=== debounce_sync_flat ===
### Wiring by layer, debounce_sync_flat

Scale: 4 px per um. Only two layers are drawn.
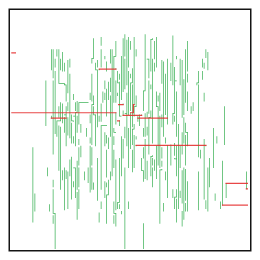

<file path="config.mk">
export PLATFORM = sky130hd
export DESIGN_NAME = debounce_sync_flat
export DESIGN_NICKNAME = d
export VERILOG_FILES = /design/src/rtl/debounce_sync_if.sv /design/src/rtl/debounce_sync.sv /design/src/flat_wrapper.sv
export SDC_FILE = /design/constraint.sdc
export NUM_CORES = 1
export LEC_CHECK = 0
export CAP_MARGIN = 5
export CELL_PAD_IN_SITES_DETAIL_PLACEMENT = 1
export CELL_PAD_IN_SITES_GLOBAL_PLACEMENT = 1
export CORE_MARGIN = 5
export CORE_UTILIZATION = 50
export CTS_BUF_LIST = sky130_fd_sc_hd__clkbuf_2
export DETAILED_ROUTE_END_ITERATION = 8
export HOLD_SLACK_MARGIN = 0.03
export PLACE_DENSITY = 0.87
export SLEW_MARGIN = 40
export SYNTH_ARGS = -nofsm -noshare
export SYNTH_HDL_FRONTEND = slang
export SYNTH_SLANG_ARGS = --single-unit
export TNS_END_PERCENT = 20
</file>
<file path="constraint.sdc">
create_clock -name clk -period 4 [get_ports clk]
set_input_delay 0.8 -clock clk [delete_from_list [all_inputs] [get_ports clk]]
set_output_delay 0.8 -clock clk [all_outputs]
set_load 0.01 [all_outputs]
</file>
<file path="src/rtl/debounce_sync_if.sv">
// Signal bundle between a raw-input consumer and the debounce/synchronizer block.
// The master drives the raw input and the slave returns the conditioned level and edge pulses.
interface debounce_sync_if;
  logic din;
  logic dout;
  logic rise;
  logic fall;
  logic busy;

  modport master (output din, input dout, rise, fall, busy);
  modport slave  (input din, output dout, rise, fall, busy);
endinterface

</file>
<file path="src/rtl/debounce_sync.sv">
// Synchronizes an asynchronous raw input, qualifies each level change over a run of stable samples,
// and emits a registered level plus single-cycle rise/fall pulses.
module debounce_sync #(
  parameter int SYNC_STAGES   = 2,
  parameter int CNT_W         = 16,
  parameter int STABLE_CYCLES = 1000
) (
  input  logic            clk,
  input  logic            reset,
  debounce_sync_if.slave  dbi
);

  localparam logic [CNT_W-1:0] LAST = CNT_W'(STABLE_CYCLES - 1);

  typedef enum logic [1:0] {IDLE_LO, WAIT_HI, IDLE_HI, WAIT_LO} state_t;

  logic [SYNC_STAGES-1:0] sync_q;
  logic                   s;
  state_t                 state;
  logic [CNT_W-1:0]       cnt;
  logic                   dout_q, rise_q, fall_q, busy_q;

  always_ff @(posedge clk) begin
    if (reset) sync_q <= '0;
    else       sync_q <= {sync_q[SYNC_STAGES-2:0], dbi.din};
  end

  assign s = sync_q[SYNC_STAGES-1];

  // Pulses default low every cycle so they can only last the one cycle after a commit.
  always_ff @(posedge clk) begin
    if (reset) begin
      state  <= IDLE_LO;
      cnt    <= '0;
      dout_q <= 1'b0;
      rise_q <= 1'b0;
      fall_q <= 1'b0;
      busy_q <= 1'b0;
    end else begin
      rise_q <= 1'b0;
      fall_q <= 1'b0;
      case (state)
        IDLE_LO: if (s) begin
          state  <= WAIT_HI;
          cnt    <= CNT_W'(1);
          busy_q <= 1'b1;
        end
        WAIT_HI: if (!s) begin
          state  <= IDLE_LO;
          cnt    <= '0;
          busy_q <= 1'b0;
        end else if (cnt == LAST) begin
          state  <= IDLE_HI;
          cnt    <= '0;
          dout_q <= 1'b1;
          rise_q <= 1'b1;
          busy_q <= 1'b0;
        end else begin
          cnt    <= cnt + CNT_W'(1);
        end
        IDLE_HI: if (!s) begin
          state  <= WAIT_LO;
          cnt    <= CNT_W'(1);
          busy_q <= 1'b1;
        end
        WAIT_LO: if (s) begin
          state  <= IDLE_HI;
          cnt    <= '0;
          busy_q <= 1'b0;
        end else if (cnt == LAST) begin
          state  <= IDLE_LO;
          cnt    <= '0;
          dout_q <= 1'b0;
          fall_q <= 1'b1;
          busy_q <= 1'b0;
        end else begin
          cnt    <= cnt + CNT_W'(1);
        end
        default: begin
          state  <= IDLE_LO;
          cnt    <= '0;
          dout_q <= 1'b0;
          busy_q <= 1'b0;
        end
      endcase
    end
  end

  assign dbi.dout = dout_q;
  assign dbi.rise = rise_q;
  assign dbi.fall = fall_q;
  assign dbi.busy = busy_q;

endmodule

</file>
<file path="src/flat_wrapper.sv">
// flat-port wrapper written by rule: the top's interface ports become plain ports
module debounce_sync_flat 
#(
  parameter int SYNC_STAGES   = 2,
  parameter int CNT_W         = 16,
  parameter int STABLE_CYCLES = 1000
)
  (clk, reset, dbi_din, dbi_dout, dbi_rise, dbi_fall, dbi_busy);
  debounce_sync_if dbi_i ();
  input  logic clk;
  input  logic reset;
  input wire logic [$bits(dbi_i.din)-1:0] dbi_din;
  output wire logic [$bits(dbi_i.dout)-1:0] dbi_dout;
  output wire logic [$bits(dbi_i.rise)-1:0] dbi_rise;
  output wire logic [$bits(dbi_i.fall)-1:0] dbi_fall;
  output wire logic [$bits(dbi_i.busy)-1:0] dbi_busy;
  assign dbi_i.din = dbi_din;
  assign dbi_dout = dbi_i.dout;
  assign dbi_rise = dbi_i.rise;
  assign dbi_fall = dbi_i.fall;
  assign dbi_busy = dbi_i.busy;
  debounce_sync #(.SYNC_STAGES(SYNC_STAGES), .CNT_W(CNT_W), .STABLE_CYCLES(STABLE_CYCLES)) u_core (.clk(clk), .reset(reset), .dbi(dbi_i));
endmodule
</file>
=== laser_hit_monitor_flat ===
<file path="src/rtl/laser_hit_monitor_if.sv">
// Bus bundle for the laser hit monitor: per-pixel/frame inputs and registered status outputs.
interface laser_hit_monitor_if;
  logic        frame_tick;
  logic        laser_on;
  logic        enemy_on;
  logic        shooting;
  logic        revive;
  logic [7:0]  hp;
  logic        hit;
  logic        flash;
  logic        dead;
  logic [1:0]  state;
  logic [15:0] hit_count;

  // Driver side (video timing / game logic)
  modport master (
    output frame_tick, laser_on, enemy_on, shooting, revive,
    input  hp, hit, flash, dead, state, hit_count
  );

  // Monitor side
  modport slave (
    input  frame_tick, laser_on, enemy_on, shooting, revive,
    output hp, hit, flash, dead, state, hit_count
  );
endinterface

</file>
<file path="src/rtl/laser_hit_monitor.sv">
// Laser/enemy hit monitor: latches per-frame sprite overlap, applies damage once per frame,
// and sequences the enemy through alive, invulnerable, dying and dead states.
module laser_hit_monitor #(
  parameter int unsigned HP_INIT       = 100,
  parameter int unsigned DAMAGE        = 1,
  parameter int unsigned INVULN_FRAMES = 8,
  parameter int unsigned DYING_FRAMES  = 32
) (
  input logic               clk,
  input logic               reset,
  laser_hit_monitor_if.slave bus
);

  localparam logic [1:0] StAlive  = 2'd0;
  localparam logic [1:0] StInvuln = 2'd1;
  localparam logic [1:0] StDying  = 2'd2;
  localparam logic [1:0] StDead   = 2'd3;

  localparam logic [7:0] HpInit       = 8'(HP_INIT);
  localparam logic [7:0] Damage       = 8'(DAMAGE);
  localparam logic [7:0] InvulnFrames = 8'(INVULN_FRAMES);
  localparam logic [7:0] DyingFrames  = 8'(DYING_FRAMES);

  logic [1:0]  state_q, state_d;
  logic [7:0]  hp_q, hp_d;
  logic [7:0]  counter_q, counter_d;
  logic        latch_q, latch_d;
  logic        hit_q, hit_d;
  logic        flash_q, flash_d;
  logic        dead_q, dead_d;
  logic [15:0] hit_count_q, hit_count_d;

  logic overlap;
  logic frame_ov;
  logic revive_taken;

  // Next-state: overlap latch, damage on frame_tick, frame counters and revive
  always_comb begin
    overlap      = bus.laser_on & bus.enemy_on & bus.shooting;
    frame_ov     = latch_q | overlap;
    state_d      = state_q;
    hp_d         = hp_q;
    counter_d    = counter_q;
    hit_d        = 1'b0;
    hit_count_d  = hit_count_q;
    revive_taken = 1'b0;

    case (state_q)
      StAlive: begin
        if (bus.frame_tick && frame_ov) begin
          hp_d  = (hp_q > Damage) ? hp_q - Damage : 8'd0;
          hit_d = 1'b1;
          if (hit_count_q != 16'hffff) hit_count_d = hit_count_q + 16'd1;
          if (hp_d == 8'd0) begin
            state_d   = StDying;
            counter_d = DyingFrames;
          end else begin
            state_d   = StInvuln;
            counter_d = InvulnFrames;
          end
        end
      end
      StInvuln: begin
        if (bus.frame_tick) begin
          if (counter_q <= 8'd1) state_d = StAlive;
          else                   counter_d = counter_q - 8'd1;
        end
      end
      StDying: begin
        if (bus.frame_tick) begin
          if (counter_q <= 8'd1) state_d = StDead;
          else                   counter_d = counter_q - 8'd1;
        end
      end
      StDead: begin
        // revive wins over a coincident frame_tick; frame_tick has no effect here anyway
        if (bus.revive) begin
          state_d      = StAlive;
          hp_d         = HpInit;
          counter_d    = 8'd0;
          revive_taken = 1'b1;
        end
      end
      default: state_d = StAlive;
    endcase

    // A frame (or a fresh life) always starts with a clean overlap latch
    latch_d = latch_q;
    if (bus.frame_tick || revive_taken) latch_d = 1'b0;
    else if (overlap)                   latch_d = 1'b1;

    flash_d = ((state_d == StInvuln) || (state_d == StDying)) ? counter_d[0] : 1'b0;
    dead_d  = (state_d == StDead);
  end

  // State and registered outputs, asynchronous active-high reset
  always_ff @(posedge clk or posedge reset) begin
    if (reset) begin
      state_q     <= StAlive;
      hp_q        <= HpInit;
      counter_q   <= 8'd0;
      latch_q     <= 1'b0;
      hit_q       <= 1'b0;
      flash_q     <= 1'b0;
      dead_q      <= 1'b0;
      hit_count_q <= 16'd0;
    end else begin
      state_q     <= state_d;
      hp_q        <= hp_d;
      counter_q   <= counter_d;
      latch_q     <= latch_d;
      hit_q       <= hit_d;
      flash_q     <= flash_d;
      dead_q      <= dead_d;
      hit_count_q <= hit_count_d;
    end
  end

  assign bus.hp        = hp_q;
  assign bus.hit       = hit_q;
  assign bus.flash     = flash_q;
  assign bus.dead      = dead_q;
  assign bus.state     = state_q;
  assign bus.hit_count = hit_count_q;

endmodule

</file>
<file path="src/flat_wrapper.sv">
// flat-port wrapper written by rule: the top's interface ports become plain ports
module laser_hit_monitor_flat 
#(
  parameter int unsigned HP_INIT       = 100,
  parameter int unsigned DAMAGE        = 1,
  parameter int unsigned INVULN_FRAMES = 8,
  parameter int unsigned DYING_FRAMES  = 32
)
  (clk, reset, bus_frame_tick, bus_laser_on, bus_enemy_on, bus_shooting, bus_revive, bus_hp, bus_hit, bus_flash, bus_dead, bus_state, bus_hit_count);
  laser_hit_monitor_if bus_i ();
  input logic clk;
  input logic reset;
  input wire logic [$bits(bus_i.frame_tick)-1:0] bus_frame_tick;
  input wire logic [$bits(bus_i.laser_on)-1:0] bus_laser_on;
  input wire logic [$bits(bus_i.enemy_on)-1:0] bus_enemy_on;
  input wire logic [$bits(bus_i.shooting)-1:0] bus_shooting;
  input wire logic [$bits(bus_i.revive)-1:0] bus_revive;
  output wire logic [$bits(bus_i.hp)-1:0] bus_hp;
  output wire logic [$bits(bus_i.hit)-1:0] bus_hit;
  output wire logic [$bits(bus_i.flash)-1:0] bus_flash;
  output wire logic [$bits(bus_i.dead)-1:0] bus_dead;
  output wire logic [$bits(bus_i.state)-1:0] bus_state;
  output wire logic [$bits(bus_i.hit_count)-1:0] bus_hit_count;
  assign bus_i.frame_tick = bus_frame_tick;
  assign bus_i.laser_on = bus_laser_on;
  assign bus_i.enemy_on = bus_enemy_on;
  assign bus_i.shooting = bus_shooting;
  assign bus_i.revive = bus_revive;
  assign bus_hp = bus_i.hp;
  assign bus_hit = bus_i.hit;
  assign bus_flash = bus_i.flash;
  assign bus_dead = bus_i.dead;
  assign bus_state = bus_i.state;
  assign bus_hit_count = bus_i.hit_count;
  laser_hit_monitor #(.HP_INIT(HP_INIT), .DAMAGE(DAMAGE), .INVULN_FRAMES(INVULN_FRAMES), .DYING_FRAMES(DYING_FRAMES)) u_core (.clk(clk), .reset(reset), .bus(bus_i));
endmodule
</file>
<file path="config.mk">
export PLATFORM = sky130hd
export DESIGN_NAME = laser_hit_monitor_flat
export DESIGN_NICKNAME = d
export VERILOG_FILES = /design/src/rtl/laser_hit_monitor_if.sv /design/src/rtl/laser_hit_monitor.sv /design/src/flat_wrapper.sv
export SDC_FILE = /design/constraint.sdc
export NUM_CORES = 1
export LEC_CHECK = 0
export ABC_AREA = 1
export CAP_MARGIN = 20
export CORE_MARGIN = 2
export CORE_UTILIZATION = 38
export DETAILED_ROUTE_END_ITERATION = 16
export PLACE_DENSITY = 0.58
export SLEW_MARGIN = 10
export SYNTH_ARGS = -nofsm -noshare
export SYNTH_HDL_FRONTEND = slang
export SYNTH_SLANG_ARGS = --single-unit
</file>
<file path="constraint.sdc">
create_clock -name clk -period 2.8 [get_ports clk]
set_clock_uncertainty 0.15 [all_clocks]
set_input_delay 0.84 -clock clk [delete_from_list [all_inputs] [get_ports clk]]
set_output_delay 0.84 -clock clk [all_outputs]
set_load 0.01 [all_outputs]
</file>
=== ifetch_queue ===
`config.mk`:
```
export PLATFORM = sky130hd
export DESIGN_NAME = ifetch_queue
export DESIGN_NICKNAME = d
export VERILOG_FILES = /design/src/rtl/ifetch_queue.sv
export SDC_FILE = /design/constraint.sdc
export NUM_CORES = 1
export LEC_CHECK = 0
export CORE_MARGIN = 3
export CORE_UTILIZATION = 44
export DETAILED_ROUTE_END_ITERATION = 8
export PLACE_DENSITY = 0.67
export SLEW_MARGIN = 20
export SYNTH_ARGS = -nofsm -noshare
export SYNTH_HDL_FRONTEND = slang
export SYNTH_SLANG_ARGS = --single-unit
```
`constraint.sdc`:
```
create_clock -name clk -period 4.1 [get_ports clk]
set_input_delay 1.23 -clock clk [delete_from_list [all_inputs] [get_ports clk]]
set_output_delay 1.23 -clock clk [all_outputs]
set_load 0.03 [all_outputs]
```
`src/rtl/ifetch_queue.sv`:
```
// rtl/ifetch_queue.sv - instruction fetch PC with prioritised redirect and registered fetch queue
// Optional feature macro: IFETCH_STALL_CNT_EN (enables the 16-bit saturating fetch-stall counter).
module ifetch_queue #(
   parameter int          AW       = 10,
   parameter int          IW       = 10,
   parameter int          QDEPTH   = 4,
   parameter int          NSRC     = 3,
   parameter int unsigned RESET_PC = 0
) (
   input  logic                         clk,
   input  logic                         reset,
   input  logic                         pc_en,
   input  logic [NSRC-1:0]              redir_valid,
   input  logic [NSRC*AW-1:0]           redir_target,
   output logic [AW-1:0]                imem_addr,
   input  logic [IW-1:0]                imem_data,
   input  logic                         imem_ready,
   output logic [IW-1:0]                instr_out,
   output logic [AW-1:0]                pc_out,
   output logic                         out_valid,
   input  logic                         out_ready,
   output logic [$clog2(QDEPTH+1)-1:0]  fill_level,
   output logic [15:0]                  stall_cnt
);

   localparam int PW = $clog2(QDEPTH);
   localparam int CW = $clog2(QDEPTH+1);
   localparam logic [CW-1:0] FULL_LVL = CW'(QDEPTH);

   logic [AW-1:0]    pc_q;
   logic [AW+IW-1:0] mem_q [QDEPTH];
   logic [PW-1:0]    head_q;
   logic [PW-1:0]    tail_q;
   logic [CW-1:0]    count_q;

   logic             any_redir;
   logic [AW-1:0]    redir_pc;
   logic             full;
   logic             pop;
   logic             push;

   // Pick the redirect target; scanning downwards lets the lowest active index win.
   always_comb begin
      any_redir = |redir_valid;
      redir_pc  = '0;
      for (int k = NSRC-1; k >= 0; k--) begin
         if (redir_valid[k]) begin
            redir_pc = redir_target[k*AW +: AW];
         end
      end
   end

   assign full      = (count_q == FULL_LVL);
   assign out_valid = (count_q != '0);
   assign pop       = out_valid && out_ready;
   assign push      = pc_en && imem_ready && (!full || pop) && !any_redir;

   assign imem_addr  = pc_q;
   assign fill_level = count_q;
   assign {pc_out, instr_out} = mem_q[head_q];

   // PC register: reset beats redirect, redirect beats sequential advance.
   always_ff @(posedge clk) begin
      if (reset) begin
         pc_q <= AW'(RESET_PC);
      end else if (any_redir) begin
         pc_q <= redir_pc;
      end else if (push) begin
         pc_q <= pc_q + AW'(1);
      end
   end

   // Queue pointers and occupancy; a redirect flushes everything, including a same-cycle pop.
   always_ff @(posedge clk) begin
      if (reset || any_redir) begin
         head_q  <= '0;
         tail_q  <= '0;
         count_q <= '0;
      end else begin
         if (push) begin
            tail_q <= tail_q + PW'(1);
         end
         if (pop) begin
            head_q <= head_q + PW'(1);
         end
         case ({push, pop})
            2'b10:   count_q <= count_q + CW'(1);
            2'b01:   count_q <= count_q - CW'(1);
            default: count_q <= count_q;
         endcase
      end
   end

   // Entry storage; contents beyond the live window are never observed, so no reset is needed.
   always_ff @(posedge clk) begin
      if (push && !reset) begin
         mem_q[tail_q] <= {pc_q, imem_data};
      end
   end

`ifdef IFETCH_STALL_CNT_EN
   logic [15:0] stall_q;

   // Count cycles where fetch is enabled but nothing is available downstream.
   always_ff @(posedge clk) begin
      if (reset || any_redir) begin
         stall_q <= '0;
      end else if (pc_en && !out_valid && (stall_q != 16'hFFFF)) begin
         stall_q <= stall_q + 16'd1;
      end
   end

   assign stall_cnt = stall_q;
`else
   assign stall_cnt = 16'd0;
`endif

endmodule

```
=== sal_bank_timing_ctrl_flat ===
### src/rtl/sal_bank_timing_ctrl_if.sv
// Scheduler-to-bank bus: timing values, command grants, legality and bank status.
// SAL_BANK_AUTO_PRE_EN adds the rd_ap/wr_ap auto-precharge qualifiers.
interface sal_bank_timing_ctrl_if #(
    parameter int unsigned TIMER_W = 8,
    parameter int unsigned ROW_W   = 14
);
    logic [TIMER_W-1:0] t_rcd;
    logic [TIMER_W-1:0] t_rp;
    logic [TIMER_W-1:0] t_ras;
    logic [TIMER_W-1:0] t_rfc;
    logic [TIMER_W-1:0] t_rtp;
    logic [TIMER_W-1:0] t_wtp;
    logic               act_gnt;
    logic [ROW_W-1:0]   act_row;
    logic               rd_gnt;
    logic               wr_gnt;
    logic               pre_gnt;
    logic               ref_gnt;
`ifdef SAL_BANK_AUTO_PRE_EN
    logic               rd_ap;
    logic               wr_ap;
`endif
    logic               act_ok;
    logic               rd_ok;
    logic               wr_ok;
    logic               pre_ok;
    logic               ref_ok;
    logic               row_open;
    logic [ROW_W-1:0]   cur_row;
    logic [2:0]         bank_state;
    logic               cmd_err;

    modport master (
`ifdef SAL_BANK_AUTO_PRE_EN
        output rd_ap, wr_ap,
`endif
        output t_rcd, t_rp, t_ras, t_rfc, t_rtp, t_wtp,
        output act_gnt, act_row, rd_gnt, wr_gnt, pre_gnt, ref_gnt,
        input  act_ok, rd_ok, wr_ok, pre_ok, ref_ok, row_open, cur_row, bank_state, cmd_err
    );

    modport slave (
`ifdef SAL_BANK_AUTO_PRE_EN
        input  rd_ap, wr_ap,
`endif
        input  t_rcd, t_rp, t_ras, t_rfc, t_rtp, t_wtp,
        input  act_gnt, act_row, rd_gnt, wr_gnt, pre_gnt, ref_gnt,
        output act_ok, rd_ok, wr_ok, pre_ok, ref_ok, row_open, cur_row, bank_state, cmd_err
    );
endinterface

### src/rtl/sal_bank_timing_ctrl.sv
// Per-bank DDR2 timing tracker: bank FSM, tRCD/tRAS/tRP/tRFC/tRTP/tWTP timers, legality flags.
// Optional SAL_BANK_AUTO_PRE_EN: RD/WR with auto-precharge closes the row on its own.
module sal_bank_timing_ctrl #(
    parameter int unsigned TIMER_W = 8,
    parameter int unsigned ROW_W   = 14
) (
    input  logic                 clk,
    input  logic                 rst,
    sal_bank_timing_ctrl_if.slave bus
);
    typedef logic [TIMER_W-1:0] cnt_t;

    typedef enum logic [2:0] {
        IDLE        = 3'd0,
        ACTIVATING  = 3'd1,
        ACTIVE      = 3'd2,
        PRECHARGING = 3'd3,
        REFRESHING  = 3'd4
    } state_t;

    state_t           state, state_n;
    cnt_t             phase_cnt, phase_n;
    cnt_t             ras_cnt, ras_n;
    cnt_t             rw_cnt, rw_n;
    logic [ROW_W-1:0] row_n;
    logic [2:0]       n_gnt;
    logic             err_n;
    logic             act_acc, rd_acc, wr_acc, pre_acc, ref_acc;
    logic             ap_blk;
`ifdef SAL_BANK_AUTO_PRE_EN
    logic             ap_pending, ap_n;
`endif

    // Counter holds cycles-remaining-minus-one, so expiry lines up with cycle C+t.
    function automatic cnt_t load_val(input cnt_t t);
        return (t > TIMER_W'(1)) ? t - TIMER_W'(1) : '0;
    endfunction

    function automatic cnt_t dec(input cnt_t c);
        return (c != '0) ? c - TIMER_W'(1) : '0;
    endfunction

    function automatic cnt_t max_c(input cnt_t a, input cnt_t b);
        return (a > b) ? a : b;
    endfunction

    // Illegal or conflicting grants are dropped as a whole.
    always_comb begin
        n_gnt   = 3'(bus.act_gnt) + 3'(bus.rd_gnt) + 3'(bus.wr_gnt) + 3'(bus.pre_gnt) + 3'(bus.ref_gnt);
        err_n   = (n_gnt > 3'd1) ||
                  (bus.act_gnt && !bus.act_ok) || (bus.rd_gnt  && !bus.rd_ok) ||
                  (bus.wr_gnt  && !bus.wr_ok)  || (bus.pre_gnt && !bus.pre_ok) ||
                  (bus.ref_gnt && !bus.ref_ok);
        act_acc = bus.act_gnt && !err_n;
        rd_acc  = bus.rd_gnt  && !err_n;
        wr_acc  = bus.wr_gnt  && !err_n;
        pre_acc = bus.pre_gnt && !err_n;
        ref_acc = bus.ref_gnt && !err_n;
    end

    always_comb begin
        state_n = state;
        phase_n = dec(phase_cnt);
        ras_n   = dec(ras_cnt);
        rw_n    = dec(rw_cnt);
        row_n   = bus.cur_row;
`ifdef SAL_BANK_AUTO_PRE_EN
        ap_n    = ap_pending;
`endif
        case (state)
            IDLE: begin
                if (act_acc) begin
                    row_n   = bus.act_row;
                    ras_n   = load_val(bus.t_ras);
                    phase_n = load_val(bus.t_rcd);
                    state_n = (phase_n == '0) ? ACTIVE : ACTIVATING;
                end else if (ref_acc) begin
                    phase_n = load_val(bus.t_rfc);
                    state_n = (phase_n == '0) ? IDLE : REFRESHING;
                end
            end
            ACTIVATING: begin
                if (phase_n == '0) state_n = ACTIVE;
            end
            ACTIVE: begin
                if (rd_acc) rw_n = max_c(rw_n, load_val(bus.t_rtp));
                if (wr_acc) rw_n = max_c(rw_n, load_val(bus.t_wtp));
                if (pre_acc) begin
                    phase_n = load_val(bus.t_rp);
                    state_n = (phase_n == '0) ? IDLE : PRECHARGING;
                end
`ifdef SAL_BANK_AUTO_PRE_EN
                if ((rd_acc && bus.rd_ap) || (wr_acc && bus.wr_ap)) ap_n = 1'b1;
                // Self-precharge is visible in the first cycle PRE would be legal, so tRP counts from there.
                if (ap_n && (ras_n == '0) && (rw_n == '0)) begin
                    state_n = PRECHARGING;
                    phase_n = load_val(bus.t_rp) + TIMER_W'(1);
                    ap_n    = 1'b0;
                end
`endif
            end
            PRECHARGING, REFRESHING: begin
                if (phase_n == '0) state_n = IDLE;
            end
            default: state_n = IDLE;
        endcase
    end

`ifdef SAL_BANK_AUTO_PRE_EN
    assign ap_blk = ap_n;
`else
    assign ap_blk = 1'b0;
`endif

    // State, timers and outputs, all decoded from next-state values.
    always_ff @(posedge clk or posedge rst) begin
        if (rst) begin
            state          <= IDLE;
            phase_cnt      <= '0;
            ras_cnt        <= '0;
            rw_cnt         <= '0;
            bus.act_ok     <= 1'b1;
            bus.ref_ok     <= 1'b1;
            bus.rd_ok      <= 1'b0;
            bus.wr_ok      <= 1'b0;
            bus.pre_ok     <= 1'b0;
            bus.row_open   <= 1'b0;
            bus.cur_row    <= '0;
            bus.bank_state <= 3'd0;
            bus.cmd_err    <= 1'b0;
`ifdef SAL_BANK_AUTO_PRE_EN
            ap_pending     <= 1'b0;
`endif
        end else begin
            state          <= state_n;
            phase_cnt      <= phase_n;
            ras_cnt        <= ras_n;
            rw_cnt         <= rw_n;
            bus.act_ok     <= (state_n == IDLE);
            bus.ref_ok     <= (state_n == IDLE);
            bus.rd_ok      <= (state_n == ACTIVE) && !ap_blk;
            bus.wr_ok      <= (state_n == ACTIVE) && !ap_blk;
            bus.pre_ok     <= (state_n == ACTIVE) && (ras_n == '0) && (rw_n == '0) && !ap_blk;
            bus.row_open   <= (state_n == ACTIVATING) || (state_n == ACTIVE);
            bus.cur_row    <= row_n;
            bus.bank_state <= state_n;
            bus.cmd_err    <= err_n;
`ifdef SAL_BANK_AUTO_PRE_EN
            ap_pending     <= ap_n;
`endif
        end
    end
endmodule

### src/flat_wrapper.sv
// flat-port wrapper written by rule: the top's interface ports become plain ports
module sal_bank_timing_ctrl_flat 
#(
    parameter int unsigned TIMER_W = 8,
    parameter int unsigned ROW_W   = 14
)
  (clk, rst, bus_t_rcd, bus_t_rp, bus_t_ras, bus_t_rfc, bus_t_rtp, bus_t_wtp, bus_act_gnt, bus_act_row, bus_rd_gnt, bus_wr_gnt, bus_pre_gnt, bus_ref_gnt, bus_act_ok, bus_rd_ok, bus_wr_ok, bus_pre_ok, bus_ref_ok, bus_row_open, bus_cur_row, bus_bank_state, bus_cmd_err);
  sal_bank_timing_ctrl_if #(.TIMER_W(TIMER_W), .ROW_W(ROW_W)) bus_i ();
  input  logic clk;
  input  logic rst;
  input wire logic [$bits(bus_i.t_rcd)-1:0] bus_t_rcd;
  input wire logic [$bits(bus_i.t_rp)-1:0] bus_t_rp;
  input wire logic [$bits(bus_i.t_ras)-1:0] bus_t_ras;
  input wire logic [$bits(bus_i.t_rfc)-1:0] bus_t_rfc;
  input wire logic [$bits(bus_i.t_rtp)-1:0] bus_t_rtp;
  input wire logic [$bits(bus_i.t_wtp)-1:0] bus_t_wtp;
  input wire logic [$bits(bus_i.act_gnt)-1:0] bus_act_gnt;
  input wire logic [$bits(bus_i.act_row)-1:0] bus_act_row;
  input wire logic [$bits(bus_i.rd_gnt)-1:0] bus_rd_gnt;
  input wire logic [$bits(bus_i.wr_gnt)-1:0] bus_wr_gnt;
  input wire logic [$bits(bus_i.pre_gnt)-1:0] bus_pre_gnt;
  input wire logic [$bits(bus_i.ref_gnt)-1:0] bus_ref_gnt;
  output wire logic [$bits(bus_i.act_ok)-1:0] bus_act_ok;
  output wire logic [$bits(bus_i.rd_ok)-1:0] bus_rd_ok;
  output wire logic [$bits(bus_i.wr_ok)-1:0] bus_wr_ok;
  output wire logic [$bits(bus_i.pre_ok)-1:0] bus_pre_ok;
  output wire logic [$bits(bus_i.ref_ok)-1:0] bus_ref_ok;
  output wire logic [$bits(bus_i.row_open)-1:0] bus_row_open;
  output wire logic [$bits(bus_i.cur_row)-1:0] bus_cur_row;
  output wire logic [$bits(bus_i.bank_state)-1:0] bus_bank_state;
  output wire logic [$bits(bus_i.cmd_err)-1:0] bus_cmd_err;
  assign bus_i.t_rcd = bus_t_rcd;
  assign bus_i.t_rp = bus_t_rp;
  assign bus_i.t_ras = bus_t_ras;
  assign bus_i.t_rfc = bus_t_rfc;
  assign bus_i.t_rtp = bus_t_rtp;
  assign bus_i.t_wtp = bus_t_wtp;
  assign bus_i.act_gnt = bus_act_gnt;
  assign bus_i.act_row = bus_act_row;
  assign bus_i.rd_gnt = bus_rd_gnt;
  assign bus_i.wr_gnt = bus_wr_gnt;
  assign bus_i.pre_gnt = bus_pre_gnt;
  assign bus_i.ref_gnt = bus_ref_gnt;
  assign bus_act_ok = bus_i.act_ok;
  assign bus_rd_ok = bus_i.rd_ok;
  assign bus_wr_ok = bus_i.wr_ok;
  assign bus_pre_ok = bus_i.pre_ok;
  assign bus_ref_ok = bus_i.ref_ok;
  assign bus_row_open = bus_i.row_open;
  assign bus_cur_row = bus_i.cur_row;
  assign bus_bank_state = bus_i.bank_state;
  assign bus_cmd_err = bus_i.cmd_err;
  sal_bank_timing_ctrl #(.TIMER_W(TIMER_W), .ROW_W(ROW_W)) u_core (.clk(clk), .rst(rst), .bus(bus_i));
endmodule
### config.mk
export PLATFORM = sky130hd
export DESIGN_NAME = sal_bank_timing_ctrl_flat
export DESIGN_NICKNAME = d
export VERILOG_FILES = /design/src/rtl/sal_bank_timing_ctrl_if.sv /design/src/rtl/sal_bank_timing_ctrl.sv /design/src/flat_wrapper.sv
export SDC_FILE = /design/constraint.sdc
export NUM_CORES = 1
export LEC_CHECK = 0
export ABC_CLOCK_PERIOD_IN_PS = 5080
export CAP_MARGIN = 10
export CORE_ASPECT_RATIO = 0.75
export CORE_UTILIZATION = 30
export CTS_CLUSTER_SIZE = 20
export DETAILED_ROUTE_END_ITERATION = 8
export DONT_BUFFER_PORTS = 1
export PLACE_DENSITY = 0.42
export SLEW_MARGIN = 20
export SYNTH_ARGS = -nofsm -noshare
export SYNTH_HDL_FRONTEND = slang
export SYNTH_SLANG_ARGS = --single-unit
### constraint.sdc
create_clock -name clk -period 5.08 [get_ports clk]
set_input_delay 1.016 -clock clk [delete_from_list [all_inputs] [get_ports clk]]
set_output_delay 1.016 -clock clk [all_outputs]
set_load 0.05 [all_outputs]

## Gallery

Signal wires on met1.
image #1
Scale: 6 px per um. Supply wires on this layer in gray.
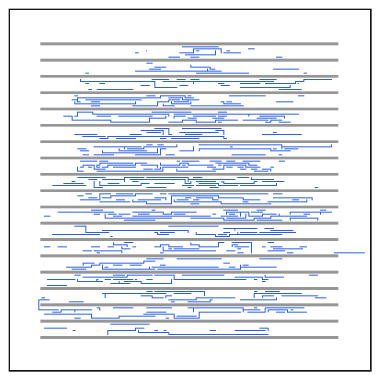
image #2
Scale: 4 px per um. Supply wires on this layer in gray.
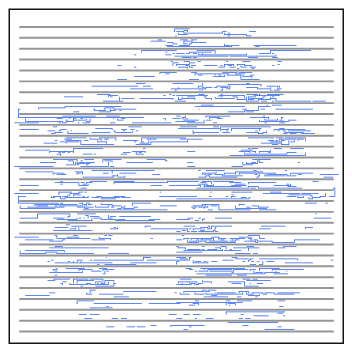
image #3
Scale: 2 px per um. Supply wires on this layer in gray.
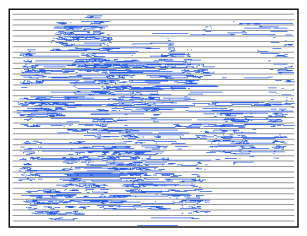
image #4
Scale: 4 px per um. Supply wires on this layer in gray.
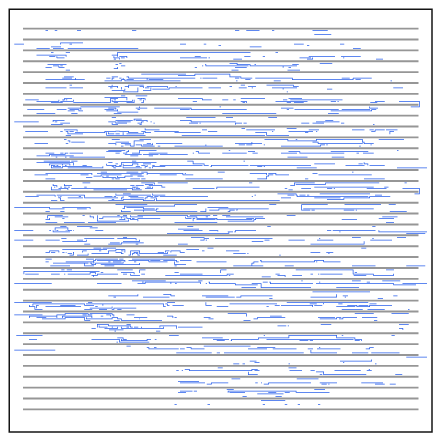
sal_bank_timing_ctrl_flat: image #3
ifetch_queue: image #4
laser_hit_monitor_flat: image #2
debounce_sync_flat: image #1
- largest die: image #3
- smallest die: image #1

### Met2 routing, ifetch_queue

Scale: 3 px per um.
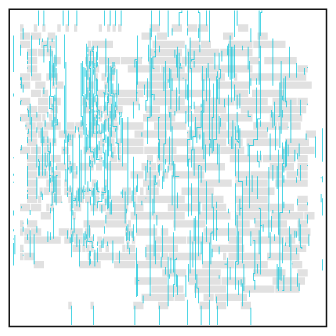
longest straight run: 42.8 um
share of all routed wire: 48%
nets with wire on the layer: 369
wire length on this layer: 3880 um
final wirelength: 8150 um
vias: 2692

==> results.yml, ifetch_queue <==
# physical design summary
status:
  status: "complete, no violations"
worst_setup_path:
  crit_required_ns: 2.87
  worstSetupStartpointType: "flip-flop"
  r2r-start: "fill_level[1]"
  crit_cells: 3
  r2r_cells: 9
  crit_slowest_cell: "clkdlybuf4s50_1"
  cp-end-kind: "output port"
  reg2reg_slack_ns: 1.94
  slowest_delay_ns: 0.61
  rr_endpoint: "fill_level[2]"
clocking:
  cts_resized: 0
  insertion_delay_ns: 0.34
  clockBufferDepth: 2
  cts_made_buffers: 9
place:
  post-place-ws_ns: 0.584
  portBuffers: 81
sta:
  slew_violations: 0
  hold_viol: 0
  rsz0062_at_grt: "false"
  clock_skew_ns: 0.00962
  setup_tns_ns: 0
yosys:
  synth_top_area_share: 0.554
  xor_share: 0.0101
  synthArstFlopShare: 0
  yosys-stat-cells: 294
  simple_gate_area_frac: 0.0998
  ys_seq_share: 0.641
  yosys.area_share.adder: 0.0219
  top_cell: "edfxtp_1"
  ff_type: "edfxtp_1"
  common_cells: "edfxtp_1, mux4_2, nand2_1, dfxtp_1, buf_4"
  yosys_warnings: 0
  ys.flops: 99
pwr:
  pg_comb_w: 0.000166
  power_density_nw_per_um2: 365
  power_frac_seq: 0.558
  p_seq_w: 0.00112
  p_comb_frac: 0.083
  top_power_group: "sequential cells"
  p_int_w: 0.00160
route:
  drt_iter0_markers: 79
  wl_met1_um: 3520
  met3_wirelength_um: 588
  routed.top_layer: "met4"
  routed-wl-met2_um: 3880
grt:
  grt_use_met1: 0.198
  antenna_found_initial: 0
  grt_util_met3: 0.0374
  grt_pass1_wl_um: 13400
  grt.total_usage: 0.152
  grt_overflow: 0
  grt_pass1_vias: 2715
worst_hold_path:
  min_from: "tail_q[1]"
  hp-class: "reg -> reg"
floorplan:
  io_pins: 98
final_layout:
  syn_to_final_growth_pct: 27.0
  fin_util: 0.585
  top_register: "mem_q"
ifetch_queue: layout make-up:
cell class,instances,area [um2]
tap,129,161
sequential,99,2780
clock buffer,12,145
multi-input combinational,169,1380
inverter,12,45.0
timing repair buffer,92,893
fill,753,3910
clock inverter,4,97.6
ifetch_queue: cell usage in the layout, fill, tap and decap left out, types with 10 or more instances in the layout:
master / count
clkdlybuf4s50_1: 81
mux4_2: 20
conb_1: 16
buf_4: 11
edfxtp_1: 80
nor2_1: 13
dfxtp_1: 19
o21ai_0: 12
nand2_1: 20
clkbuf_8: 10
inv_1: 12
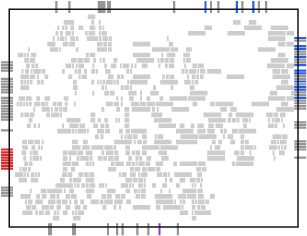
*I/O pins on the die edge, sal_bank_timing_ctrl_flat*
Scale: 2 px per um. Pins as bars across the die edge, other pins in gray.
[blue] bus_act_row | pins: 14 | direction: input | edge: 11 east, 3 north
[purple] bus_cmd_err | pins: 1 | direction: output | edge: south
[red] bus_t_wtp | pins: 8 | direction: input | edge: west
die span in x: 144 um
Port-buffer cells: 0

==> results.yml, sal_bank_timing_ctrl_flat <==
# physical design summary
status:
  status: "complete, no violations"
place:
  dp.cells: 770
  hpwl_um: 10900
  placed_area_um2: 5020
clocking:
  postCtsHoldBufs: 0
  clockRootBuffer: "clkbuf_16"
  htreeDepth: 2
  cts_setup_buffers: 14
  clockBufferDepth: 2
  insertion_delay_ns: 0.29
worst_setup_path:
  r2r_cells: 22
  cp-end-kind: "flip-flop"
  worst-path-buf-inv: 2
  reg2reg_slack_ns: 0.17
  crit_arrival_ns: 5.18
  path_cells: "ha_1 > inv_1 > fa_1 > nand2b_4 > fa_1 > and2_4 > and3_4 > nand3_4 > buf_6 > nand2_2 > o21ai_2 > ha_1 > nor2b_1 > o211ai_1 > a21oi_2 > or3_4 > a21o_1 > a221o_1 > a2111o_1 > nor4_2"
  slowest_delay_ns: 0.47
  crit_type: "in -> reg"
  path_delay_family: "adder cells"
final_layout:
  seq_area_um2: 1150
  largest_cell_class: "combinational gates"
  nFillCells: 1498
  lay_top_cells: "buf_4, nor2_1, dfrtp_1"
  fin_area_um2: 5540
  comb_area_share: 0.597
  clk_share: 0.0314
  top_register: "u_core.bus.cur_row"
  comb_area_um2: 3300
  ff_count: 46
  seq_share: 0.208
  inverters: 40
  nets: 703
  buf_share: 0.0911
  antennaDiodeCount: 0
  final_cells: 800
route:
  met3_wirelength_um: 940
  wl_met1_um: 7090
  dr.pass1.iters: 5
  drt_iter0_markers: 230
  antenna_left: 0
worst_hold_path:
  min_to: "u_core.ras_cnt[0]"
  hp-class: "reg -> reg"
  min_from: "u_core.ras_cnt[0]"
floorplan:
  dieArea_um2: 15500
  io_pins: 93
yosys:
  ys_seq_share: 0.256
  netlist_instances: 542
  top_cell: "nor2_1"
  synthAoiAreaFrac: 0.183
  simple_gate_area_frac: 0.294
  synthArstFlopShare: 1.00
  topCellsByArea: "dfrtp_1, ha_1, nor2_1"
grt:
  antenna_found_initial: 0
  grt_util_met2: 0.247
  grt_pass1_vias: 4048
  top_usage_layer: "met1"
  grt_util_met3: 0.0314
  grt_overflow: 0
  grt.total_usage: 0.173
sta:
  max_freq_mhz: 201
  max-slew-margin-rel: 0.385
  hold_ws_ns: 0.571
  worst_slack_ns: 0.0952
pwr:
  ir_drop_v: 0.000155
  p_leak_nw: 2.31
  design_power_total_w: 0.00285
flow_run:
  cap_violations: 0
[sal_bank_timing_ctrl_flat: where the power goes]
| group | total, W | internal, W | switching, W | leakage (nW) |
|---|---|---|---|---|
| Combinational | 0.00153 | 0.000702 | 0.000824 | 1.66 |
| Sequential | 0.000941 | 0.000534 | 0.000408 | 0.570 |
| Clock | 0.000381 | 0.000236 | 0.000146 | 0.0819 |
| Total | 0.00285 | 0.00147 | 0.00138 | 2.31 |
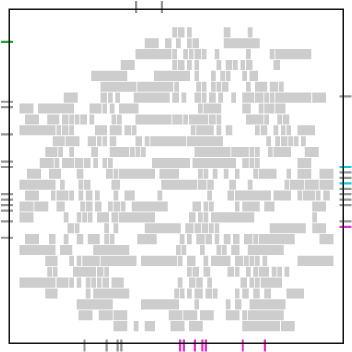
*I/O pins on the die edge, laser_hit_monitor_flat*
Scale: 4 px per um. Pins as bars across the die edge, other pins in gray.
[green] clk | pins: 1 | direction: input | edge: west
[cyan] bus_state | pins: 2 | direction: output | edge: east
[magenta] bus_hp | pins: 8 | direction: output | edge: 7 south, 1 east
all pins by edge: 12 west, 11 east, 11 south, 2 north
Port-buffer cells: 35
die span in x: 83.1 um
die height: 83.1 um

==> results.yml, laser_hit_monitor_flat <==
# physical design summary
status:
  status: "complete, no violations"
sta:
  hold_ws_ns: 0.366
  hold_viol: 0
  fin_crit_sh: 0.874
clocking:
  insertion_delay_ns: 0.29
  clockBufferDepth: 2
  cts_made_buffers: 5
  cts.reportedPaths.clkPinSlew_ns: 0.08
floorplan:
  dieArea_um2: 6910
worst_hold_path:
  hp-class: "reg -> reg"
  min_from: "u_core.counter_q[1]"
  min_to: "u_core.counter_q[1]"
final_layout:
  fin_area_um2: 2980
  nFillCells: 579
  clkbuf_count: 6
  drive_gt1_frac: 0.0867
  seq_area_um2: 955
  buf_share: 0.130
  antennaDiodeCount: 0
  lay_top_cells: "nand2_1, inv_1, nor2_1"
  fin_util: 0.498
  clk_share: 0.0478
  final_common_cell: "nand2_1"
  inverters: 56
yosys:
  syn_nets: 342
  ys_chip_area_um2: 2380
  mux_share: 0
  top_logic_kind: "simple AND/OR/NAND/NOR gates"
  yosys.area_share.adder: 0.0579
  syn_avg_cell_area_um2: 7.34
  largest_area_cell: "dfrtp_1"
pwr:
  power_frac_seq: 0.312
  p_leak_nw: 1.43
  ir_drop_v: 0.000342
  top_power_group: "combinational logic"
  clkPwrFrac: 0.212
  swShare: 0.408
  power_density_nw_per_um2: 917
  p_comb_frac: 0.477
worst_setup_path:
  crit_path_start: "u_core.bus.hp[1]"
  crit_cells: 14
  critPathCapture: "u_core.bus.flash"
  crit_required_ns: 2.84
  slowest_delay_ns: 0.41
  cp-end-kind: "flip-flop"
flow_run:
  cap_violations: 0
route:
  wl_per_cell_um: 12.1
  wirelength_um: 5360
  drc: 0
  routed-wl-met2_um: 2510
  routed.top_layer: "met4"
grt:
  grt_pass1_wl_um: 9410
  grt_pass1_vias: 2078
  grt_use_met1: 0.212
[laser_hit_monitor_flat: flip-flops by register name, summed over array words and instances, names as in the netlist]
| signal | cells |
|---|---|
| u_core.bus.hit_count | 16 |
| u_core.bus.hp | 8 |
| u_core.counter_q | 8 |
| u_core.bus.hit | 1 |
| u_core.latch_q | 1 |
| u_core.bus.state | 2 |
| u_core.bus.dead | 1 |
| u_core.bus.flash | 1 |
[laser_hit_monitor_flat: timing repair]
item	CTS	global route
resized	0	2
setup buffers	0	0
endpoints found under the setup margin	0	1
hold endpoints to repair	0	0
### Met2 routing, debounce_sync_flat

Scale: 4 px per um.
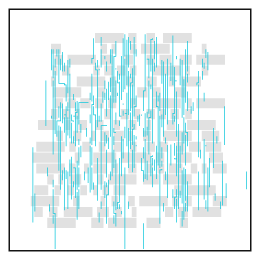
share of all routed wire: 48%
main direction: vertical
longest straight run: 31.6 um

### Metal 3, debounce_sync_flat

Scale: 6 px per um.
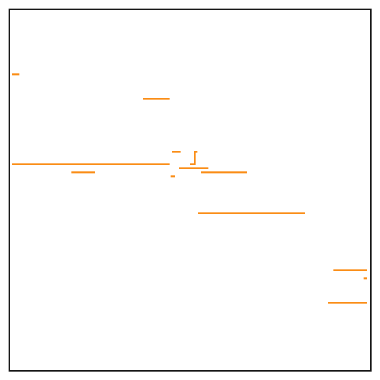
wire length on this layer: 80.2 um
longest straight run: 26.0 um
nets with wire on the layer: 11
share of all routed wire: 2.6%

Notes on 'Wiring by layer' of debounce_sync_flat above:
[red] M3 | wire length: 80.2 um
[green] M2 | wire length: 1510 um
final wirelength: 3140 um
post-DR wirelength/cell: 17.9 um

==> results.yml, debounce_sync_flat <==
# physical design summary
yosys:
  simple_gate_area_frac: 0.317
  syn_avg_cell_area_um2: 8.51
  ff_type: "dfxtp_1"
  synthAoiAreaFrac: 0.180
  netlist_instances: 147
  ys.flops: 24
  top_cell: "dfxtp_1"
  common_cells: "dfxtp_1, a31oi_1, nand2_1, nand3_1, nor3_1"
  synth-edff-count: 0
  top_logic_kind: "simple AND/OR/NAND/NOR gates"
  synthArstFlopShare: 0
  mux_share: 0
  ys_seq_share: 0.384
sta:
  min_period_ns: 2.33
  setup_tns_ns: 0
  clock_skew_ns: 0.00681
  rsz0062_at_grt: "false"
  worst_slack_ns: 1.67
  hold_ws_ns: 0.464
  slew_violations: 0
pwr:
  ir_drop_v: 0.000211
  power_frac_seq: 0.687
  swShare: 0.239
  clkPwrFrac: 0.248
  top_power_group: "sequential cells"
  p_seq_w: 0.000248
clocking:
  insertion_delay_ns: 0.33
  clockRootBuffer: "clkbuf_2"
  cts_setup_buffers: 0
  cts_resized: 0
place:
  dp.cells: 173
  gp_congestion: 0.824
worst_setup_path:
  r2r-start: "u_core.cnt[1]"
  crit_arrival_ns: 2.55
  crit_path_start: "u_core.cnt[1]"
  critPathCapture: "u_core.cnt[12]"
  worstSetupStartpointType: "flip-flop"
grt:
  grt.total_usage: 0.197
  grt_max_degree: 23
  grt_overflow: 0
  grt_pass1_wl_um: 5410
flow_run:
  cap_violations: 0
floorplan:
  dieHeight_um: 60.0
  coreArea_um2: 2430
  dieArea_um2: 3600
worst_hold_path:
  min_from: "u_core.sync_q[0]"
  whs_path_depth: 1
  hp-class: "reg -> reg"
status:
  status: "complete, no violations"
route:
  antenna_left: 0
  drt_iter0_markers: 39
final_layout:
  drive_gt1_frac: 0.0685
debounce_sync_flat: final cells by class:
cell class	count	share of cell area
multi-input cells	110	0.537
flip-flops and latches	24	0.368
repair buffers	6	0.0460
well taps	30	0.0287
clock buffers	3	0.0115
inverters	3	0.00862
debounce_sync_flat: metal layers:
layer  vias up  global-route usage  part of all wire
met5         -                   0                 0
met4         0              0.0601            0.0060
met3         4              0.0259             0.025
met2        19               0.327              0.48
met1       580               0.264              0.49
li1        558                   -                 -

=== processor ===
### Met2 routing, processor

Scale: 3 px per um.
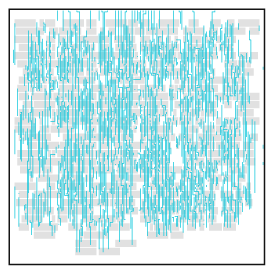

===== src/rtl/processor_pkg.sv =====
// rtl/processor_pkg.sv - shared width, opcode and field-position definitions for the processor
package processor_pkg;

   localparam int BITNESS = 8;

   localparam int OP_LSB  = 12;
   localparam int RD_LSB  = 10;
   localparam int RS_LSB  = 8;
   localparam int IMM_LSB = 0;
   localparam int PIN_LSB = 0;
   localparam int VAL_BIT = 3;

   typedef enum logic [3:0] {
      OP_NOP  = 4'h0,
      OP_LDI  = 4'h1,
      OP_MOV  = 4'h2,
      OP_ADD  = 4'h3,
      OP_SUB  = 4'h4,
      OP_AND  = 4'h5,
      OP_OR   = 4'h6,
      OP_XOR  = 4'h7,
      OP_NOT  = 4'h8,
      OP_IN   = 4'h9,
      OP_OUT  = 4'hA,
      OP_PSET = 4'hB,
      OP_JMP  = 4'hC,
      OP_JZ   = 4'hD,
      OP_JNZ  = 4'hE,
      OP_HALT = 4'hF
   } opcode_e;

endpackage


===== src/rtl/processor_alu.sv =====
// rtl/processor_alu.sv - combinational ALU; non-arithmetic opcodes pass operand b through
module processor_alu
   import processor_pkg::*;
(
   input  logic [BITNESS-1:0] a,
   input  logic [BITNESS-1:0] b,
   input  opcode_e            op,
   output logic [BITNESS-1:0] result,
   output logic               carry,
   output logic               zero
);

   logic [BITNESS:0] sum;

   always_comb begin
      sum    = {1'b0, a} + {1'b0, b};
      result = b;
      carry  = 1'b0;
      case (op)
         OP_ADD: begin
            result = sum[BITNESS-1:0];
            carry  = sum[BITNESS];
         end
         OP_SUB: begin
            result = a - b;
            carry  = (a < b);
         end
         OP_AND:  result = a & b;
         OP_OR:   result = a | b;
         OP_XOR:  result = a ^ b;
         OP_NOT:  result = ~a;
         default: result = b;
      endcase
      zero = (result == '0);
   end

endmodule


===== src/rtl/processor.sv =====
// rtl/processor.sv - single-cycle processor: register file, flags, pc and pin logic
module processor
   import processor_pkg::*;
(
   input  logic               clk,
   input  logic               rst,
   output logic [BITNESS-1:0] pc,
   input  logic [15:0]        ins,
   input  logic               pin_in  [BITNESS],
   output logic               pin_out [BITNESS]
);

   // Declaration values match the reset values so outputs are defined before the first reset edge.
   logic [BITNESS-1:0]      pc_q     = '0;
   logic [3:0][BITNESS-1:0] regs_q   = '0;
   logic [BITNESS-1:0]      pins_q   = '0;
   logic                    z_q      = 1'b0;
   logic                    c_q      = 1'b0;
   logic                    halted_q = 1'b0;

   opcode_e            op;
   logic [1:0]         rd;
   logic [1:0]         rs;
   logic [7:0]         imm;
   logic [2:0]         pin_idx;
   logic               pin_val;
   logic [BITNESS-1:0] rd_val;
   logic [BITNESS-1:0] rs_val;
   logic [BITNESS-1:0] pin_vec;
   logic [BITNESS-1:0] alu_b;
   logic [BITNESS-1:0] alu_result;
   logic               alu_carry;
   logic               alu_zero;
   logic [BITNESS-1:0] pc_inc;

   assign op      = opcode_e'(ins[OP_LSB +: 4]);
   assign rd      = ins[RD_LSB +: 2];
   assign rs      = ins[RS_LSB +: 2];
   assign imm     = ins[IMM_LSB +: 8];
   assign pin_idx = ins[PIN_LSB +: 3];
   assign pin_val = ins[VAL_BIT];
   assign rd_val  = regs_q[rd];
   assign rs_val  = regs_q[rs];
   assign pc_inc  = pc_q + BITNESS'(1);
   assign pc      = pc_q;

   for (genvar i = 0; i < BITNESS; i++) begin : g_pins
      assign pin_vec[i] = pin_in[i];
      assign pin_out[i] = pins_q[i];
   end

   // LDI and IN route their source through the ALU pass-through so Z comes for free.
   assign alu_b = (op == OP_LDI) ? BITNESS'(imm) :
                  (op == OP_IN)  ? pin_vec       : rs_val;

   processor_alu u_alu (
      .a      (rd_val),
      .b      (alu_b),
      .op     (op),
      .result (alu_result),
      .carry  (alu_carry),
      .zero   (alu_zero)
   );

   always_ff @(posedge clk) begin
      if (rst) begin
         pc_q     <= '0;
         regs_q   <= '0;
         pins_q   <= '0;
         z_q      <= 1'b0;
         c_q      <= 1'b0;
         halted_q <= 1'b0;
      end else if (!halted_q) begin
         pc_q <= pc_inc;
         case (op)
            OP_LDI, OP_MOV: regs_q[rd] <= alu_result;
            OP_ADD, OP_SUB, OP_AND, OP_OR, OP_XOR, OP_NOT: begin
               regs_q[rd] <= alu_result;
               z_q        <= alu_zero;
               c_q        <= alu_carry;
            end
            OP_IN: begin
               regs_q[rd] <= alu_result;
               z_q        <= alu_zero;
            end
            OP_OUT:  pins_q          <= rs_val;
            OP_PSET: pins_q[pin_idx] <= pin_val;
            OP_JMP:  pc_q            <= BITNESS'(imm);
            OP_JZ:   if (z_q)  pc_q  <= BITNESS'(imm);
            OP_JNZ:  if (!z_q) pc_q  <= BITNESS'(imm);
            OP_HALT: begin
               halted_q <= 1'b1;
               pc_q     <= pc_q;
            end
            default: ;
         endcase
      end
   end

endmodule


===== config.mk =====
export PLATFORM = sky130hd
export DESIGN_NAME = processor
export DESIGN_NICKNAME = d
export VERILOG_FILES = /design/src/rtl/processor_pkg.sv /design/src/rtl/processor_alu.sv /design/src/rtl/processor.sv
export SDC_FILE = /design/constraint.sdc
export NUM_CORES = 1
export LEC_CHECK = 0
export ABC_CLOCK_PERIOD_IN_PS = 6410
export CORE_MARGIN = 1
export CORE_UTILIZATION = 63
export DETAILED_ROUTE_END_ITERATION = 16
export GPL_ROUTABILITY_DRIVEN = 0
export PLACE_DENSITY = 0.87
export SLEW_MARGIN = 20
export SYNTH_ARGS = -nofsm -noshare
export SYNTH_HDL_FRONTEND = slang
export SYNTH_HIERARCHICAL = 1
export SYNTH_SLANG_ARGS = --single-unit

===== constraint.sdc =====
create_clock -name clk -period 6.41 [get_ports clk]
set_input_delay 1.282 -clock clk [delete_from_list [all_inputs] [get_ports clk]]
set_output_delay 1.282 -clock clk [all_outputs]
set_load 0.05 [all_outputs]

=== ms_timeout_timer_flat ===
===== config.mk =====
export PLATFORM = sky130hd
export DESIGN_NAME = ms_timeout_timer_flat
export DESIGN_NICKNAME = d
export VERILOG_FILES = /design/src/rtl/ms_timeout_timer_pkg.sv /design/src/rtl/ms_timeout_timer_if.sv /design/src/rtl/ms_timeout_timer_ms_tick_sync.sv /design/src/rtl/ms_timeout_timer.sv /design/src/flat_wrapper.sv
export SDC_FILE = /design/constraint.sdc
export NUM_CORES = 1
export LEC_CHECK = 0
export ABC_AREA = 1
export CORE_MARGIN = 2
export CORE_UTILIZATION = 50
export CTS_CLUSTER_DIAMETER = 30
export DETAILED_ROUTE_END_ITERATION = 10
export HOLD_SLACK_MARGIN = 0.06
export PLACE_DENSITY_LB_ADDON = 0.15
export SYNTH_ARGS = -nofsm -noshare
export SYNTH_HDL_FRONTEND = slang
export SYNTH_SLANG_ARGS = --single-unit

===== constraint.sdc =====
create_clock -name fsm_clk -period 2 [get_ports fsm_clk]
set_input_delay 0.5 -clock fsm_clk [delete_from_list [all_inputs] [get_ports fsm_clk]]
set_output_delay 0.5 -clock fsm_clk [all_outputs]
set_load 0.01 [all_outputs]

===== src/rtl/ms_timeout_timer_pkg.sv =====
// usb4_timer_pkg: shared state encoding, default counter width and named
// timeout lengths for the logical-layer millisecond timers.
// Expiry lands on the Nth tick after start, so the true elapsed time is in
// (N-1, N] ms; the constants below already include the extra tick.
package usb4_timer_pkg;

  localparam int unsigned TMR_CNT_W = 8;

  typedef enum logic [1:0] {
    IDLE    = 2'd0,
    RUNNING = 2'd1,
    EXPIRED = 2'd2
  } tmr_state_e;

  localparam logic [TMR_CNT_W-1:0] T_SB_RSP_MS     = 8'd3;
  localparam logic [TMR_CNT_W-1:0] T_TRAIN_MS      = 8'd101;
  localparam logic [TMR_CNT_W-1:0] T_DISCONNECT_MS = 8'd51;

endpackage


===== src/rtl/ms_timeout_timer_if.sv =====
// Control/status bundle between a logical-layer FSM (master) and one
// ms_timeout_timer (slave). elapsed_ms exists only with TIMER_ELAPSED_EN.
interface ms_timeout_timer_if
  import usb4_timer_pkg::*;
#(
  parameter int unsigned CNT_W = TMR_CNT_W
) ();

  logic             start;
  logic             stop;
  logic [CNT_W-1:0] timeout_ms;
  logic             ms_tick;
  logic             busy;
  logic             timeout;
  logic             expired;
`ifdef TIMER_ELAPSED_EN
  logic [CNT_W-1:0] elapsed_ms;
`endif

  modport master (
    output start, stop, timeout_ms,
    input  ms_tick, busy, timeout, expired
`ifdef TIMER_ELAPSED_EN
    , input elapsed_ms
`endif
  );

  modport slave (
    input  start, stop, timeout_ms,
    output ms_tick, busy, timeout, expired
`ifdef TIMER_ELAPSED_EN
    , output elapsed_ms
`endif
  );

endinterface


===== src/rtl/ms_timeout_timer_ms_tick_sync.sv =====
// ms_tick_sync: brings the free-running ms_clk toggle into the fsm_clk
// domain and emits a one-cycle pulse on every edge of either polarity.
// Edge-to-pulse latency is SYNC_STAGES+1 fsm_clk cycles.
module ms_tick_sync #(
  parameter int unsigned SYNC_STAGES = 2
) (
  input  logic fsm_clk,
  input  logic rst,
  input  logic ms_clk,
  output logic ms_tick
);

  logic [SYNC_STAGES-1:0] sync_q, sync_d;
  logic                   hist_q, hist_d;
  logic                   tick_q, tick_d;

  // Shift ms_clk through the chain, remember the last synced level, compare.
  always_comb begin
    sync_d = {sync_q[SYNC_STAGES-2:0], ms_clk};
    hist_d = sync_q[SYNC_STAGES-1];
    tick_d = sync_q[SYNC_STAGES-1] ^ hist_q;
  end

  // Synchroniser, history and pulse registers.
  always_ff @(posedge fsm_clk or negedge rst) begin
    if (!rst) begin
      sync_q <= '0;
      hist_q <= 1'b0;
      tick_q <= 1'b0;
    end else begin
      sync_q <= sync_d;
      hist_q <= hist_d;
      tick_q <= tick_d;
    end
  end

  assign ms_tick = tick_q;

endmodule


===== src/rtl/ms_timeout_timer.sv =====
// ms_timeout_timer: one programmable millisecond timeout driven by the
// divider's ms_clk toggle. Optional macro TIMER_ELAPSED_EN exposes the
// running tick count as elapsed_ms.
//
//   state   | meaning
//   --------+------------------------------------------------------
//   IDLE    | no timeout armed
//   RUNNING | counting ms ticks towards the loaded length
//   EXPIRED | length reached; held until start or stop
module ms_timeout_timer
  import usb4_timer_pkg::*;
#(
  parameter int unsigned CNT_W       = TMR_CNT_W,
  parameter int unsigned SYNC_STAGES = 2
) (
  input  logic              fsm_clk,
  input  logic              rst,
  input  logic              ms_clk,
  ms_timeout_timer_if.slave tmr
);

  logic             ms_tick;
  tmr_state_e       state_q, state_d;
  logic [CNT_W-1:0] count_q, count_d;
  logic [CNT_W-1:0] load_q, load_d;
  logic [CNT_W-1:0] count_inc;
  logic             busy_q, busy_d;
  logic             expired_q, expired_d;
  logic             timeout_q, timeout_d;

  ms_tick_sync #(
    .SYNC_STAGES (SYNC_STAGES)
  ) u_tick_sync (
    .fsm_clk (fsm_clk),
    .rst     (rst),
    .ms_clk  (ms_clk),
    .ms_tick (ms_tick)
  );

  // Next state: stop beats start beats tick; a zero length expires at once.
  always_comb begin
    state_d   = state_q;
    count_d   = count_q;
    load_d    = load_q;
    timeout_d = 1'b0;
    count_inc = count_q + CNT_W'(1);
    if (tmr.stop) begin
      state_d = IDLE;
    end else if (tmr.start) begin
      load_d  = tmr.timeout_ms;
      count_d = '0;
      if (tmr.timeout_ms == '0) begin
        state_d   = EXPIRED;
        timeout_d = 1'b1;
      end else begin
        state_d = RUNNING;
      end
    end else if ((state_q == RUNNING) && ms_tick) begin
      count_d = count_inc;
      if (count_inc == load_q) begin
        state_d   = EXPIRED;
        timeout_d = 1'b1;
      end
    end
    busy_d    = (state_d == RUNNING);
    expired_d = (state_d == EXPIRED);
  end

  // State, counter and registered status outputs.
  always_ff @(posedge fsm_clk or negedge rst) begin
    if (!rst) begin
      state_q   <= IDLE;
      count_q   <= '0;
      load_q    <= '0;
      busy_q    <= 1'b0;
      expired_q <= 1'b0;
      timeout_q <= 1'b0;
    end else begin
      state_q   <= state_d;
      count_q   <= count_d;
      load_q    <= load_d;
      busy_q    <= busy_d;
      expired_q <= expired_d;
      timeout_q <= timeout_d;
    end
  end

  assign tmr.ms_tick = ms_tick;
  assign tmr.busy    = busy_q;
  assign tmr.expired = expired_q;
  assign tmr.timeout = timeout_q;
`ifdef TIMER_ELAPSED_EN
  assign tmr.elapsed_ms = count_q;
`endif

endmodule


===== src/flat_wrapper.sv =====
// flat-port wrapper written by rule: the top's interface ports become plain ports
module ms_timeout_timer_flat import usb4_timer_pkg::*;
#(
  parameter int unsigned CNT_W       = TMR_CNT_W,
  parameter int unsigned SYNC_STAGES = 2
)
  (fsm_clk, rst, ms_clk, tmr_start, tmr_stop, tmr_timeout_ms, tmr_ms_tick, tmr_busy, tmr_timeout, tmr_expired);
  ms_timeout_timer_if #(.CNT_W(CNT_W)) tmr_i ();
  input  logic fsm_clk;
  input  logic rst;
  input  logic ms_clk;
  input wire logic [$bits(tmr_i.start)-1:0] tmr_start;
  input wire logic [$bits(tmr_i.stop)-1:0] tmr_stop;
  input wire logic [$bits(tmr_i.timeout_ms)-1:0] tmr_timeout_ms;
  output wire logic [$bits(tmr_i.ms_tick)-1:0] tmr_ms_tick;
  output wire logic [$bits(tmr_i.busy)-1:0] tmr_busy;
  output wire logic [$bits(tmr_i.timeout)-1:0] tmr_timeout;
  output wire logic [$bits(tmr_i.expired)-1:0] tmr_expired;
  assign tmr_i.start = tmr_start;
  assign tmr_i.stop = tmr_stop;
  assign tmr_i.timeout_ms = tmr_timeout_ms;
  assign tmr_ms_tick = tmr_i.ms_tick;
  assign tmr_busy = tmr_i.busy;
  assign tmr_timeout = tmr_i.timeout;
  assign tmr_expired = tmr_i.expired;
  ms_timeout_timer #(.CNT_W(CNT_W), .SYNC_STAGES(SYNC_STAGES)) u_core (.fsm_clk(fsm_clk), .rst(rst), .ms_clk(ms_clk), .tmr(tmr_i));
endmodule

=== rr_stream_arbiter_flat ===
==> src/rtl/rr_arb_pkg.sv <==
// Shared types and helpers for the round-robin stream arbiter.
package rr_arb_pkg;

  typedef enum logic {ARB_IDLE, ARB_LOCKED} arb_state_t;

  function automatic int unsigned rr_next(input int unsigned ptr, input int unsigned n);
    return (ptr + 32'd1 >= n) ? 32'd0 : ptr + 32'd1;
  endfunction

endpackage

==> src/rtl/rr_stream_arbiter_if.sv <==
// Bundle of N requester streams plus the single arbitrated output stream.
interface rr_stream_arbiter_if #(
  parameter int unsigned WIDTH = 32,
  parameter int unsigned N     = 4
);
  localparam int unsigned IDW = $clog2(N);

  logic [N-1:0]       in_valid;
  logic [N*WIDTH-1:0] in_data;
  logic [N-1:0]       in_last;
  logic [N-1:0]       in_ready;
  logic               out_valid;
  logic [WIDTH-1:0]   out_data;
  logic               out_last;
  logic [IDW-1:0]     out_id;
  logic               out_ready;

  // master: the environment (requesters + downstream); slave: the arbiter
  modport master (
    output in_valid, in_data, in_last, out_ready,
    input  in_ready, out_valid, out_data, out_last, out_id
  );

  modport slave (
    input  in_valid, in_data, in_last, out_ready,
    output in_ready, out_valid, out_data, out_last, out_id
  );

endinterface

==> src/rtl/rr_priority_pick.sv <==
// Circular priority picker: first set request at or after ptr, wrapping modulo N.
module rr_priority_pick #(
  parameter int unsigned N = 4
) (
  input  logic [N-1:0]         req,
  input  logic [$clog2(N)-1:0] ptr,
  output logic                 gnt_valid,
  output logic [$clog2(N)-1:0] gnt_idx
);

  localparam int unsigned IDW = $clog2(N);

  always_comb begin
    gnt_valid = 1'b0;
    gnt_idx   = '0;
    for (int unsigned k = 0; k < N; k++) begin
      if (!gnt_valid && req[(32'(ptr) + k) % N]) begin
        gnt_valid = 1'b1;
        gnt_idx   = IDW'((32'(ptr) + k) % N);
      end
    end
  end

endmodule

==> src/rtl/rr_stream_arbiter.sv <==
// N-to-1 packet-locked round-robin arbiter feeding one registered valid/ready stage.
module rr_stream_arbiter
  import rr_arb_pkg::*;
#(
  parameter int unsigned WIDTH = 32,
  parameter int unsigned N     = 4
) (
  input logic                clk,
  input logic                reset,
  rr_stream_arbiter_if.slave bus
);

  localparam int unsigned IDW = $clog2(N);

  arb_state_t       state_q, state_d;
  logic [IDW-1:0]   lock_id_q, lock_id_d;
  logic [IDW-1:0]   rr_ptr_q, rr_ptr_d;
  logic             out_valid_q;
  logic [WIDTH-1:0] out_data_q;
  logic             out_last_q;
  logic [IDW-1:0]   out_id_q;

  logic             load_en;
  logic             pick_valid;
  logic [IDW-1:0]   pick_idx;
  logic             gnt_valid;
  logic [IDW-1:0]   gnt_idx;
  logic             ready_en;
  logic             xfer;
  logic [WIDTH-1:0] beat_data;
  logic             beat_last;
  logic [WIDTH-1:0] data_arr [N];

  rr_priority_pick #(
    .N(N)
  ) u_pick (
    .req       (bus.in_valid),
    .ptr       (rr_ptr_q),
    .gnt_valid (pick_valid),
    .gnt_idx   (pick_idx)
  );

  always_comb begin
    for (int unsigned i = 0; i < N; i++) begin
      data_arr[i] = bus.in_data[i*WIDTH +: WIDTH];
    end
  end

  assign load_en   = !out_valid_q || bus.out_ready;
  // A locked owner keeps the grant even while it idles between beats.
  assign gnt_valid = (state_q == ARB_LOCKED) || pick_valid;
  assign gnt_idx   = (state_q == ARB_LOCKED) ? lock_id_q : pick_idx;
  assign ready_en  = load_en && gnt_valid && !reset;
  assign xfer      = ready_en && bus.in_valid[gnt_idx];
  assign beat_data = data_arr[gnt_idx];
  assign beat_last = bus.in_last[gnt_idx];

  // State register
  always_ff @(posedge clk) begin
    if (reset) begin
      state_q <= ARB_IDLE;
    end else begin
      state_q <= state_d;
    end
  end

  // Next-state logic
  always_comb begin
    state_d = state_q;
    unique case (state_q)
      ARB_IDLE:   if (xfer && !beat_last) state_d = ARB_LOCKED;
      ARB_LOCKED: if (xfer && beat_last)  state_d = ARB_IDLE;
    endcase
  end

  // Output logic
  always_comb begin
    bus.in_ready = '0;
    if (ready_en) begin
      bus.in_ready[gnt_idx] = 1'b1;
    end
  end

  // Pointer only advances at packet end, so a locked owner cannot be skipped.
  always_comb begin
    lock_id_d = lock_id_q;
    rr_ptr_d  = rr_ptr_q;
    if (xfer) begin
      if (beat_last) begin
        rr_ptr_d = IDW'(rr_next(32'(gnt_idx), N));
      end else begin
        lock_id_d = gnt_idx;
      end
    end
  end

  always_ff @(posedge clk) begin
    if (reset) begin
      lock_id_q   <= '0;
      rr_ptr_q    <= '0;
      out_valid_q <= 1'b0;
      out_data_q  <= '0;
      out_last_q  <= 1'b0;
      out_id_q    <= '0;
    end else begin
      lock_id_q <= lock_id_d;
      rr_ptr_q  <= rr_ptr_d;
      if (xfer) begin
        out_valid_q <= 1'b1;
        out_data_q  <= beat_data;
        out_last_q  <= beat_last;
        out_id_q    <= gnt_idx;
      end else if (bus.out_ready) begin
        out_valid_q <= 1'b0;
      end
    end
  end

  assign bus.out_valid = out_valid_q;
  assign bus.out_data  = out_data_q;
  assign bus.out_last  = out_last_q;
  assign bus.out_id    = out_id_q;

endmodule

==> src/flat_wrapper.sv <==
// flat-port wrapper written by rule: the top's interface ports become plain ports
module rr_stream_arbiter_flat import rr_arb_pkg::*;
#(
  parameter int unsigned WIDTH = 32,
  parameter int unsigned N     = 4
)
  (clk, reset, bus_in_valid, bus_in_data, bus_in_last, bus_out_ready, bus_in_ready, bus_out_valid, bus_out_data, bus_out_last, bus_out_id);
  rr_stream_arbiter_if #(.WIDTH(WIDTH), .N(N)) bus_i ();
  input logic clk;
  input logic reset;
  input wire logic [$bits(bus_i.in_valid)-1:0] bus_in_valid;
  input wire logic [$bits(bus_i.in_data)-1:0] bus_in_data;
  input wire logic [$bits(bus_i.in_last)-1:0] bus_in_last;
  input wire logic [$bits(bus_i.out_ready)-1:0] bus_out_ready;
  output wire logic [$bits(bus_i.in_ready)-1:0] bus_in_ready;
  output wire logic [$bits(bus_i.out_valid)-1:0] bus_out_valid;
  output wire logic [$bits(bus_i.out_data)-1:0] bus_out_data;
  output wire logic [$bits(bus_i.out_last)-1:0] bus_out_last;
  output wire logic [$bits(bus_i.out_id)-1:0] bus_out_id;
  assign bus_i.in_valid = bus_in_valid;
  assign bus_i.in_data = bus_in_data;
  assign bus_i.in_last = bus_in_last;
  assign bus_i.out_ready = bus_out_ready;
  assign bus_in_ready = bus_i.in_ready;
  assign bus_out_valid = bus_i.out_valid;
  assign bus_out_data = bus_i.out_data;
  assign bus_out_last = bus_i.out_last;
  assign bus_out_id = bus_i.out_id;
  rr_stream_arbiter #(.WIDTH(WIDTH), .N(N)) u_core (.clk(clk), .reset(reset), .bus(bus_i));
endmodule
==> config.mk <==
export PLATFORM = sky130hd
export DESIGN_NAME = rr_stream_arbiter_flat
export DESIGN_NICKNAME = d
export VERILOG_FILES = /design/src/rtl/rr_arb_pkg.sv /design/src/rtl/rr_stream_arbiter_if.sv /design/src/rtl/rr_priority_pick.sv /design/src/rtl/rr_stream_arbiter.sv /design/src/flat_wrapper.sv
export SDC_FILE = /design/constraint.sdc
export NUM_CORES = 1
export LEC_CHECK = 0
export CAP_MARGIN = 0
export CORE_UTILIZATION = 35
export CTS_CLUSTER_DIAMETER = 100
export CTS_CLUSTER_SIZE = 24
export DETAILED_ROUTE_END_ITERATION = 12
export PLACE_DENSITY = 0.65
export SYNTH_ARGS = -nofsm -noshare
export SYNTH_HDL_FRONTEND = slang
export SYNTH_SLANG_ARGS = --single-unit
==> constraint.sdc <==
create_clock -name clk -period 3 [get_ports clk]
set_clock_uncertainty 0.1 [all_clocks]
set_input_delay 0.3 -clock clk [delete_from_list [all_inputs] [get_ports clk]]
set_output_delay 0.3 -clock clk [all_outputs]
set_load 0.05 [all_outputs]
### Met4 routing, rr_stream_arbiter_flat

Scale: 3 px per um. Supply wires on this layer in gray.
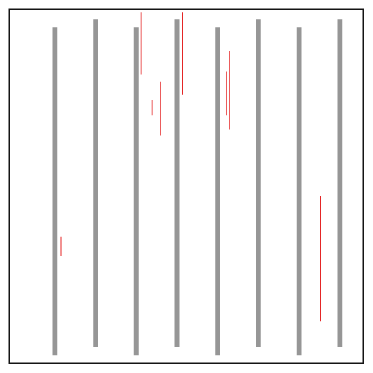
nets with wire on the layer: 7
longest straight run: 41.5 um
share of all routed wire: 0.90%
wire length on this layer: 158 um
main direction: vertical
vias: 5653
final wirelength: 17600 um

### Met2 routing, rr_stream_arbiter_flat

Scale: 2 px per um.
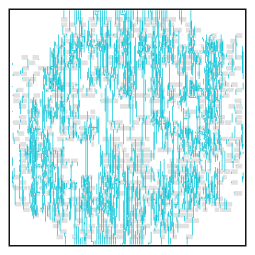
nets with wire on the layer: 757
share of all routed wire: 47%
longest straight run: 41.1 um
GR Layer Usage met2: 0.404

==> results.yml, rr_stream_arbiter_flat <==
# physical design summary
grt:
  top_usage_layer: "met2"
  grt_max_degree: 45
  grt_overflow: 0
  grt_util_met3: 0.0543
  grt.total_usage: 0.243
worst_setup_path:
  crit_required_ns: 2.60
  crit_path_start: "bus_in_valid[0]"
  r2r_cells: 7
  r2r-start: "u_core.rr_ptr_q[1]"
  crit_fanout: 10
  rr_endpoint: "u_core.bus.out_data[28]"
  crit_type: "in -> out"
  reg2reg_slack_ns: 0.41
  crit_arrival_ns: 2.41
sta:
  setup_viol_count_final: 0
  rsz0062_at_grt: "false"
  hold_ws_ns: 0.368
  max_freq_mhz: 355
  min_period_ns: 2.81
  slew_violations: 0
  max-slew-margin-rel: 0.336
clocking:
  clockRootBuffer: "clkbuf_16"
  insertion_delay_ns: 0.28
  cts_sinks: 41
  clockBufferDepth: 2
  cts.reportedPaths.clkPinSlew_ns: 0.06
  cts_setup_buffers: 0
  cts_tree: "yes"
floorplan:
  placementRows: 41
yosys:
  ys_chip_area_um2: 4670
  simple_gate_area_frac: 0.243
  synthAoiAreaFrac: 0.341
  xor_share: 0
  syn_nets: 734
  netlist_instances: 593
  yosys.area_share.adder: 0.00536
  ys_seq_share: 0.176
  topCellsByArea: "dfxtp_1, a22oi_1, mux2_2"
  yosys_warnings: 0
  common_cells: "a22oi_1, mux2_2, clkbuf_1, nor2_1, dfxtp_1"
  synth_top_area_share: 0.176
  yosysUniqueCellTypes: 47
  synth-edff-count: 0
route:
  routed-wl-met2_um: 8260
  drc: 0
  wl_per_cell_um: 19.1
  routed.top_layer: "met4"
  drt_iter0_markers: 521
  dr.pass1.iters: 6
  wl_met1_um: 7720
pwr:
  p_comb_frac: 0.749
  p_int_w: 0.00281
  p_clk_w: 0.000538
  ir_drop_v: 0.000433
final_layout:
  nets: 886
  final_cells: 917
  fin_util: 0.539
  seq_area_um2: 823
  drive_gt1_frac: 0.224
  syn_to_final_growth_pct: 48.1
worst_hold_path:
  min_to: "u_core.bus.out_id[0]"
  min_from: "u_core.bus.out_id[0]"
  whs_path_depth: 2
status:
  status: "complete, no violations"
place:
  dp.cells: 910
  hpwl_um: 12000
[rr_stream_arbiter_flat: critical path, stage by stage]
cell and delay [ns]:
clkdlybuf4s50_1 0.55, nor2b_2 0.25, o21a_1 0.22, buf_4 0.16, o31ai_4 0.26, buf_4 0.20
ha_1 0.16, and2_1 0.12, buf_4 0.19
[rr_stream_arbiter_flat: layout make-up]
cell class / instances / area share
inverters: 5 / 0.00271
clock buffers: 7 / 0.0206
repair buffers: 215 / 0.312
multi-input cells: 477 / 0.514
well taps: 172 / 0.0311
flip-flops and latches: 41 / 0.119
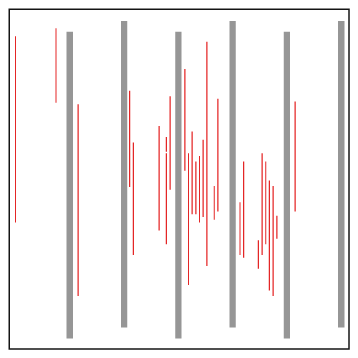
*Met4 routing, processor*
Scale: 4 px per um. Supply wires on this layer in gray.
longest straight run: 55.8 um
wire length on this layer: 633 um
main direction: vertical
nets with wire on the layer: 27
vias: 4217
final wirelength: 12100 um

### Placed standard cells, processor

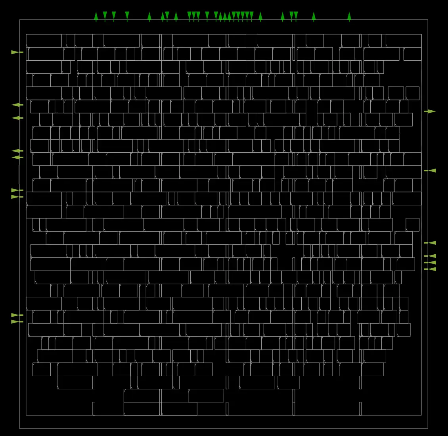
post-layout util: 0.744
CORE AREA: 6460 um2
non-filler cells, final: 604
FILL cells: 466
tap cell count: 77

About 'Met2 routing' of processor:
wire length on this layer: 5750 um
share of all routed wire: 47%
longest straight run: 49.0 um
nets with wire on the layer: 500
main direction: vertical

==> results.yml, processor <==
# physical design summary
status:
  status: "complete, no violations"
pwr:
  switching_power_w: 0.000280
  top_power_group: "sequential cells"
  p_seq_w: 0.000336
  pg_comb_w: 0.000251
  power_density_nw_per_um2: 171
  p_int_w: 0.000542
  design_power_total_w: 0.000822
  power_frac_seq: 0.409
  p_clk_w: 0.000235
  p_comb_frac: 0.306
  ir_drop_v: 0.000172
  p_leak_nw: 1.90
final_layout:
  nMultiInputCombCells: 391
  final_common_cell: "nor2_1"
  lay_top_cells: "nor2_1, dfxtp_1, mux2i_1"
  largest_cell_class: "combinational gates"
  seq_area_um2: 1000
  syn_to_final_growth_pct: 11.8
  largest_reg_flops: 32
  signal_buffers: 48
  seq_share: 0.208
  clkbuf_count: 5
  ff_count: 50
  drive_gt1_frac: 0.0968
route:
  antenna_left: 0
  drt_iter0_markers: 387
  dr.pass1.iters: 7
  vias_per_cell: 6.98
  wl_per_cell_um: 20.1
sta:
  hold_ws_ns: 0.510
  setup_viol_count_final: 0
  clock_skew_ns: 0.0176
  setup_tns_ns: 0
  worstMarginPinSlew_ns: 0.832
worst_setup_path:
  reg2reg_slack_ns: 2.48
  cp-end-kind: "flip-flop"
  critPathCapture: "z_q"
  crit_path_start: "ins[15]"
  crit_arrival_ns: 5.67
  rr_endpoint: "z_q"
yosys:
  synth_area_um2: 4300
  yosys_warnings: 6
  syn_nets: 558
  syn_avg_cell_area_um2: 8.51
place:
  placed_area_um2: 4690
  dp.cells: 596
  portBuffers: 41
grt:
  antenna_found_initial: 0
  grt_pass1_wl_um: 19600
  grt_overflow: 0
  grt_max_degree: 48
floorplan:
  io_pins: 42
  dieArea_um2: 7150
  placementRows: 29
  fp-utilization: 0.665
clocking:
  cts_resized: 0
  postCtsHoldBufs: 0
  cts_setup_buffers: 0
  clockBufferDepth: 2
flow_run:
  cap_violations: 0
  warning_count: 42
worst_hold_path:
  whs_path_depth: 2
  hp-class: "reg -> reg"
## processor: critical path: stages
cell and delay (ns):
clkdlybuf4s50_1 0.45, buf_4 0.25, nor3b_1 0.22, buf_4 0.23, mux2i_1 0.09, o21ai_0 0.66, inv_1 0.22, ha_1 0.37
a21o_1 0.22, a21oi_1 0.23, xnor2_1 0.16, nor2_1 0.06, o32a_1 0.43, or3_1 0.44, nor4_2 0.15, mux2i_1 0.10
nor2_1 0.09
## processor: layer usage
metal | track usage | routed length, um
met1 | 0.441 | 4840
met2 | 0.562 | 5750
met3 | 0.0590 | 905
met4 | 0.202 | 633
met5 | 0 | 0
### Met2 routing, ms_timeout_timer_flat

Scale: 4 px per um.
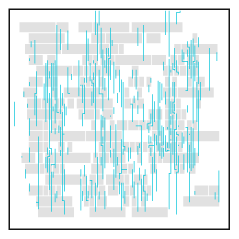
main direction: vertical
nets with wire on the layer: 158
share of all routed wire: 46%

==> results.yml, ms_timeout_timer_flat <==
# physical design summary
floorplan:
  fp-utilization: 0.522
  io_pins: 17
  dieHeight_um: 54.6
clocking:
  clockRootBuffer: "clkbuf_4"
route:
  drt_iter0_markers: 24
sta:
  worst_slack_ns: 0.242
  setup_tns_ns: 0
  worstMarginPinSlew_ns: 0.312
place:
  portBuffers: 16
  post-place-ws_ns: 0.104
status:
  status: "complete, no violations"
yosys:
  syn_avg_cell_area_um2: 7.46
  netlist_instances: 172
  synth_top_area_share: 0.488
  largest_area_cell: "dfrtp_1"
  syn_nets: 186
final_layout:
  final_common_cell: "nand2_1"
  comb_area_um2: 529
worst_setup_path:
  critPathCapture: "u_core.state_q[0]"
[ms_timeout_timer_flat: routing by layer]
metal  track usage  vias to the layer above
li1              -                      583
met1         0.250                      476
met2         0.337                       34
met3        0.0246                        8
met4        0.0750                        0
met5             0                        -
[ms_timeout_timer_flat: where the power goes]
| part | switching [W] | leakage, nW | internal, W |
|---|---|---|---|
| logic | 0.0000735 | 0.439 | 0.0000690 |
| clock network | 0.000159 | 0.0177 | 0.0000751 |
| registers | 0.0000246 | 0.323 | 0.000538 |
| total | 0.000257 | 0.779 | 0.000683 |

=== mem_arbiter ===
### Placed standard cells, mem_arbiter

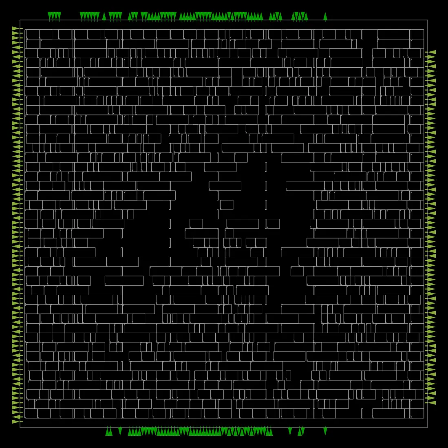

--- config.mk ---
export PLATFORM = sky130hd
export DESIGN_NAME = mem_arbiter
export DESIGN_NICKNAME = d
export VERILOG_FILES = /design/src/rtl/mem_arbiter_pkg.sv /design/src/rtl/mem_arb_watchdog.sv /design/src/rtl/mem_arbiter.sv
export SDC_FILE = /design/constraint.sdc
export NUM_CORES = 1
export LEC_CHECK = 0
export ABC_CLOCK_PERIOD_IN_PS = 8290
export CORE_MARGIN = 1
export CORE_UTILIZATION = 44
export DETAILED_ROUTE_END_ITERATION = 16
export PLACE_DENSITY = 0.88
export SYNTH_ARGS = -nofsm -noshare
export SYNTH_HDL_FRONTEND = slang
export SYNTH_HIERARCHICAL = 1
export SYNTH_SLANG_ARGS = --single-unit
export TNS_END_PERCENT = 1
--- constraint.sdc ---
create_clock -name clock -period 8.29 [get_ports clock]
set_input_delay 1.2435 -clock clock [delete_from_list [all_inputs] [get_ports clock]]
set_output_delay 1.2435 -clock clock [all_outputs]
set_load 0.01 [all_outputs]
--- src/rtl/mem_arbiter_pkg.sv ---
`default_nettype none
// ----------------------------------------------------------------------------
// mem_arbiter_pkg : shared FSM encodings, port ids and opcode constants
// Rev 1.0
// ----------------------------------------------------------------------------
package mem_arbiter_pkg;

  typedef enum logic [1:0] {
    ST_IDLE     = 2'd0,
    ST_IF_BUSY  = 2'd1,
    ST_MEM_BUSY = 2'd2,
    ST_DONE     = 2'd3
  } arb_state_e;

  localparam logic       PORT_IF           = 1'b0;
  localparam logic       PORT_MEM          = 1'b1;
  localparam logic       OP_READ           = 1'b0;
  localparam logic       OP_WRITE          = 1'b1;
  localparam logic [3:0] CATEGORY_WORD_SEL = 4'b1111;
  localparam int unsigned WD_WIDTH         = 8;

endpackage
`default_nettype wire

--- src/rtl/mem_arb_watchdog.sv ---
`default_nettype none
// ----------------------------------------------------------------------------
// mem_arb_watchdog : saturating bus-wait counter, expire after TIMEOUT_CYCLES
// Rev 1.0
// ----------------------------------------------------------------------------
module mem_arb_watchdog
  import mem_arbiter_pkg::*;
#(
  parameter int unsigned TIMEOUT_CYCLES = 255
) (
  input  logic clock,
  input  logic reset,
  input  logic start,
  input  logic ack,
  output logic expire
);

  localparam logic [WD_WIDTH-1:0] c_LIMIT = WD_WIDTH'(TIMEOUT_CYCLES - 1);

  logic [WD_WIDTH-1:0] count_q;

  always_ff @(posedge clock or posedge reset) begin
    if (reset) begin
      count_q <= '0;
    end else if (start || ack) begin
      count_q <= '0;
    end else if (count_q != '1) begin
      count_q <= count_q + 1'b1;
    end
  end

  // count_q holds the number of completed wait cycles, so the last one flags
  assign expire = (count_q == c_LIMIT);

endmodule
`default_nettype wire

--- src/rtl/mem_arbiter.sv ---
`default_nettype none
// ----------------------------------------------------------------------------
// mem_arbiter : fetch/data port arbiter onto one shared memory bus
// Optional bus timeout with MEM_ARB_TIMEOUT_EN.  Rev 1.0
// ----------------------------------------------------------------------------
module mem_arbiter
  import mem_arbiter_pkg::*;
#(
  parameter int unsigned TIMEOUT_CYCLES = 255
) (
  input  logic        clock,
  input  logic        reset,
  input  logic        if_req,
  input  logic [31:0] if_addr,
  output logic [31:0] if_rdata,
  output logic        if_ready,
  input  logic        mem_req,
  input  logic        mem_we,
  input  logic [3:0]  mem_sel,
  input  logic [31:0] mem_addr,
  input  logic [31:0] mem_wdata,
  output logic [31:0] mem_rdata,
  output logic        mem_ready,
  output logic        bus_req,
  output logic        bus_we,
  output logic [3:0]  bus_sel,
  output logic [31:0] bus_addr,
  output logic [31:0] bus_wdata,
  input  logic [31:0] bus_rdata,
  input  logic        bus_ack,
  output logic        stall_request,
  output logic        timeout_error
);

  arb_state_e  state_q;
  logic        owner_q;
  logic        bus_req_q;
  logic        bus_we_q;
  logic [3:0]  bus_sel_q;
  logic [31:0] bus_addr_q;
  logic [31:0] bus_wdata_q;
  logic [31:0] if_rdata_q;
  logic [31:0] mem_rdata_q;
  logic        if_ready_q;
  logic        mem_ready_q;
  logic        timeout_error_q;
  logic [31:0] rdata_d;
  logic        w_expire;

  // Writes and timeouts both complete with zero read data
  assign rdata_d = (bus_ack && bus_we_q == OP_READ) ? bus_rdata : '0;

`ifdef MEM_ARB_TIMEOUT_EN
  logic w_grant;
  logic w_wd_expire;

  assign w_grant = (state_q == ST_IDLE) && (mem_req || if_req);

  mem_arb_watchdog #(
    .TIMEOUT_CYCLES(TIMEOUT_CYCLES)
  ) u_watchdog (
    .clock (clock),
    .reset (reset),
    .start (w_grant),
    .ack   (bus_ack),
    .expire(w_wd_expire)
  );

  assign w_expire = w_wd_expire;
`else
  logic w_unused_cfg;
  assign w_unused_cfg = ^TIMEOUT_CYCLES;
  assign w_expire     = 1'b0;
`endif

  always_ff @(posedge clock or posedge reset) begin
    if (reset) begin
      state_q         <= ST_IDLE;
      owner_q         <= PORT_IF;
      bus_req_q       <= 1'b0;
      bus_we_q        <= 1'b0;
      bus_sel_q       <= '0;
      bus_addr_q      <= '0;
      bus_wdata_q     <= '0;
      if_rdata_q      <= '0;
      mem_rdata_q     <= '0;
      if_ready_q      <= 1'b0;
      mem_ready_q     <= 1'b0;
      timeout_error_q <= 1'b0;
    end else begin
      case (state_q)
        ST_IDLE: begin
          if (mem_req) begin
            state_q     <= ST_MEM_BUSY;
            owner_q     <= PORT_MEM;
            bus_req_q   <= 1'b1;
            bus_we_q    <= mem_we;
            bus_sel_q   <= mem_sel;
            bus_addr_q  <= mem_addr;
            bus_wdata_q <= mem_wdata;
          end else if (if_req) begin
            state_q     <= ST_IF_BUSY;
            owner_q     <= PORT_IF;
            bus_req_q   <= 1'b1;
            bus_we_q    <= OP_READ;
            bus_sel_q   <= CATEGORY_WORD_SEL;
            bus_addr_q  <= if_addr;
            bus_wdata_q <= '0;
          end
        end
        ST_IF_BUSY, ST_MEM_BUSY: begin
          // A real acknowledge takes precedence over a coincident timeout
          if (bus_ack || w_expire) begin
            state_q   <= ST_DONE;
            bus_req_q <= 1'b0;
            if (owner_q == PORT_MEM) begin
              mem_rdata_q <= rdata_d;
              mem_ready_q <= 1'b1;
            end else begin
              if_rdata_q <= rdata_d;
              if_ready_q <= 1'b1;
            end
            if (!bus_ack) begin
              timeout_error_q <= 1'b1;
            end
          end
        end
        ST_DONE: begin
          state_q     <= ST_IDLE;
          if_ready_q  <= 1'b0;
          mem_ready_q <= 1'b0;
        end
        default: begin
          state_q <= ST_IDLE;
        end
      endcase
    end
  end

  assign bus_req       = bus_req_q;
  assign bus_we        = bus_we_q;
  assign bus_sel       = bus_sel_q;
  assign bus_addr      = bus_addr_q;
  assign bus_wdata     = bus_wdata_q;
  assign if_rdata      = if_rdata_q;
  assign mem_rdata     = mem_rdata_q;
  assign if_ready      = if_ready_q;
  assign mem_ready     = mem_ready_q;
  assign timeout_error = timeout_error_q;
  assign stall_request = (if_req & ~if_ready_q) | (mem_req & ~mem_ready_q);

endmodule
`default_nettype wire

=== io_intr_ctrl ===
<file path="src/rtl/io_intr_ctrl.sv">
// io_intr_ctrl: I/O flag and interrupt sequencer for the 5-bit-opcode core.
// Owns FGI/FGO/IEN, INPR/OUTR, handshakes with the input/output devices and
// steps the core through interrupt entry (save PC, load vector) and halt/wake.
//
// Ports:
//   clk, reset            rising-edge clock, synchronous active-high reset
//   rfi/rfo/sfo/ion/iof   decoder flag strobes (ignored while stall=1)
//   in_op/out_op/hlt      decoder instruction strobes (ignored while stall=1)
//   instr_done            core retires an instruction (interrupt check point)
//   acc                   datapath value latched into OUTR on OUT
//   in_req/in_data/in_ack input device handshake
//   out_valid/out_data/out_ack output device handshake
//   inpr, fgi, fgo, ien   architectural registers/flags
//   stall, save_pc, pc_load, pc_vector, halted   core sequencing controls
module io_intr_ctrl #(
   parameter int unsigned   DATA_W  = 8,
   parameter int unsigned   PC_W    = 8,
   parameter logic [PC_W-1:0] INT_VEC = PC_W'(1)
) (
   input  logic              clk,
   input  logic              reset,
   input  logic              rfi,
   input  logic              rfo,
   input  logic              sfo,
   input  logic              ion,
   input  logic              iof,
   input  logic              in_op,
   input  logic              out_op,
   input  logic              hlt,
   input  logic              instr_done,
   input  logic [DATA_W-1:0] acc,
   input  logic              in_req,
   input  logic [DATA_W-1:0] in_data,
   output logic              in_ack,
   output logic              out_valid,
   output logic [DATA_W-1:0] out_data,
   input  logic              out_ack,
   output logic [DATA_W-1:0] inpr,
   output logic              fgi,
   output logic              fgo,
   output logic              ien,
   output logic              stall,
   output logic              save_pc,
   output logic              pc_load,
   output logic [PC_W-1:0]   pc_vector,
   output logic              halted
);

   typedef enum logic [1:0] {
      ST_RUN      = 2'd0,
      ST_INT_SAVE = 2'd1,
      ST_INT_JUMP = 2'd2,
      ST_HALT     = 2'd3
   } state_t;

   state_t            state_q, state_d;
   logic              fgi_q, fgi_d;
   logic              fgo_q, fgo_d;
   logic              ien_q, ien_d;
   logic [DATA_W-1:0] inpr_q, inpr_d;
   logic [DATA_W-1:0] outr_q, outr_d;
   logic              in_ack_q, in_ack_d;
   logic              out_valid_q, out_valid_d;
   logic              stall_q, stall_d;
   logic              save_pc_q, save_pc_d;
   logic              pc_load_q, pc_load_d;
   logic              halted_q, halted_d;

   // Decoder strobes gated by stall; irq uses pre-update register values.
   logic rfi_g, rfo_g, sfo_g, ion_g, iof_g, out_op_g, hlt_g;
   logic irq;
   logic capture;
   logic int_enter;

   always_comb begin
      rfi_g    = rfi    & ~stall_q;
      rfo_g    = rfo    & ~stall_q;
      sfo_g    = sfo    & ~stall_q;
      ion_g    = ion    & ~stall_q;
      iof_g    = iof    & ~stall_q;
      out_op_g = out_op & ~stall_q;
      hlt_g    = hlt    & ~stall_q;
      irq      = ien_q & (fgi_q | fgo_q);
   end

   // IN only reads inpr in the datapath; the strobe has no side effect here.
   logic unused_in_op;
   assign unused_in_op = in_op;

   // Next-state and registered control outputs.
   always_comb begin
      state_d   = state_q;
      int_enter = 1'b0;
      case (state_q)
         ST_RUN: begin
            if (instr_done && irq) begin
               state_d   = ST_INT_SAVE;
               int_enter = 1'b1;
            end else if (hlt_g) begin
               state_d = ST_HALT;
            end
         end
         ST_INT_SAVE: state_d = ST_INT_JUMP;
         ST_INT_JUMP: state_d = ST_RUN;
         ST_HALT: begin
            if (irq) begin
               state_d   = ST_INT_SAVE;
               int_enter = 1'b1;
            end
         end
         default: state_d = ST_RUN;
      endcase
      stall_d   = (state_d != ST_RUN);
      save_pc_d = (state_d == ST_INT_SAVE);
      pc_load_d = (state_d == ST_INT_JUMP);
      halted_d  = (state_d == ST_HALT);
   end

   // Flags and data registers; device handshakes run regardless of stall.
   always_comb begin
      fgi_d    = fgi_q;
      fgo_d    = fgo_q;
      ien_d    = ien_q;
      inpr_d   = inpr_q;
      outr_d   = outr_q;
      in_ack_d = 1'b0;

      // A same-cycle rfi blocks capture so the new data is not lost under the clear.
      capture = ~fgi_q & in_req & ~rfi_g;
      if (rfi_g) begin
         fgi_d = 1'b0;
      end else if (capture) begin
         fgi_d    = 1'b1;
         inpr_d   = in_data;
         in_ack_d = 1'b1;
      end

      if (out_op_g) outr_d = acc;

      // Priority: rfo over sfo and over device acceptance.
      if (rfo_g) begin
         fgo_d = 1'b0;
      end else if (sfo_g) begin
         fgo_d = 1'b1;
      end else if (~fgo_q && out_ack) begin
         fgo_d = 1'b1;
      end
      out_valid_d = ~fgo_d;

      if (ion_g) ien_d = 1'b1;
      if (iof_g) ien_d = 1'b0;
      if (int_enter) ien_d = 1'b0;
   end

   always_ff @(posedge clk) begin
      if (reset) begin
         state_q     <= ST_RUN;
         fgi_q       <= 1'b0;
         fgo_q       <= 1'b1;
         ien_q       <= 1'b0;
         inpr_q      <= '0;
         outr_q      <= '0;
         in_ack_q    <= 1'b0;
         out_valid_q <= 1'b0;
         stall_q     <= 1'b0;
         save_pc_q   <= 1'b0;
         pc_load_q   <= 1'b0;
         halted_q    <= 1'b0;
      end else begin
         state_q     <= state_d;
         fgi_q       <= fgi_d;
         fgo_q       <= fgo_d;
         ien_q       <= ien_d;
         inpr_q      <= inpr_d;
         outr_q      <= outr_d;
         in_ack_q    <= in_ack_d;
         out_valid_q <= out_valid_d;
         stall_q     <= stall_d;
         save_pc_q   <= save_pc_d;
         pc_load_q   <= pc_load_d;
         halted_q    <= halted_d;
      end
   end

   assign fgi       = fgi_q;
   assign fgo       = fgo_q;
   assign ien       = ien_q;
   assign inpr      = inpr_q;
   assign out_data  = outr_q;
   assign in_ack    = in_ack_q;
   assign out_valid = out_valid_q;
   assign stall     = stall_q;
   assign save_pc   = save_pc_q;
   assign pc_load   = pc_load_q;
   assign halted    = halted_q;
   assign pc_vector = INT_VEC;

endmodule

</file>
<file path="config.mk">
export PLATFORM = sky130hd
export DESIGN_NAME = io_intr_ctrl
export DESIGN_NICKNAME = d
export VERILOG_FILES = /design/src/rtl/io_intr_ctrl.sv
export SDC_FILE = /design/constraint.sdc
export NUM_CORES = 1
export LEC_CHECK = 0
export CELL_PAD_IN_SITES_DETAIL_PLACEMENT = 1
export CELL_PAD_IN_SITES_GLOBAL_PLACEMENT = 2
export CORE_ASPECT_RATIO = 2
export CORE_MARGIN = 4
export CORE_UTILIZATION = 23
export DETAILED_ROUTE_END_ITERATION = 6
export GPL_TIMING_DRIVEN = 0
export PLACE_DENSITY = 0.95
export SYNTH_ARGS = -nofsm -noshare
export SYNTH_HDL_FRONTEND = slang
export SYNTH_SLANG_ARGS = --single-unit
</file>
<file path="constraint.sdc">
create_clock -name clk -period 3.1 [get_ports clk]
set_clock_uncertainty 0.2 [all_clocks]
set_input_delay 0.465 -clock clk [delete_from_list [all_inputs] [get_ports clk]]
set_output_delay 0.465 -clock clk [all_outputs]
set_load 0.03 [all_outputs]
</file>
=== uart_host_link_flat ===
File: config.mk
export PLATFORM = sky130hd
export DESIGN_NAME = uart_host_link_flat
export DESIGN_NICKNAME = d
export VERILOG_FILES = /design/src/rtl/uart_link_pkg.sv /design/src/rtl/axi_stream_if.sv /design/src/rtl/uart_link_deframer.sv /design/src/rtl/uart_host_link.sv /design/src/flat_wrapper.sv
export SDC_FILE = /design/constraint.sdc
export NUM_CORES = 1
export LEC_CHECK = 0
export CORE_MARGIN = 1.5
export CORE_UTILIZATION = 45
export DETAILED_ROUTE_END_ITERATION = 10
export PLACE_DENSITY = 0.88
export SYNTH_ARGS = -nofsm -noshare
export SYNTH_HDL_FRONTEND = slang
export SYNTH_SLANG_ARGS = --single-unit
File: constraint.sdc
create_clock -name clk -period 4.8 [get_ports clk]
set_input_delay 0.96 -clock clk [delete_from_list [all_inputs] [get_ports clk]]
set_output_delay 0.96 -clock clk [all_outputs]
set_load 0.01 [all_outputs]
File: src/rtl/uart_link_pkg.sv
// Packet-type constants shared with the on-chip UART/TCP mux, and the command frame-length rule.
package uart_link_pkg;

    localparam logic [7:0] PT_PARROT          = 8'd0;
    localparam logic [7:0] PT_ETH_FRAME_IN    = 8'd1;
    localparam logic [7:0] PT_ETH_FRAME_OUT   = 8'd2;
    localparam logic [7:0] PT_REMAINING_LAYER = 8'd3;
    localparam logic [7:0] PT_INSTRUCTION     = 8'd4;
    localparam logic [7:0] PT_BRAIN_STATUS    = 8'd5;
    localparam logic [7:0] PT_PAYLOAD_COMING  = 8'd6;
    localparam logic [7:0] PT_INFO            = 8'd7;

    // Total bytes on the wire for a host command, header included.
    function automatic logic [1:0] frame_len(input logic [7:0] pkt_type);
        case (pkt_type)
            PT_ETH_FRAME_IN, PT_INSTRUCTION, PT_PAYLOAD_COMING: frame_len = 2'd2;
            PT_INFO:                                            frame_len = 2'd3;
            default:                                            frame_len = 2'd1;
        endcase
    endfunction

endpackage

File: src/rtl/axi_stream_if.sv
// Byte stream with valid/ready handshake; master drives tdata/tvalid, slave drives tready.
interface axi_stream_if #(
    parameter int W = 8
);
    logic [W-1:0] tdata;
    logic         tvalid;
    logic         tready;

    modport master (output tdata, output tvalid, input tready);
    modport slave  (input tdata, input tvalid, output tready);
endinterface

File: src/rtl/uart_link_deframer.sv
// Parses [header, data] response frames and routes data to one of four streams; output valid 1 cycle after data byte.
// Holds off link_rx while a byte awaits delivery; abandons a frame whose data byte does not arrive within RX_TIMEOUT cycles.
module uart_link_deframer
    import uart_link_pkg::*;
#(
    parameter int RX_TIMEOUT = 1024
) (
    input  logic         clk,
    input  logic         rst,
    axi_stream_if.slave  link_rx,
    axi_stream_if.master echo_axis,
    axi_stream_if.master frame_out_axis,
    axi_stream_if.master rest_axis,
    axi_stream_if.master status_axis,
    output logic [15:0]  bad_hdr_count,
    output logic [15:0]  timeout_count
);

    localparam int CW = $clog2(RX_TIMEOUT + 1);

    typedef enum logic [1:0] {R_HDR, R_DATA, R_DELIVER} rx_state_e;

    rx_state_e      state, state_next;
    logic [7:0]     hdr_q, dat_q;
    logic [CW-1:0]  wait_cnt;
    logic           rx_hs, routable, expired, deliver, out_hs;

    assign rx_hs    = link_rx.tvalid && link_rx.tready;
    assign routable = (hdr_q == PT_PARROT) || (hdr_q == PT_ETH_FRAME_OUT) ||
                      (hdr_q == PT_REMAINING_LAYER) || (hdr_q == PT_BRAIN_STATUS);
    // wait_cnt holds the idle cycles already spent, so this is the RX_TIMEOUT-th one.
    assign expired  = (wait_cnt == CW'(RX_TIMEOUT - 1));
    assign deliver  = (state == R_DELIVER);

    assign echo_axis.tvalid      = deliver && (hdr_q == PT_PARROT);
    assign frame_out_axis.tvalid = deliver && (hdr_q == PT_ETH_FRAME_OUT);
    assign rest_axis.tvalid      = deliver && (hdr_q == PT_REMAINING_LAYER);
    assign status_axis.tvalid    = deliver && (hdr_q == PT_BRAIN_STATUS);
    assign echo_axis.tdata       = dat_q;
    assign frame_out_axis.tdata  = dat_q;
    assign rest_axis.tdata       = dat_q;
    assign status_axis.tdata     = dat_q;

    assign out_hs = (echo_axis.tvalid      && echo_axis.tready)      ||
                    (frame_out_axis.tvalid && frame_out_axis.tready) ||
                    (rest_axis.tvalid      && rest_axis.tready)      ||
                    (status_axis.tvalid    && status_axis.tready);

    always_comb begin
        state_next     = state;
        link_rx.tready = 1'b0;
        case (state)
            R_HDR: begin
                link_rx.tready = 1'b1;
                if (link_rx.tvalid) state_next = R_DATA;
            end
            R_DATA: begin
                link_rx.tready = 1'b1;
                if (link_rx.tvalid)  state_next = routable ? R_DELIVER : R_HDR;
                else if (expired)    state_next = R_HDR;
            end
            R_DELIVER: if (out_hs) state_next = R_HDR;
            default:   state_next = R_HDR;
        endcase
    end

    always_ff @(posedge clk) begin
        if (rst) begin
            state         <= R_HDR;
            hdr_q         <= '0;
            dat_q         <= '0;
            wait_cnt      <= '0;
            bad_hdr_count <= '0;
            timeout_count <= '0;
        end else begin
            state <= state_next;
            if (state == R_HDR && rx_hs) begin
                hdr_q    <= link_rx.tdata;
                wait_cnt <= '0;
            end else if (state == R_DATA) begin
                if (rx_hs) begin
                    dat_q <= link_rx.tdata;
                    if (!routable && bad_hdr_count != 16'hFFFF)
                        bad_hdr_count <= bad_hdr_count + 16'd1;
                end else if (expired) begin
                    if (timeout_count != 16'hFFFF)
                        timeout_count <= timeout_count + 16'd1;
                end else begin
                    wait_cnt <= wait_cnt + 1'b1;
                end
            end
        end
    end

endmodule

File: src/rtl/uart_host_link.sv
// Frames host commands into 1-3 byte UART packets (header valid 1 cycle after accept) and deframes chip responses.
// cmd_ready is low until the whole frame has left on link_tx; each byte waits for link_tx.tready.
module uart_host_link
    import uart_link_pkg::*;
#(
    parameter int DATA_WIDTH = 8,
    parameter int RX_TIMEOUT = 1024
) (
    input  logic                  clk,
    input  logic                  rst,
    input  logic                  cmd_valid,
    output logic                  cmd_ready,
    input  logic [DATA_WIDTH-1:0] cmd_type,
    input  logic [DATA_WIDTH-1:0] cmd_addr,
    input  logic [DATA_WIDTH-1:0] cmd_data,
    axi_stream_if.master          link_tx,
    axi_stream_if.slave           link_rx,
    axi_stream_if.master          echo_axis,
    axi_stream_if.master          frame_out_axis,
    axi_stream_if.master          rest_axis,
    axi_stream_if.master          status_axis,
    output logic [15:0]           bad_hdr_count,
    output logic [15:0]           timeout_count
);

    typedef enum logic [1:0] {T_IDLE, T_HDR, T_ADDR, T_DATA} tx_state_e;

    tx_state_e             tx_state, tx_next;
    logic [DATA_WIDTH-1:0] type_q, addr_q, data_q;

    assign cmd_ready = (tx_state == T_IDLE);

    always_ff @(posedge clk) begin
        if (rst) begin
            tx_state <= T_IDLE;
            type_q   <= '0;
            addr_q   <= '0;
            data_q   <= '0;
        end else begin
            tx_state <= tx_next;
            if (cmd_valid && cmd_ready) begin
                type_q <= cmd_type;
                addr_q <= cmd_addr;
                data_q <= cmd_data;
            end
        end
    end

    always_comb begin
        tx_next        = tx_state;
        link_tx.tvalid = 1'b0;
        link_tx.tdata  = '0;
        case (tx_state)
            T_IDLE: if (cmd_valid) tx_next = T_HDR;
            T_HDR: begin
                link_tx.tvalid = 1'b1;
                link_tx.tdata  = type_q;
                if (link_tx.tready) begin
                    case (frame_len(type_q))
                        2'd2:    tx_next = T_DATA;
                        2'd3:    tx_next = T_ADDR;
                        default: tx_next = T_IDLE;
                    endcase
                end
            end
            T_ADDR: begin
                link_tx.tvalid = 1'b1;
                link_tx.tdata  = addr_q;
                if (link_tx.tready) tx_next = T_DATA;
            end
            T_DATA: begin
                link_tx.tvalid = 1'b1;
                link_tx.tdata  = data_q;
                if (link_tx.tready) tx_next = T_IDLE;
            end
            default: tx_next = T_IDLE;
        endcase
    end

    uart_link_deframer #(
        .RX_TIMEOUT (RX_TIMEOUT)
    ) u_deframer (
        .clk            (clk),
        .rst            (rst),
        .link_rx        (link_rx),
        .echo_axis      (echo_axis),
        .frame_out_axis (frame_out_axis),
        .rest_axis      (rest_axis),
        .status_axis    (status_axis),
        .bad_hdr_count  (bad_hdr_count),
        .timeout_count  (timeout_count)
    );

endmodule

File: src/flat_wrapper.sv
// flat-port wrapper written by rule: the top's interface ports become plain ports
module uart_host_link_flat import uart_link_pkg::*;
#(
    parameter int DATA_WIDTH = 8,
    parameter int RX_TIMEOUT = 1024
)
  (clk, rst, cmd_valid, cmd_ready, cmd_type, cmd_addr, cmd_data, bad_hdr_count, timeout_count, link_tx_tdata, link_tx_tvalid, link_tx_tready, link_rx_tdata, link_rx_tvalid, link_rx_tready, echo_axis_tdata, echo_axis_tvalid, echo_axis_tready, frame_out_axis_tdata, frame_out_axis_tvalid, frame_out_axis_tready, rest_axis_tdata, rest_axis_tvalid, rest_axis_tready, status_axis_tdata, status_axis_tvalid, status_axis_tready);
  axi_stream_if #(.W(8)) link_tx_i ();
  axi_stream_if #(.W(8)) link_rx_i ();
  axi_stream_if #(.W(8)) echo_axis_i ();
  axi_stream_if #(.W(8)) frame_out_axis_i ();
  axi_stream_if #(.W(8)) rest_axis_i ();
  axi_stream_if #(.W(8)) status_axis_i ();
  input  logic clk;
  input  logic rst;
  input  logic cmd_valid;
  output logic cmd_ready;
  input  logic [DATA_WIDTH-1:0] cmd_type;
  input  logic [DATA_WIDTH-1:0] cmd_addr;
  input  logic [DATA_WIDTH-1:0] cmd_data;
  output logic [15:0] bad_hdr_count;
  output logic [15:0] timeout_count;
  output wire logic [$bits(link_tx_i.tdata)-1:0] link_tx_tdata;
  output wire logic [$bits(link_tx_i.tvalid)-1:0] link_tx_tvalid;
  input wire logic [$bits(link_tx_i.tready)-1:0] link_tx_tready;
  input wire logic [$bits(link_rx_i.tdata)-1:0] link_rx_tdata;
  input wire logic [$bits(link_rx_i.tvalid)-1:0] link_rx_tvalid;
  output wire logic [$bits(link_rx_i.tready)-1:0] link_rx_tready;
  output wire logic [$bits(echo_axis_i.tdata)-1:0] echo_axis_tdata;
  output wire logic [$bits(echo_axis_i.tvalid)-1:0] echo_axis_tvalid;
  input wire logic [$bits(echo_axis_i.tready)-1:0] echo_axis_tready;
  output wire logic [$bits(frame_out_axis_i.tdata)-1:0] frame_out_axis_tdata;
  output wire logic [$bits(frame_out_axis_i.tvalid)-1:0] frame_out_axis_tvalid;
  input wire logic [$bits(frame_out_axis_i.tready)-1:0] frame_out_axis_tready;
  output wire logic [$bits(rest_axis_i.tdata)-1:0] rest_axis_tdata;
  output wire logic [$bits(rest_axis_i.tvalid)-1:0] rest_axis_tvalid;
  input wire logic [$bits(rest_axis_i.tready)-1:0] rest_axis_tready;
  output wire logic [$bits(status_axis_i.tdata)-1:0] status_axis_tdata;
  output wire logic [$bits(status_axis_i.tvalid)-1:0] status_axis_tvalid;
  input wire logic [$bits(status_axis_i.tready)-1:0] status_axis_tready;
  assign link_tx_tdata = link_tx_i.tdata;
  assign link_tx_tvalid = link_tx_i.tvalid;
  assign link_tx_i.tready = link_tx_tready;
  assign link_rx_i.tdata = link_rx_tdata;
  assign link_rx_i.tvalid = link_rx_tvalid;
  assign link_rx_tready = link_rx_i.tready;
  assign echo_axis_tdata = echo_axis_i.tdata;
  assign echo_axis_tvalid = echo_axis_i.tvalid;
  assign echo_axis_i.tready = echo_axis_tready;
  assign frame_out_axis_tdata = frame_out_axis_i.tdata;
  assign frame_out_axis_tvalid = frame_out_axis_i.tvalid;
  assign frame_out_axis_i.tready = frame_out_axis_tready;
  assign rest_axis_tdata = rest_axis_i.tdata;
  assign rest_axis_tvalid = rest_axis_i.tvalid;
  assign rest_axis_i.tready = rest_axis_tready;
  assign status_axis_tdata = status_axis_i.tdata;
  assign status_axis_tvalid = status_axis_i.tvalid;
  assign status_axis_i.tready = status_axis_tready;
  uart_host_link #(.DATA_WIDTH(DATA_WIDTH), .RX_TIMEOUT(RX_TIMEOUT)) u_core (.clk(clk), .rst(rst), .cmd_valid(cmd_valid), .cmd_ready(cmd_ready), .cmd_type(cmd_type), .cmd_addr(cmd_addr), .cmd_data(cmd_data), .link_tx(link_tx_i), .link_rx(link_rx_i), .echo_axis(echo_axis_i), .frame_out_axis(frame_out_axis_i), .rest_axis(rest_axis_i), .status_axis(status_axis_i), .bad_hdr_count(bad_hdr_count), .timeout_count(timeout_count));
endmodule
### Met4 routing, mem_arbiter

Scale: 3 px per um. Supply wires on this layer in gray.
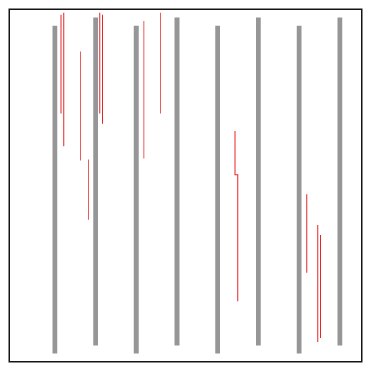
share of all routed wire: 2.8%
main direction: vertical
wire length on this layer: 437 um

### Met2 routing, mem_arbiter

Scale: 2 px per um.
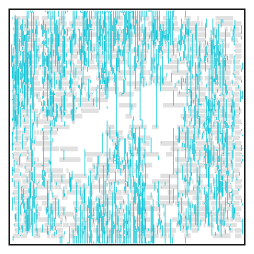
longest straight run: 52.5 um
wire length on this layer: 7770 um
main direction: vertical

## Picture notes: 'Placed standard cells' of mem_arbiter
flip-flops: 139
Site Rows: 41

==> results.yml, mem_arbiter <==
# physical design summary
worst_setup_path:
  path_cells: "buf_2 > buf_4 > inv_1 > o22ai_1 > clkdlybuf4s50_1"
  worst-path-buf-inv: 4
route:
  wl_met1_um: 6070
sta:
  worstMarginPinSlew_ns: 1.07
  hold_viol: 0
pwr:
  p_seq_w: 0.00115
  power_frac_seq: 0.341
  swShare: 0.338
yosys:
  synth_top_area_share: 0.598
  synthAoiAreaFrac: 0.102
  netlist_instances: 582
clocking:
  cts_resized: 0
  insertion_delay_ns: 0.41
  cts_made_buffers: 17
final_layout:
  clk_share: 0.0695
  antennaDiodeCount: 0
flow_run:
  warning_count: 28
place:
  dp.cells: 992
status:
  status: "complete, no violations"
mem_arbiter: sequential cells by signal (all words and copies together) (netlist names):
register and cells:
bus_addr 32, bus_req 1, bus_sel 4, bus_wdata 32, bus_we 1, if_rdata 32
if_ready 1, mem_rdata 32, mem_ready 1, owner_q 1, state_q 2
mem_arbiter: worst max-delay path by stage:
stage | end | slack [ns] | depth (start not counted)
2_1_floorplan | bus_addr[0] | 3.32 | 1
3_3_place_gp | stall_request | 4.02 | 5
3_5_place_dp | stall_request | 4.00 | 5
4_1_cts | stall_request | 3.99 | 5
5_1_grt | stall_request | 3.87 | 5
6_report | stall_request | 4.00 | 5
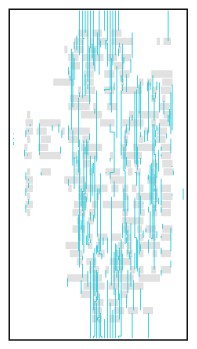
*Met2 routing, io_intr_ctrl*
Scale: 3 px per um.
main direction: vertical
wire length on this layer: 1870 um
share of all routed wire: 57%

==> results.yml, io_intr_ctrl <==
# physical design summary
status:
  status: "complete, no violations"
grt:
  grt_util_met3: 0.0235
  grt_max_degree: 17
  grt_pass1_vias: 1139
  grt.total_usage: 0.102
pwr:
  ir_drop_v: 0.000308
  design_power_total_w: 0.00126
  p_leak_nw: 0.747
  p_seq_w: 0.000484
  switching_power_w: 0.000497
  clkPwrFrac: 0.159
  p_clk_w: 0.000200
  p_int_w: 0.000765
yosys:
  ys.flops: 27
  yosys-stat-cells: 126
  synthArstFlopShare: 0
  top_cell: "dfxtp_1"
  netlist_instances: 126
  yosysUniqueCellTypes: 28
  largest_area_cell: "dfxtp_1"
  ys_chip_area_um2: 1190
  ys_seq_share: 0.454
  syn_avg_cell_area_um2: 9.44
clocking:
  clockBufferDepth: 2
  htreeDepth: 1
  cts_setup_buffers: 0
  clockRootBuffer: "clkbuf_8"
  cts_made_buffers: 3
  postCtsHoldBufs: 0
  cts_tree: "yes"
final_layout:
  fin_util: 0.372
  fin_area_um2: 1840
  comb_area_um2: 561
  final_common_cell: "clkdlybuf4s50_1"
  nFillCells: 598
  seq_area_um2: 541
  antennaDiodeCount: 0
place:
  dp.cells: 240
  placed_area_um2: 1790
worst_setup_path:
  crit_cells: 1
  rr_endpoint: "stall"
  path_cells: "clkdlybuf4s50_1"
  crit_arrival_ns: 1.49
  r2r-start: "state_q[1]"
  reg2reg_slack_ns: 1.45
  slowest_delay_ns: 0.73
  cp-end-kind: "output port"
  crit_path_start: "stall"
  crit_type: "reg -> out"
  worstSetupStartpointType: "flip-flop"
floorplan:
  dieHeight_um: 110
  placementRows: 36
  fp-utilization: 0.240
  coreArea_um2: 4950
sta:
  hold_ws_ns: 0.280
  setup_tns_ns: 0
  hold_viol: 0
route:
  vias: 1069
  wl_per_cell_um: 13.4
  drc: 0
  antenna_left: 0
worst_hold_path:
  min_from: "inpr[3]"
  whs_path_depth: 2
io_intr_ctrl: kinds of logic (layout without fill, tap and decap cells):
kind of cell,count (synthesis),count (layout),share of synthesized area
compound gates,33,33,0.195
fa+ha+maj,5,5,0.0526
buf+inv,20,75,0.0936
flops,27,27,0.454
mux,8,8,0.0673
other cells,2,8,0.00631
simple gates,31,31,0.131
io_intr_ctrl: area by class of cell:
type	count	area share
Buffer	15	0.0502
Multi-Input combinational cell	85	0.304
Timing Repair Buffer	51	0.277
Clock buffer	3	0.0224
Tap cell	57	0.0387
Clock inverter	1	0.00407
Sequential cell	27	0.293
Inverter	5	0.0102
### Signal wires on met1, uart_host_link_flat

Scale: 4 px per um. Supply wires on this layer in gray.
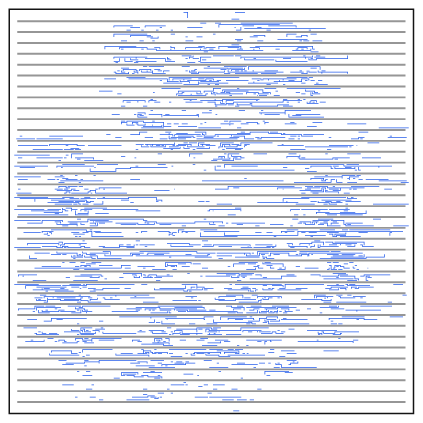
nets with wire on the layer: 586
main direction: horizontal
share of all routed wire: 42%
wire length on this layer: 4350 um

==> results.yml, uart_host_link_flat <==
# physical design summary
final_layout:
  lay_top_cells: "clkdlybuf4s50_1, nand2_1, dfxtp_1"
  clkbuf_count: 11
  final_common_cell: "clkdlybuf4s50_1"
  comb_area_share: 0.399
  reg_top3: "u_core.u_deframer.bad_hdr_count: 16 flops, u_core.u_deframer.timeout_count: 16 flops, u_core.u_deframer.wait_cnt: 11 flops"
  nets: 649
pwr:
  switching_power_w: 0.000347
  clkPwrFrac: 0.385
worst_setup_path:
  worst-path-buf-inv: 1
  crit_cells: 4
  crit_arrival_ns: 2.27
  rr_endpoint: "u_core.u_deframer.timeout_count[15]"
  crit_type: "reg -> out"
clocking:
  cts_resized: 0
  clockBufferDepth: 2
sta:
  max-slew-margin-rel: 0.420
  min_period_ns: 3.23
  worst_slack_ns: 1.57
  hold_ws_ns: 0.457
  rsz0062_at_grt: "false"
route:
  drt_iter0_markers: 192
  wl_per_cell_um: 13.9
place:
  portBuffers: 119
  gp_congestion: 0.877
  hpwl_um: 7630
  post-place-ws_ns: 1.48
yosys:
  synth-edff-count: 0
  simple_gate_area_frac: 0.280
  ff_type: "dfxtp_1"
  syn_avg_cell_area_um2: 8.22
  synth_area_um2: 4300
  common_cells: "nand2_1, dfxtp_1, a21oi_1, nor2_1, buf_4"
flow_run:
  warning_count: 26
status:
  status: "complete, no violations"
-- uart_host_link_flat: worst min-delay path, cell delays in order, from the launching register on --
cell	delay (ns)
dfxtp_1	0.31
nand2_1	0.05
a21oi_1	0.05
-- uart_host_link_flat: layer usage --
metal  part of all wire  vias up  global-route usage  wire length, um
met5                  0        -                   0                0
met4              0.017        0              0.0780              174
met3              0.047       14              0.0451              482
met2               0.51       97               0.354             5270
met1               0.42     1886               0.244             4350
li1                   -     1955                   -                -

=== stream_rr_arb_flat ===
===== src/rtl/stream_rr_arb_if.sv =====
// Handshake bundle for stream_rr_arb: N_REQ requester lanes in, one
// registered stream out. The "slave" modport is the arbiter's view and the
// "master" modport is the view of whatever drives requests and takes beats.
interface stream_rr_arb_if #(
  parameter int WIDTH = 32,
  parameter int N_REQ = 4
);
  localparam int SRC_W = $clog2(N_REQ);

  logic [N_REQ*WIDTH-1:0] req_data;
  logic [N_REQ-1:0]       req_last;
  logic [N_REQ-1:0]       req_vld;
  logic [N_REQ-1:0]       req_rdy;
  logic [WIDTH-1:0]       out_data;
  logic                   out_last;
  logic [SRC_W-1:0]       out_src;
  logic                   out_vld;
  logic                   out_rdy;

  modport master (
    output req_data, req_last, req_vld, out_rdy,
    input  req_rdy, out_data, out_last, out_src, out_vld
  );

  modport slave (
    input  req_data, req_last, req_vld, out_rdy,
    output req_rdy, out_data, out_last, out_src, out_vld
  );
endinterface


===== src/rtl/stream_rr_arb.sv =====
// stream_rr_arb: N_REQ-way round-robin arbiter feeding one registered
// valid/ready stage. Once a requester wins with a non-last beat it owns the
// output until its last beat, so packets never interleave.
// Optional feature: define STREAM_RR_ARB_CNT_EN to add the saturating 16-bit
// pkt_cnt output counting accepted last beats.
module stream_rr_arb #(
  parameter int WIDTH = 32,
  parameter int N_REQ = 4
) (
  input  logic clk,
  input  logic rst,
`ifdef STREAM_RR_ARB_CNT_EN
  output logic [15:0] pkt_cnt,
`endif
  stream_rr_arb_if.slave bus
);
  localparam int SRC_W = $clog2(N_REQ);

  typedef enum logic [0:0] {IDLE, LOCKED} state_t;

  state_t           state, state_nxt;
  logic [SRC_W-1:0] rr_ptr, rr_nxt;
  logic [SRC_W-1:0] owner, owner_nxt;
  logic [SRC_W-1:0] grant;
  logic [SRC_W-1:0] sel;
  logic             any_vld;
  logic             load;
  logic             take;
  logic [N_REQ-1:0] rdy;
  logic [WIDTH-1:0] sel_data;
  logic             sel_last;

  logic [WIDTH-1:0] data_p1;
  logic             last_p1;
  logic [SRC_W-1:0] src_p1;
  logic             vld_p1;

  // Round-robin successor; explicit wrap keeps non-power-of-2 N_REQ correct.
  function automatic logic [SRC_W-1:0] next_idx(input logic [SRC_W-1:0] i);
    if (i == SRC_W'(N_REQ - 1)) begin
      return '0;
    end else begin
      return i + 1'b1;
    end
  endfunction

`ifdef STREAM_RR_ARB_CNT_EN
  // Increment that sticks at all-ones instead of wrapping.
  function automatic logic [15:0] sat_inc(input logic [15:0] v);
    if (v == 16'hFFFF) begin
      return v;
    end else begin
      return v + 16'd1;
    end
  endfunction
`endif

  // Stage can take a new beat when empty or when its current beat leaves.
  assign load = bus.out_rdy | ~vld_p1;

  // Find the first valid requester at or after rr_ptr, wrapping.
  always_comb begin
    int idx;
    any_vld = 1'b0;
    grant   = rr_ptr;
    idx     = 0;
    for (int k = 0; k < N_REQ; k++) begin
      idx = int'(rr_ptr) + k;
      if (idx >= N_REQ) begin
        idx = idx - N_REQ;
      end
      if (!any_vld && bus.req_vld[idx]) begin
        any_vld = 1'b1;
        grant   = SRC_W'(idx);
      end
    end
  end

  // FSM state, round-robin pointer and packet owner.
  always_ff @(posedge clk or posedge rst) begin
    if (rst) begin
      state  <= IDLE;
      rr_ptr <= '0;
      owner  <= '0;
    end else begin
      state  <= state_nxt;
      rr_ptr <= rr_nxt;
      owner  <= owner_nxt;
    end
  end

  // Next-state, grant and per-requester ready decisions.
  always_comb begin
    state_nxt = state;
    rr_nxt    = rr_ptr;
    owner_nxt = owner;
    rdy       = '0;
    take      = 1'b0;
    sel       = grant;
    case (state)
      IDLE: begin
        sel = grant;
        if (load && any_vld) begin
          rdy[grant] = 1'b1;
          take       = 1'b1;
          if (bus.req_last[grant]) begin
            rr_nxt = next_idx(grant);
          end else begin
            state_nxt = LOCKED;
            owner_nxt = grant;
          end
        end
      end
      LOCKED: begin
        sel        = owner;
        rdy[owner] = load;
        if (load && bus.req_vld[owner]) begin
          take = 1'b1;
          if (bus.req_last[owner]) begin
            state_nxt = IDLE;
            rr_nxt    = next_idx(owner);
          end
        end
      end
      default: begin
        state_nxt = IDLE;
      end
    endcase
  end

  // Nothing is accepted while reset is held.
  assign bus.req_rdy = rst ? '0 : rdy;

  // Mux the selected requester's beat toward the output register.
  always_comb begin
    sel_data = bus.req_data[int'(sel)*WIDTH +: WIDTH];
    sel_last = bus.req_last[sel];
  end

  // ---- stage p1: output register, loads only when the stage may advance ----
  always_ff @(posedge clk or posedge rst) begin
    if (rst) begin
      vld_p1  <= 1'b0;
      data_p1 <= '0;
      last_p1 <= 1'b0;
      src_p1  <= '0;
    end else if (load) begin
      vld_p1 <= take;
      if (take) begin
        data_p1 <= sel_data;
        last_p1 <= sel_last;
        src_p1  <= sel;
      end
    end
  end

  assign bus.out_data = data_p1;
  assign bus.out_last = last_p1;
  assign bus.out_src  = src_p1;
  assign bus.out_vld  = vld_p1;

`ifdef STREAM_RR_ARB_CNT_EN
  // Count completed packets as their last beat enters the register.
  always_ff @(posedge clk or posedge rst) begin
    if (rst) begin
      pkt_cnt <= '0;
    end else if (take && sel_last) begin
      pkt_cnt <= sat_inc(pkt_cnt);
    end
  end
`endif

endmodule


===== src/flat_wrapper.sv =====
// flat-port wrapper written by rule: the top's interface ports become plain ports
module stream_rr_arb_flat 
#(
  parameter int WIDTH = 32,
  parameter int N_REQ = 4
)
  (clk, rst, bus_req_data, bus_req_last, bus_req_vld, bus_out_rdy, bus_req_rdy, bus_out_data, bus_out_last, bus_out_src, bus_out_vld);
  stream_rr_arb_if #(.WIDTH(WIDTH), .N_REQ(N_REQ)) bus_i ();
  input  logic clk;
  input  logic rst;
  input wire logic [$bits(bus_i.req_data)-1:0] bus_req_data;
  input wire logic [$bits(bus_i.req_last)-1:0] bus_req_last;
  input wire logic [$bits(bus_i.req_vld)-1:0] bus_req_vld;
  input wire logic [$bits(bus_i.out_rdy)-1:0] bus_out_rdy;
  output wire logic [$bits(bus_i.req_rdy)-1:0] bus_req_rdy;
  output wire logic [$bits(bus_i.out_data)-1:0] bus_out_data;
  output wire logic [$bits(bus_i.out_last)-1:0] bus_out_last;
  output wire logic [$bits(bus_i.out_src)-1:0] bus_out_src;
  output wire logic [$bits(bus_i.out_vld)-1:0] bus_out_vld;
  assign bus_i.req_data = bus_req_data;
  assign bus_i.req_last = bus_req_last;
  assign bus_i.req_vld = bus_req_vld;
  assign bus_i.out_rdy = bus_out_rdy;
  assign bus_req_rdy = bus_i.req_rdy;
  assign bus_out_data = bus_i.out_data;
  assign bus_out_last = bus_i.out_last;
  assign bus_out_src = bus_i.out_src;
  assign bus_out_vld = bus_i.out_vld;
  stream_rr_arb #(.WIDTH(WIDTH), .N_REQ(N_REQ)) u_core (.clk(clk), .rst(rst), .bus(bus_i));
endmodule

===== config.mk =====
export PLATFORM = sky130hd
export DESIGN_NAME = stream_rr_arb_flat
export DESIGN_NICKNAME = d
export VERILOG_FILES = /design/src/rtl/stream_rr_arb_if.sv /design/src/rtl/stream_rr_arb.sv /design/src/flat_wrapper.sv
export SDC_FILE = /design/constraint.sdc
export NUM_CORES = 1
export LEC_CHECK = 0
export ABC_AREA = 1
export CAP_MARGIN = 10
export CORE_MARGIN = 2
export CORE_UTILIZATION = 30
export CTS_CLUSTER_DIAMETER = 30
export DETAILED_ROUTE_END_ITERATION = 10
export GPL_TIMING_DRIVEN = 0
export PLACE_DENSITY = 0.62
export SETUP_SLACK_MARGIN = 0.1
export SKIP_LAST_GASP = 1
export SLEW_MARGIN = 20
export SYNTH_ARGS = -nofsm -noshare
export SYNTH_HDL_FRONTEND = slang
export SYNTH_SLANG_ARGS = --single-unit
export TNS_END_PERCENT = 10

===== constraint.sdc =====
create_clock -name clk -period 2.6 [get_ports clk]
set_input_delay 0.39 -clock clk [delete_from_list [all_inputs] [get_ports clk]]
set_output_delay 0.39 -clock clk [all_outputs]
set_load 0.02 [all_outputs]

### Signal wires on met1, stream_rr_arb_flat

Scale: 3 px per um. Supply wires on this layer in gray.
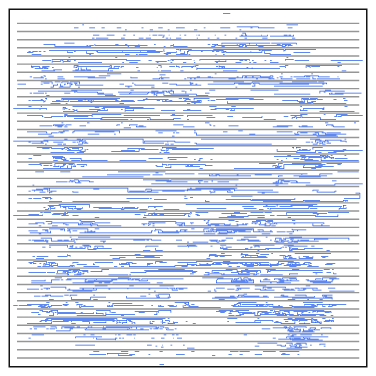
nets with wire on the layer: 889
longest straight run: 45.5 um
share of all routed wire: 42%
wire length on this layer: 6100 um

### Met2 routing, stream_rr_arb_flat

Scale: 2 px per um.
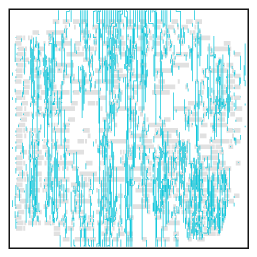
share of all routed wire: 49%
wire length on this layer: 7210 um
main direction: vertical
longest straight run: 49.0 um

==> results.yml <==
# physical design summary
clocking:
  cts_sinks: 41
  htreeDepth: 2
  clockRootBuffer: "clkbuf_16"
  cts_tree: "yes"
  insertion_delay_ns: 0.28
  cts_resized: 61
  cts.reportedPaths.clkPinSlew_ns: 0.06
sta:
  max_freq_mhz: 375
  fin_crit_sh: 1.03
  worst_slack_ns: -0.0665
  hold_viol: 0
  min_period_ns: 2.67
  setup_viol_count_final: 4
floorplan:
  dieHeight_um: 119
  fp-utilization: 0.310
  coreArea_um2: 12700
  io_pins: 179
yosys:
  synthArstFlopShare: 1.00
  yosys-stat-cells: 671
  synth-edff-count: 0
  mux_share: 0
  ys_chip_area_um2: 3950
  syn_nets: 818
  ys_seq_share: 0.260
  synthAoiAreaFrac: 0.0193
route:
  drc: 0
  met3_wirelength_um: 1140
  routed.top_layer: "met4"
  wl_met1_um: 6100
  drt_iter0_markers: 255
  routed-wl-met2_um: 7210
  wl_per_cell_um: 14.0
grt:
  grt_pass1_vias: 4534
  grt_util_met3: 0.0613
  grt_util_met2: 0.361
  antenna_found_initial: 0
  grt_use_met1: 0.253
place:
  hpwl_um: 10700
  dp.cells: 1021
worst_setup_path:
  crit_arrival_ns: 2.28
  crit_fanout: 5
  crit_slowest_cell: "dfrtp_1"
status:
  status: "finished, violations left"
  violations: "negative setup slack"
worst_hold_path:
  min_to: "u_core.bus.out_data[13]"
  hp-class: "reg -> reg"
  min_from: "u_core.bus.out_data[13]"
final_layout:
  fin_util: 0.513
  comb_area_um2: 2520
pwr:
  p_comb_frac: 0.775
  p_int_w: 0.00402
  p_leak_nw: 3.42
area by class of cell:
class                           count  share of cell area
Multi-Input combinational cell    478               0.387
Timing Repair Buffer              194               0.290
Sequential cell                    41               0.157
Inverter                          113              0.0679
Buffer                             39              0.0380
Tap cell                          172              0.0330
Clock buffer                        7              0.0219
Clock inverter                      1             0.00460
Timing Repair inverter              1             0.00115
registers in the layout, indices dropped and copies added, names as in the netlist:
name,flops
u_core.bus.out_data,32
u_core.bus.out_src,2
u_core.owner,2
u_core.rr_ptr,2
u_core.bus.out_last,1
u_core.bus.out_vld,1
u_core.state,1


## Gallery

Met2 routing.
(a)
Scale: 2 px per um.
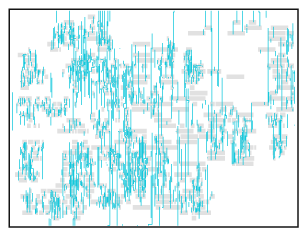
(b)
Scale: 3 px per um.
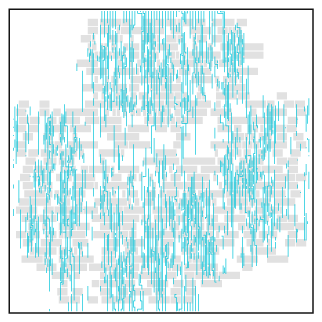
(c)
Scale: 3 px per um.
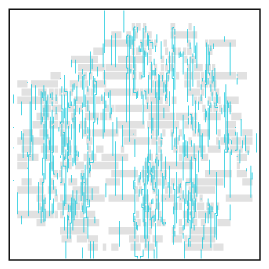
- laser_hit_monitor_flat = (c)
- sal_bank_timing_ctrl_flat = (a)
- uart_host_link_flat = (b)
The one with the smallest die is (c).
The one with the largest die is (a).


## Gallery

Placed standard cells.
Plate I
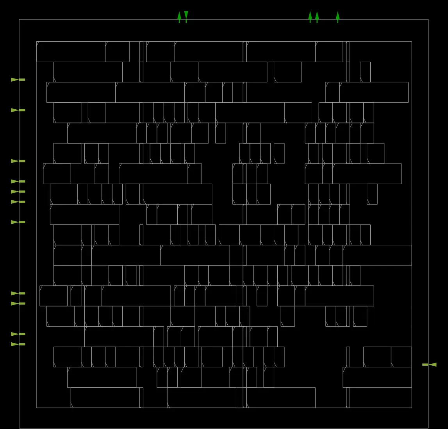
Plate II
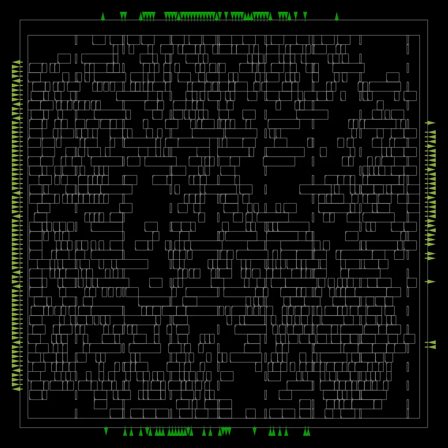
Plate III
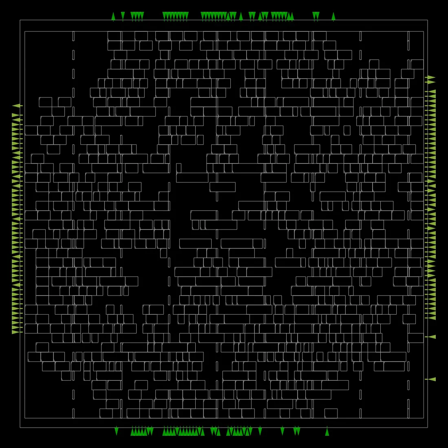
Plate IV
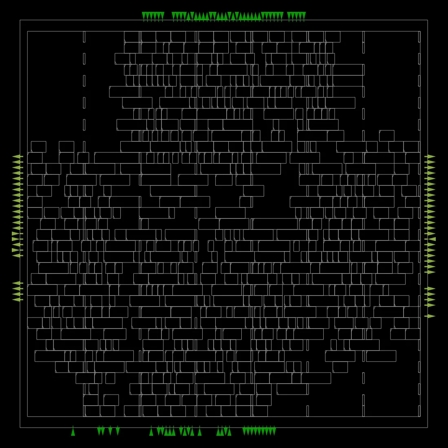
Plate V
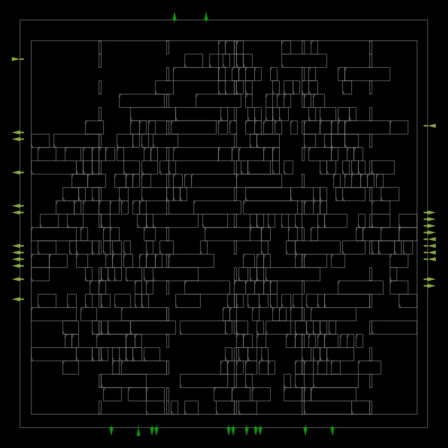
Plate VI
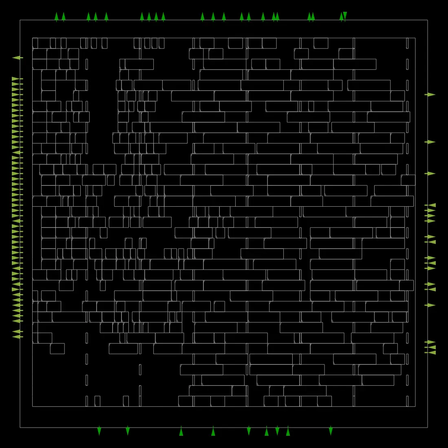
- fewest sequential cells: Plate I
- fewest cells: Plate I
uart_host_link_flat: Plate IV
rr_stream_arbiter_flat: Plate III
ifetch_queue: Plate VI
laser_hit_monitor_flat: Plate V
stream_rr_arb_flat: Plate II
ms_timeout_timer_flat: Plate I

Power and IR drop assume default switching activity.
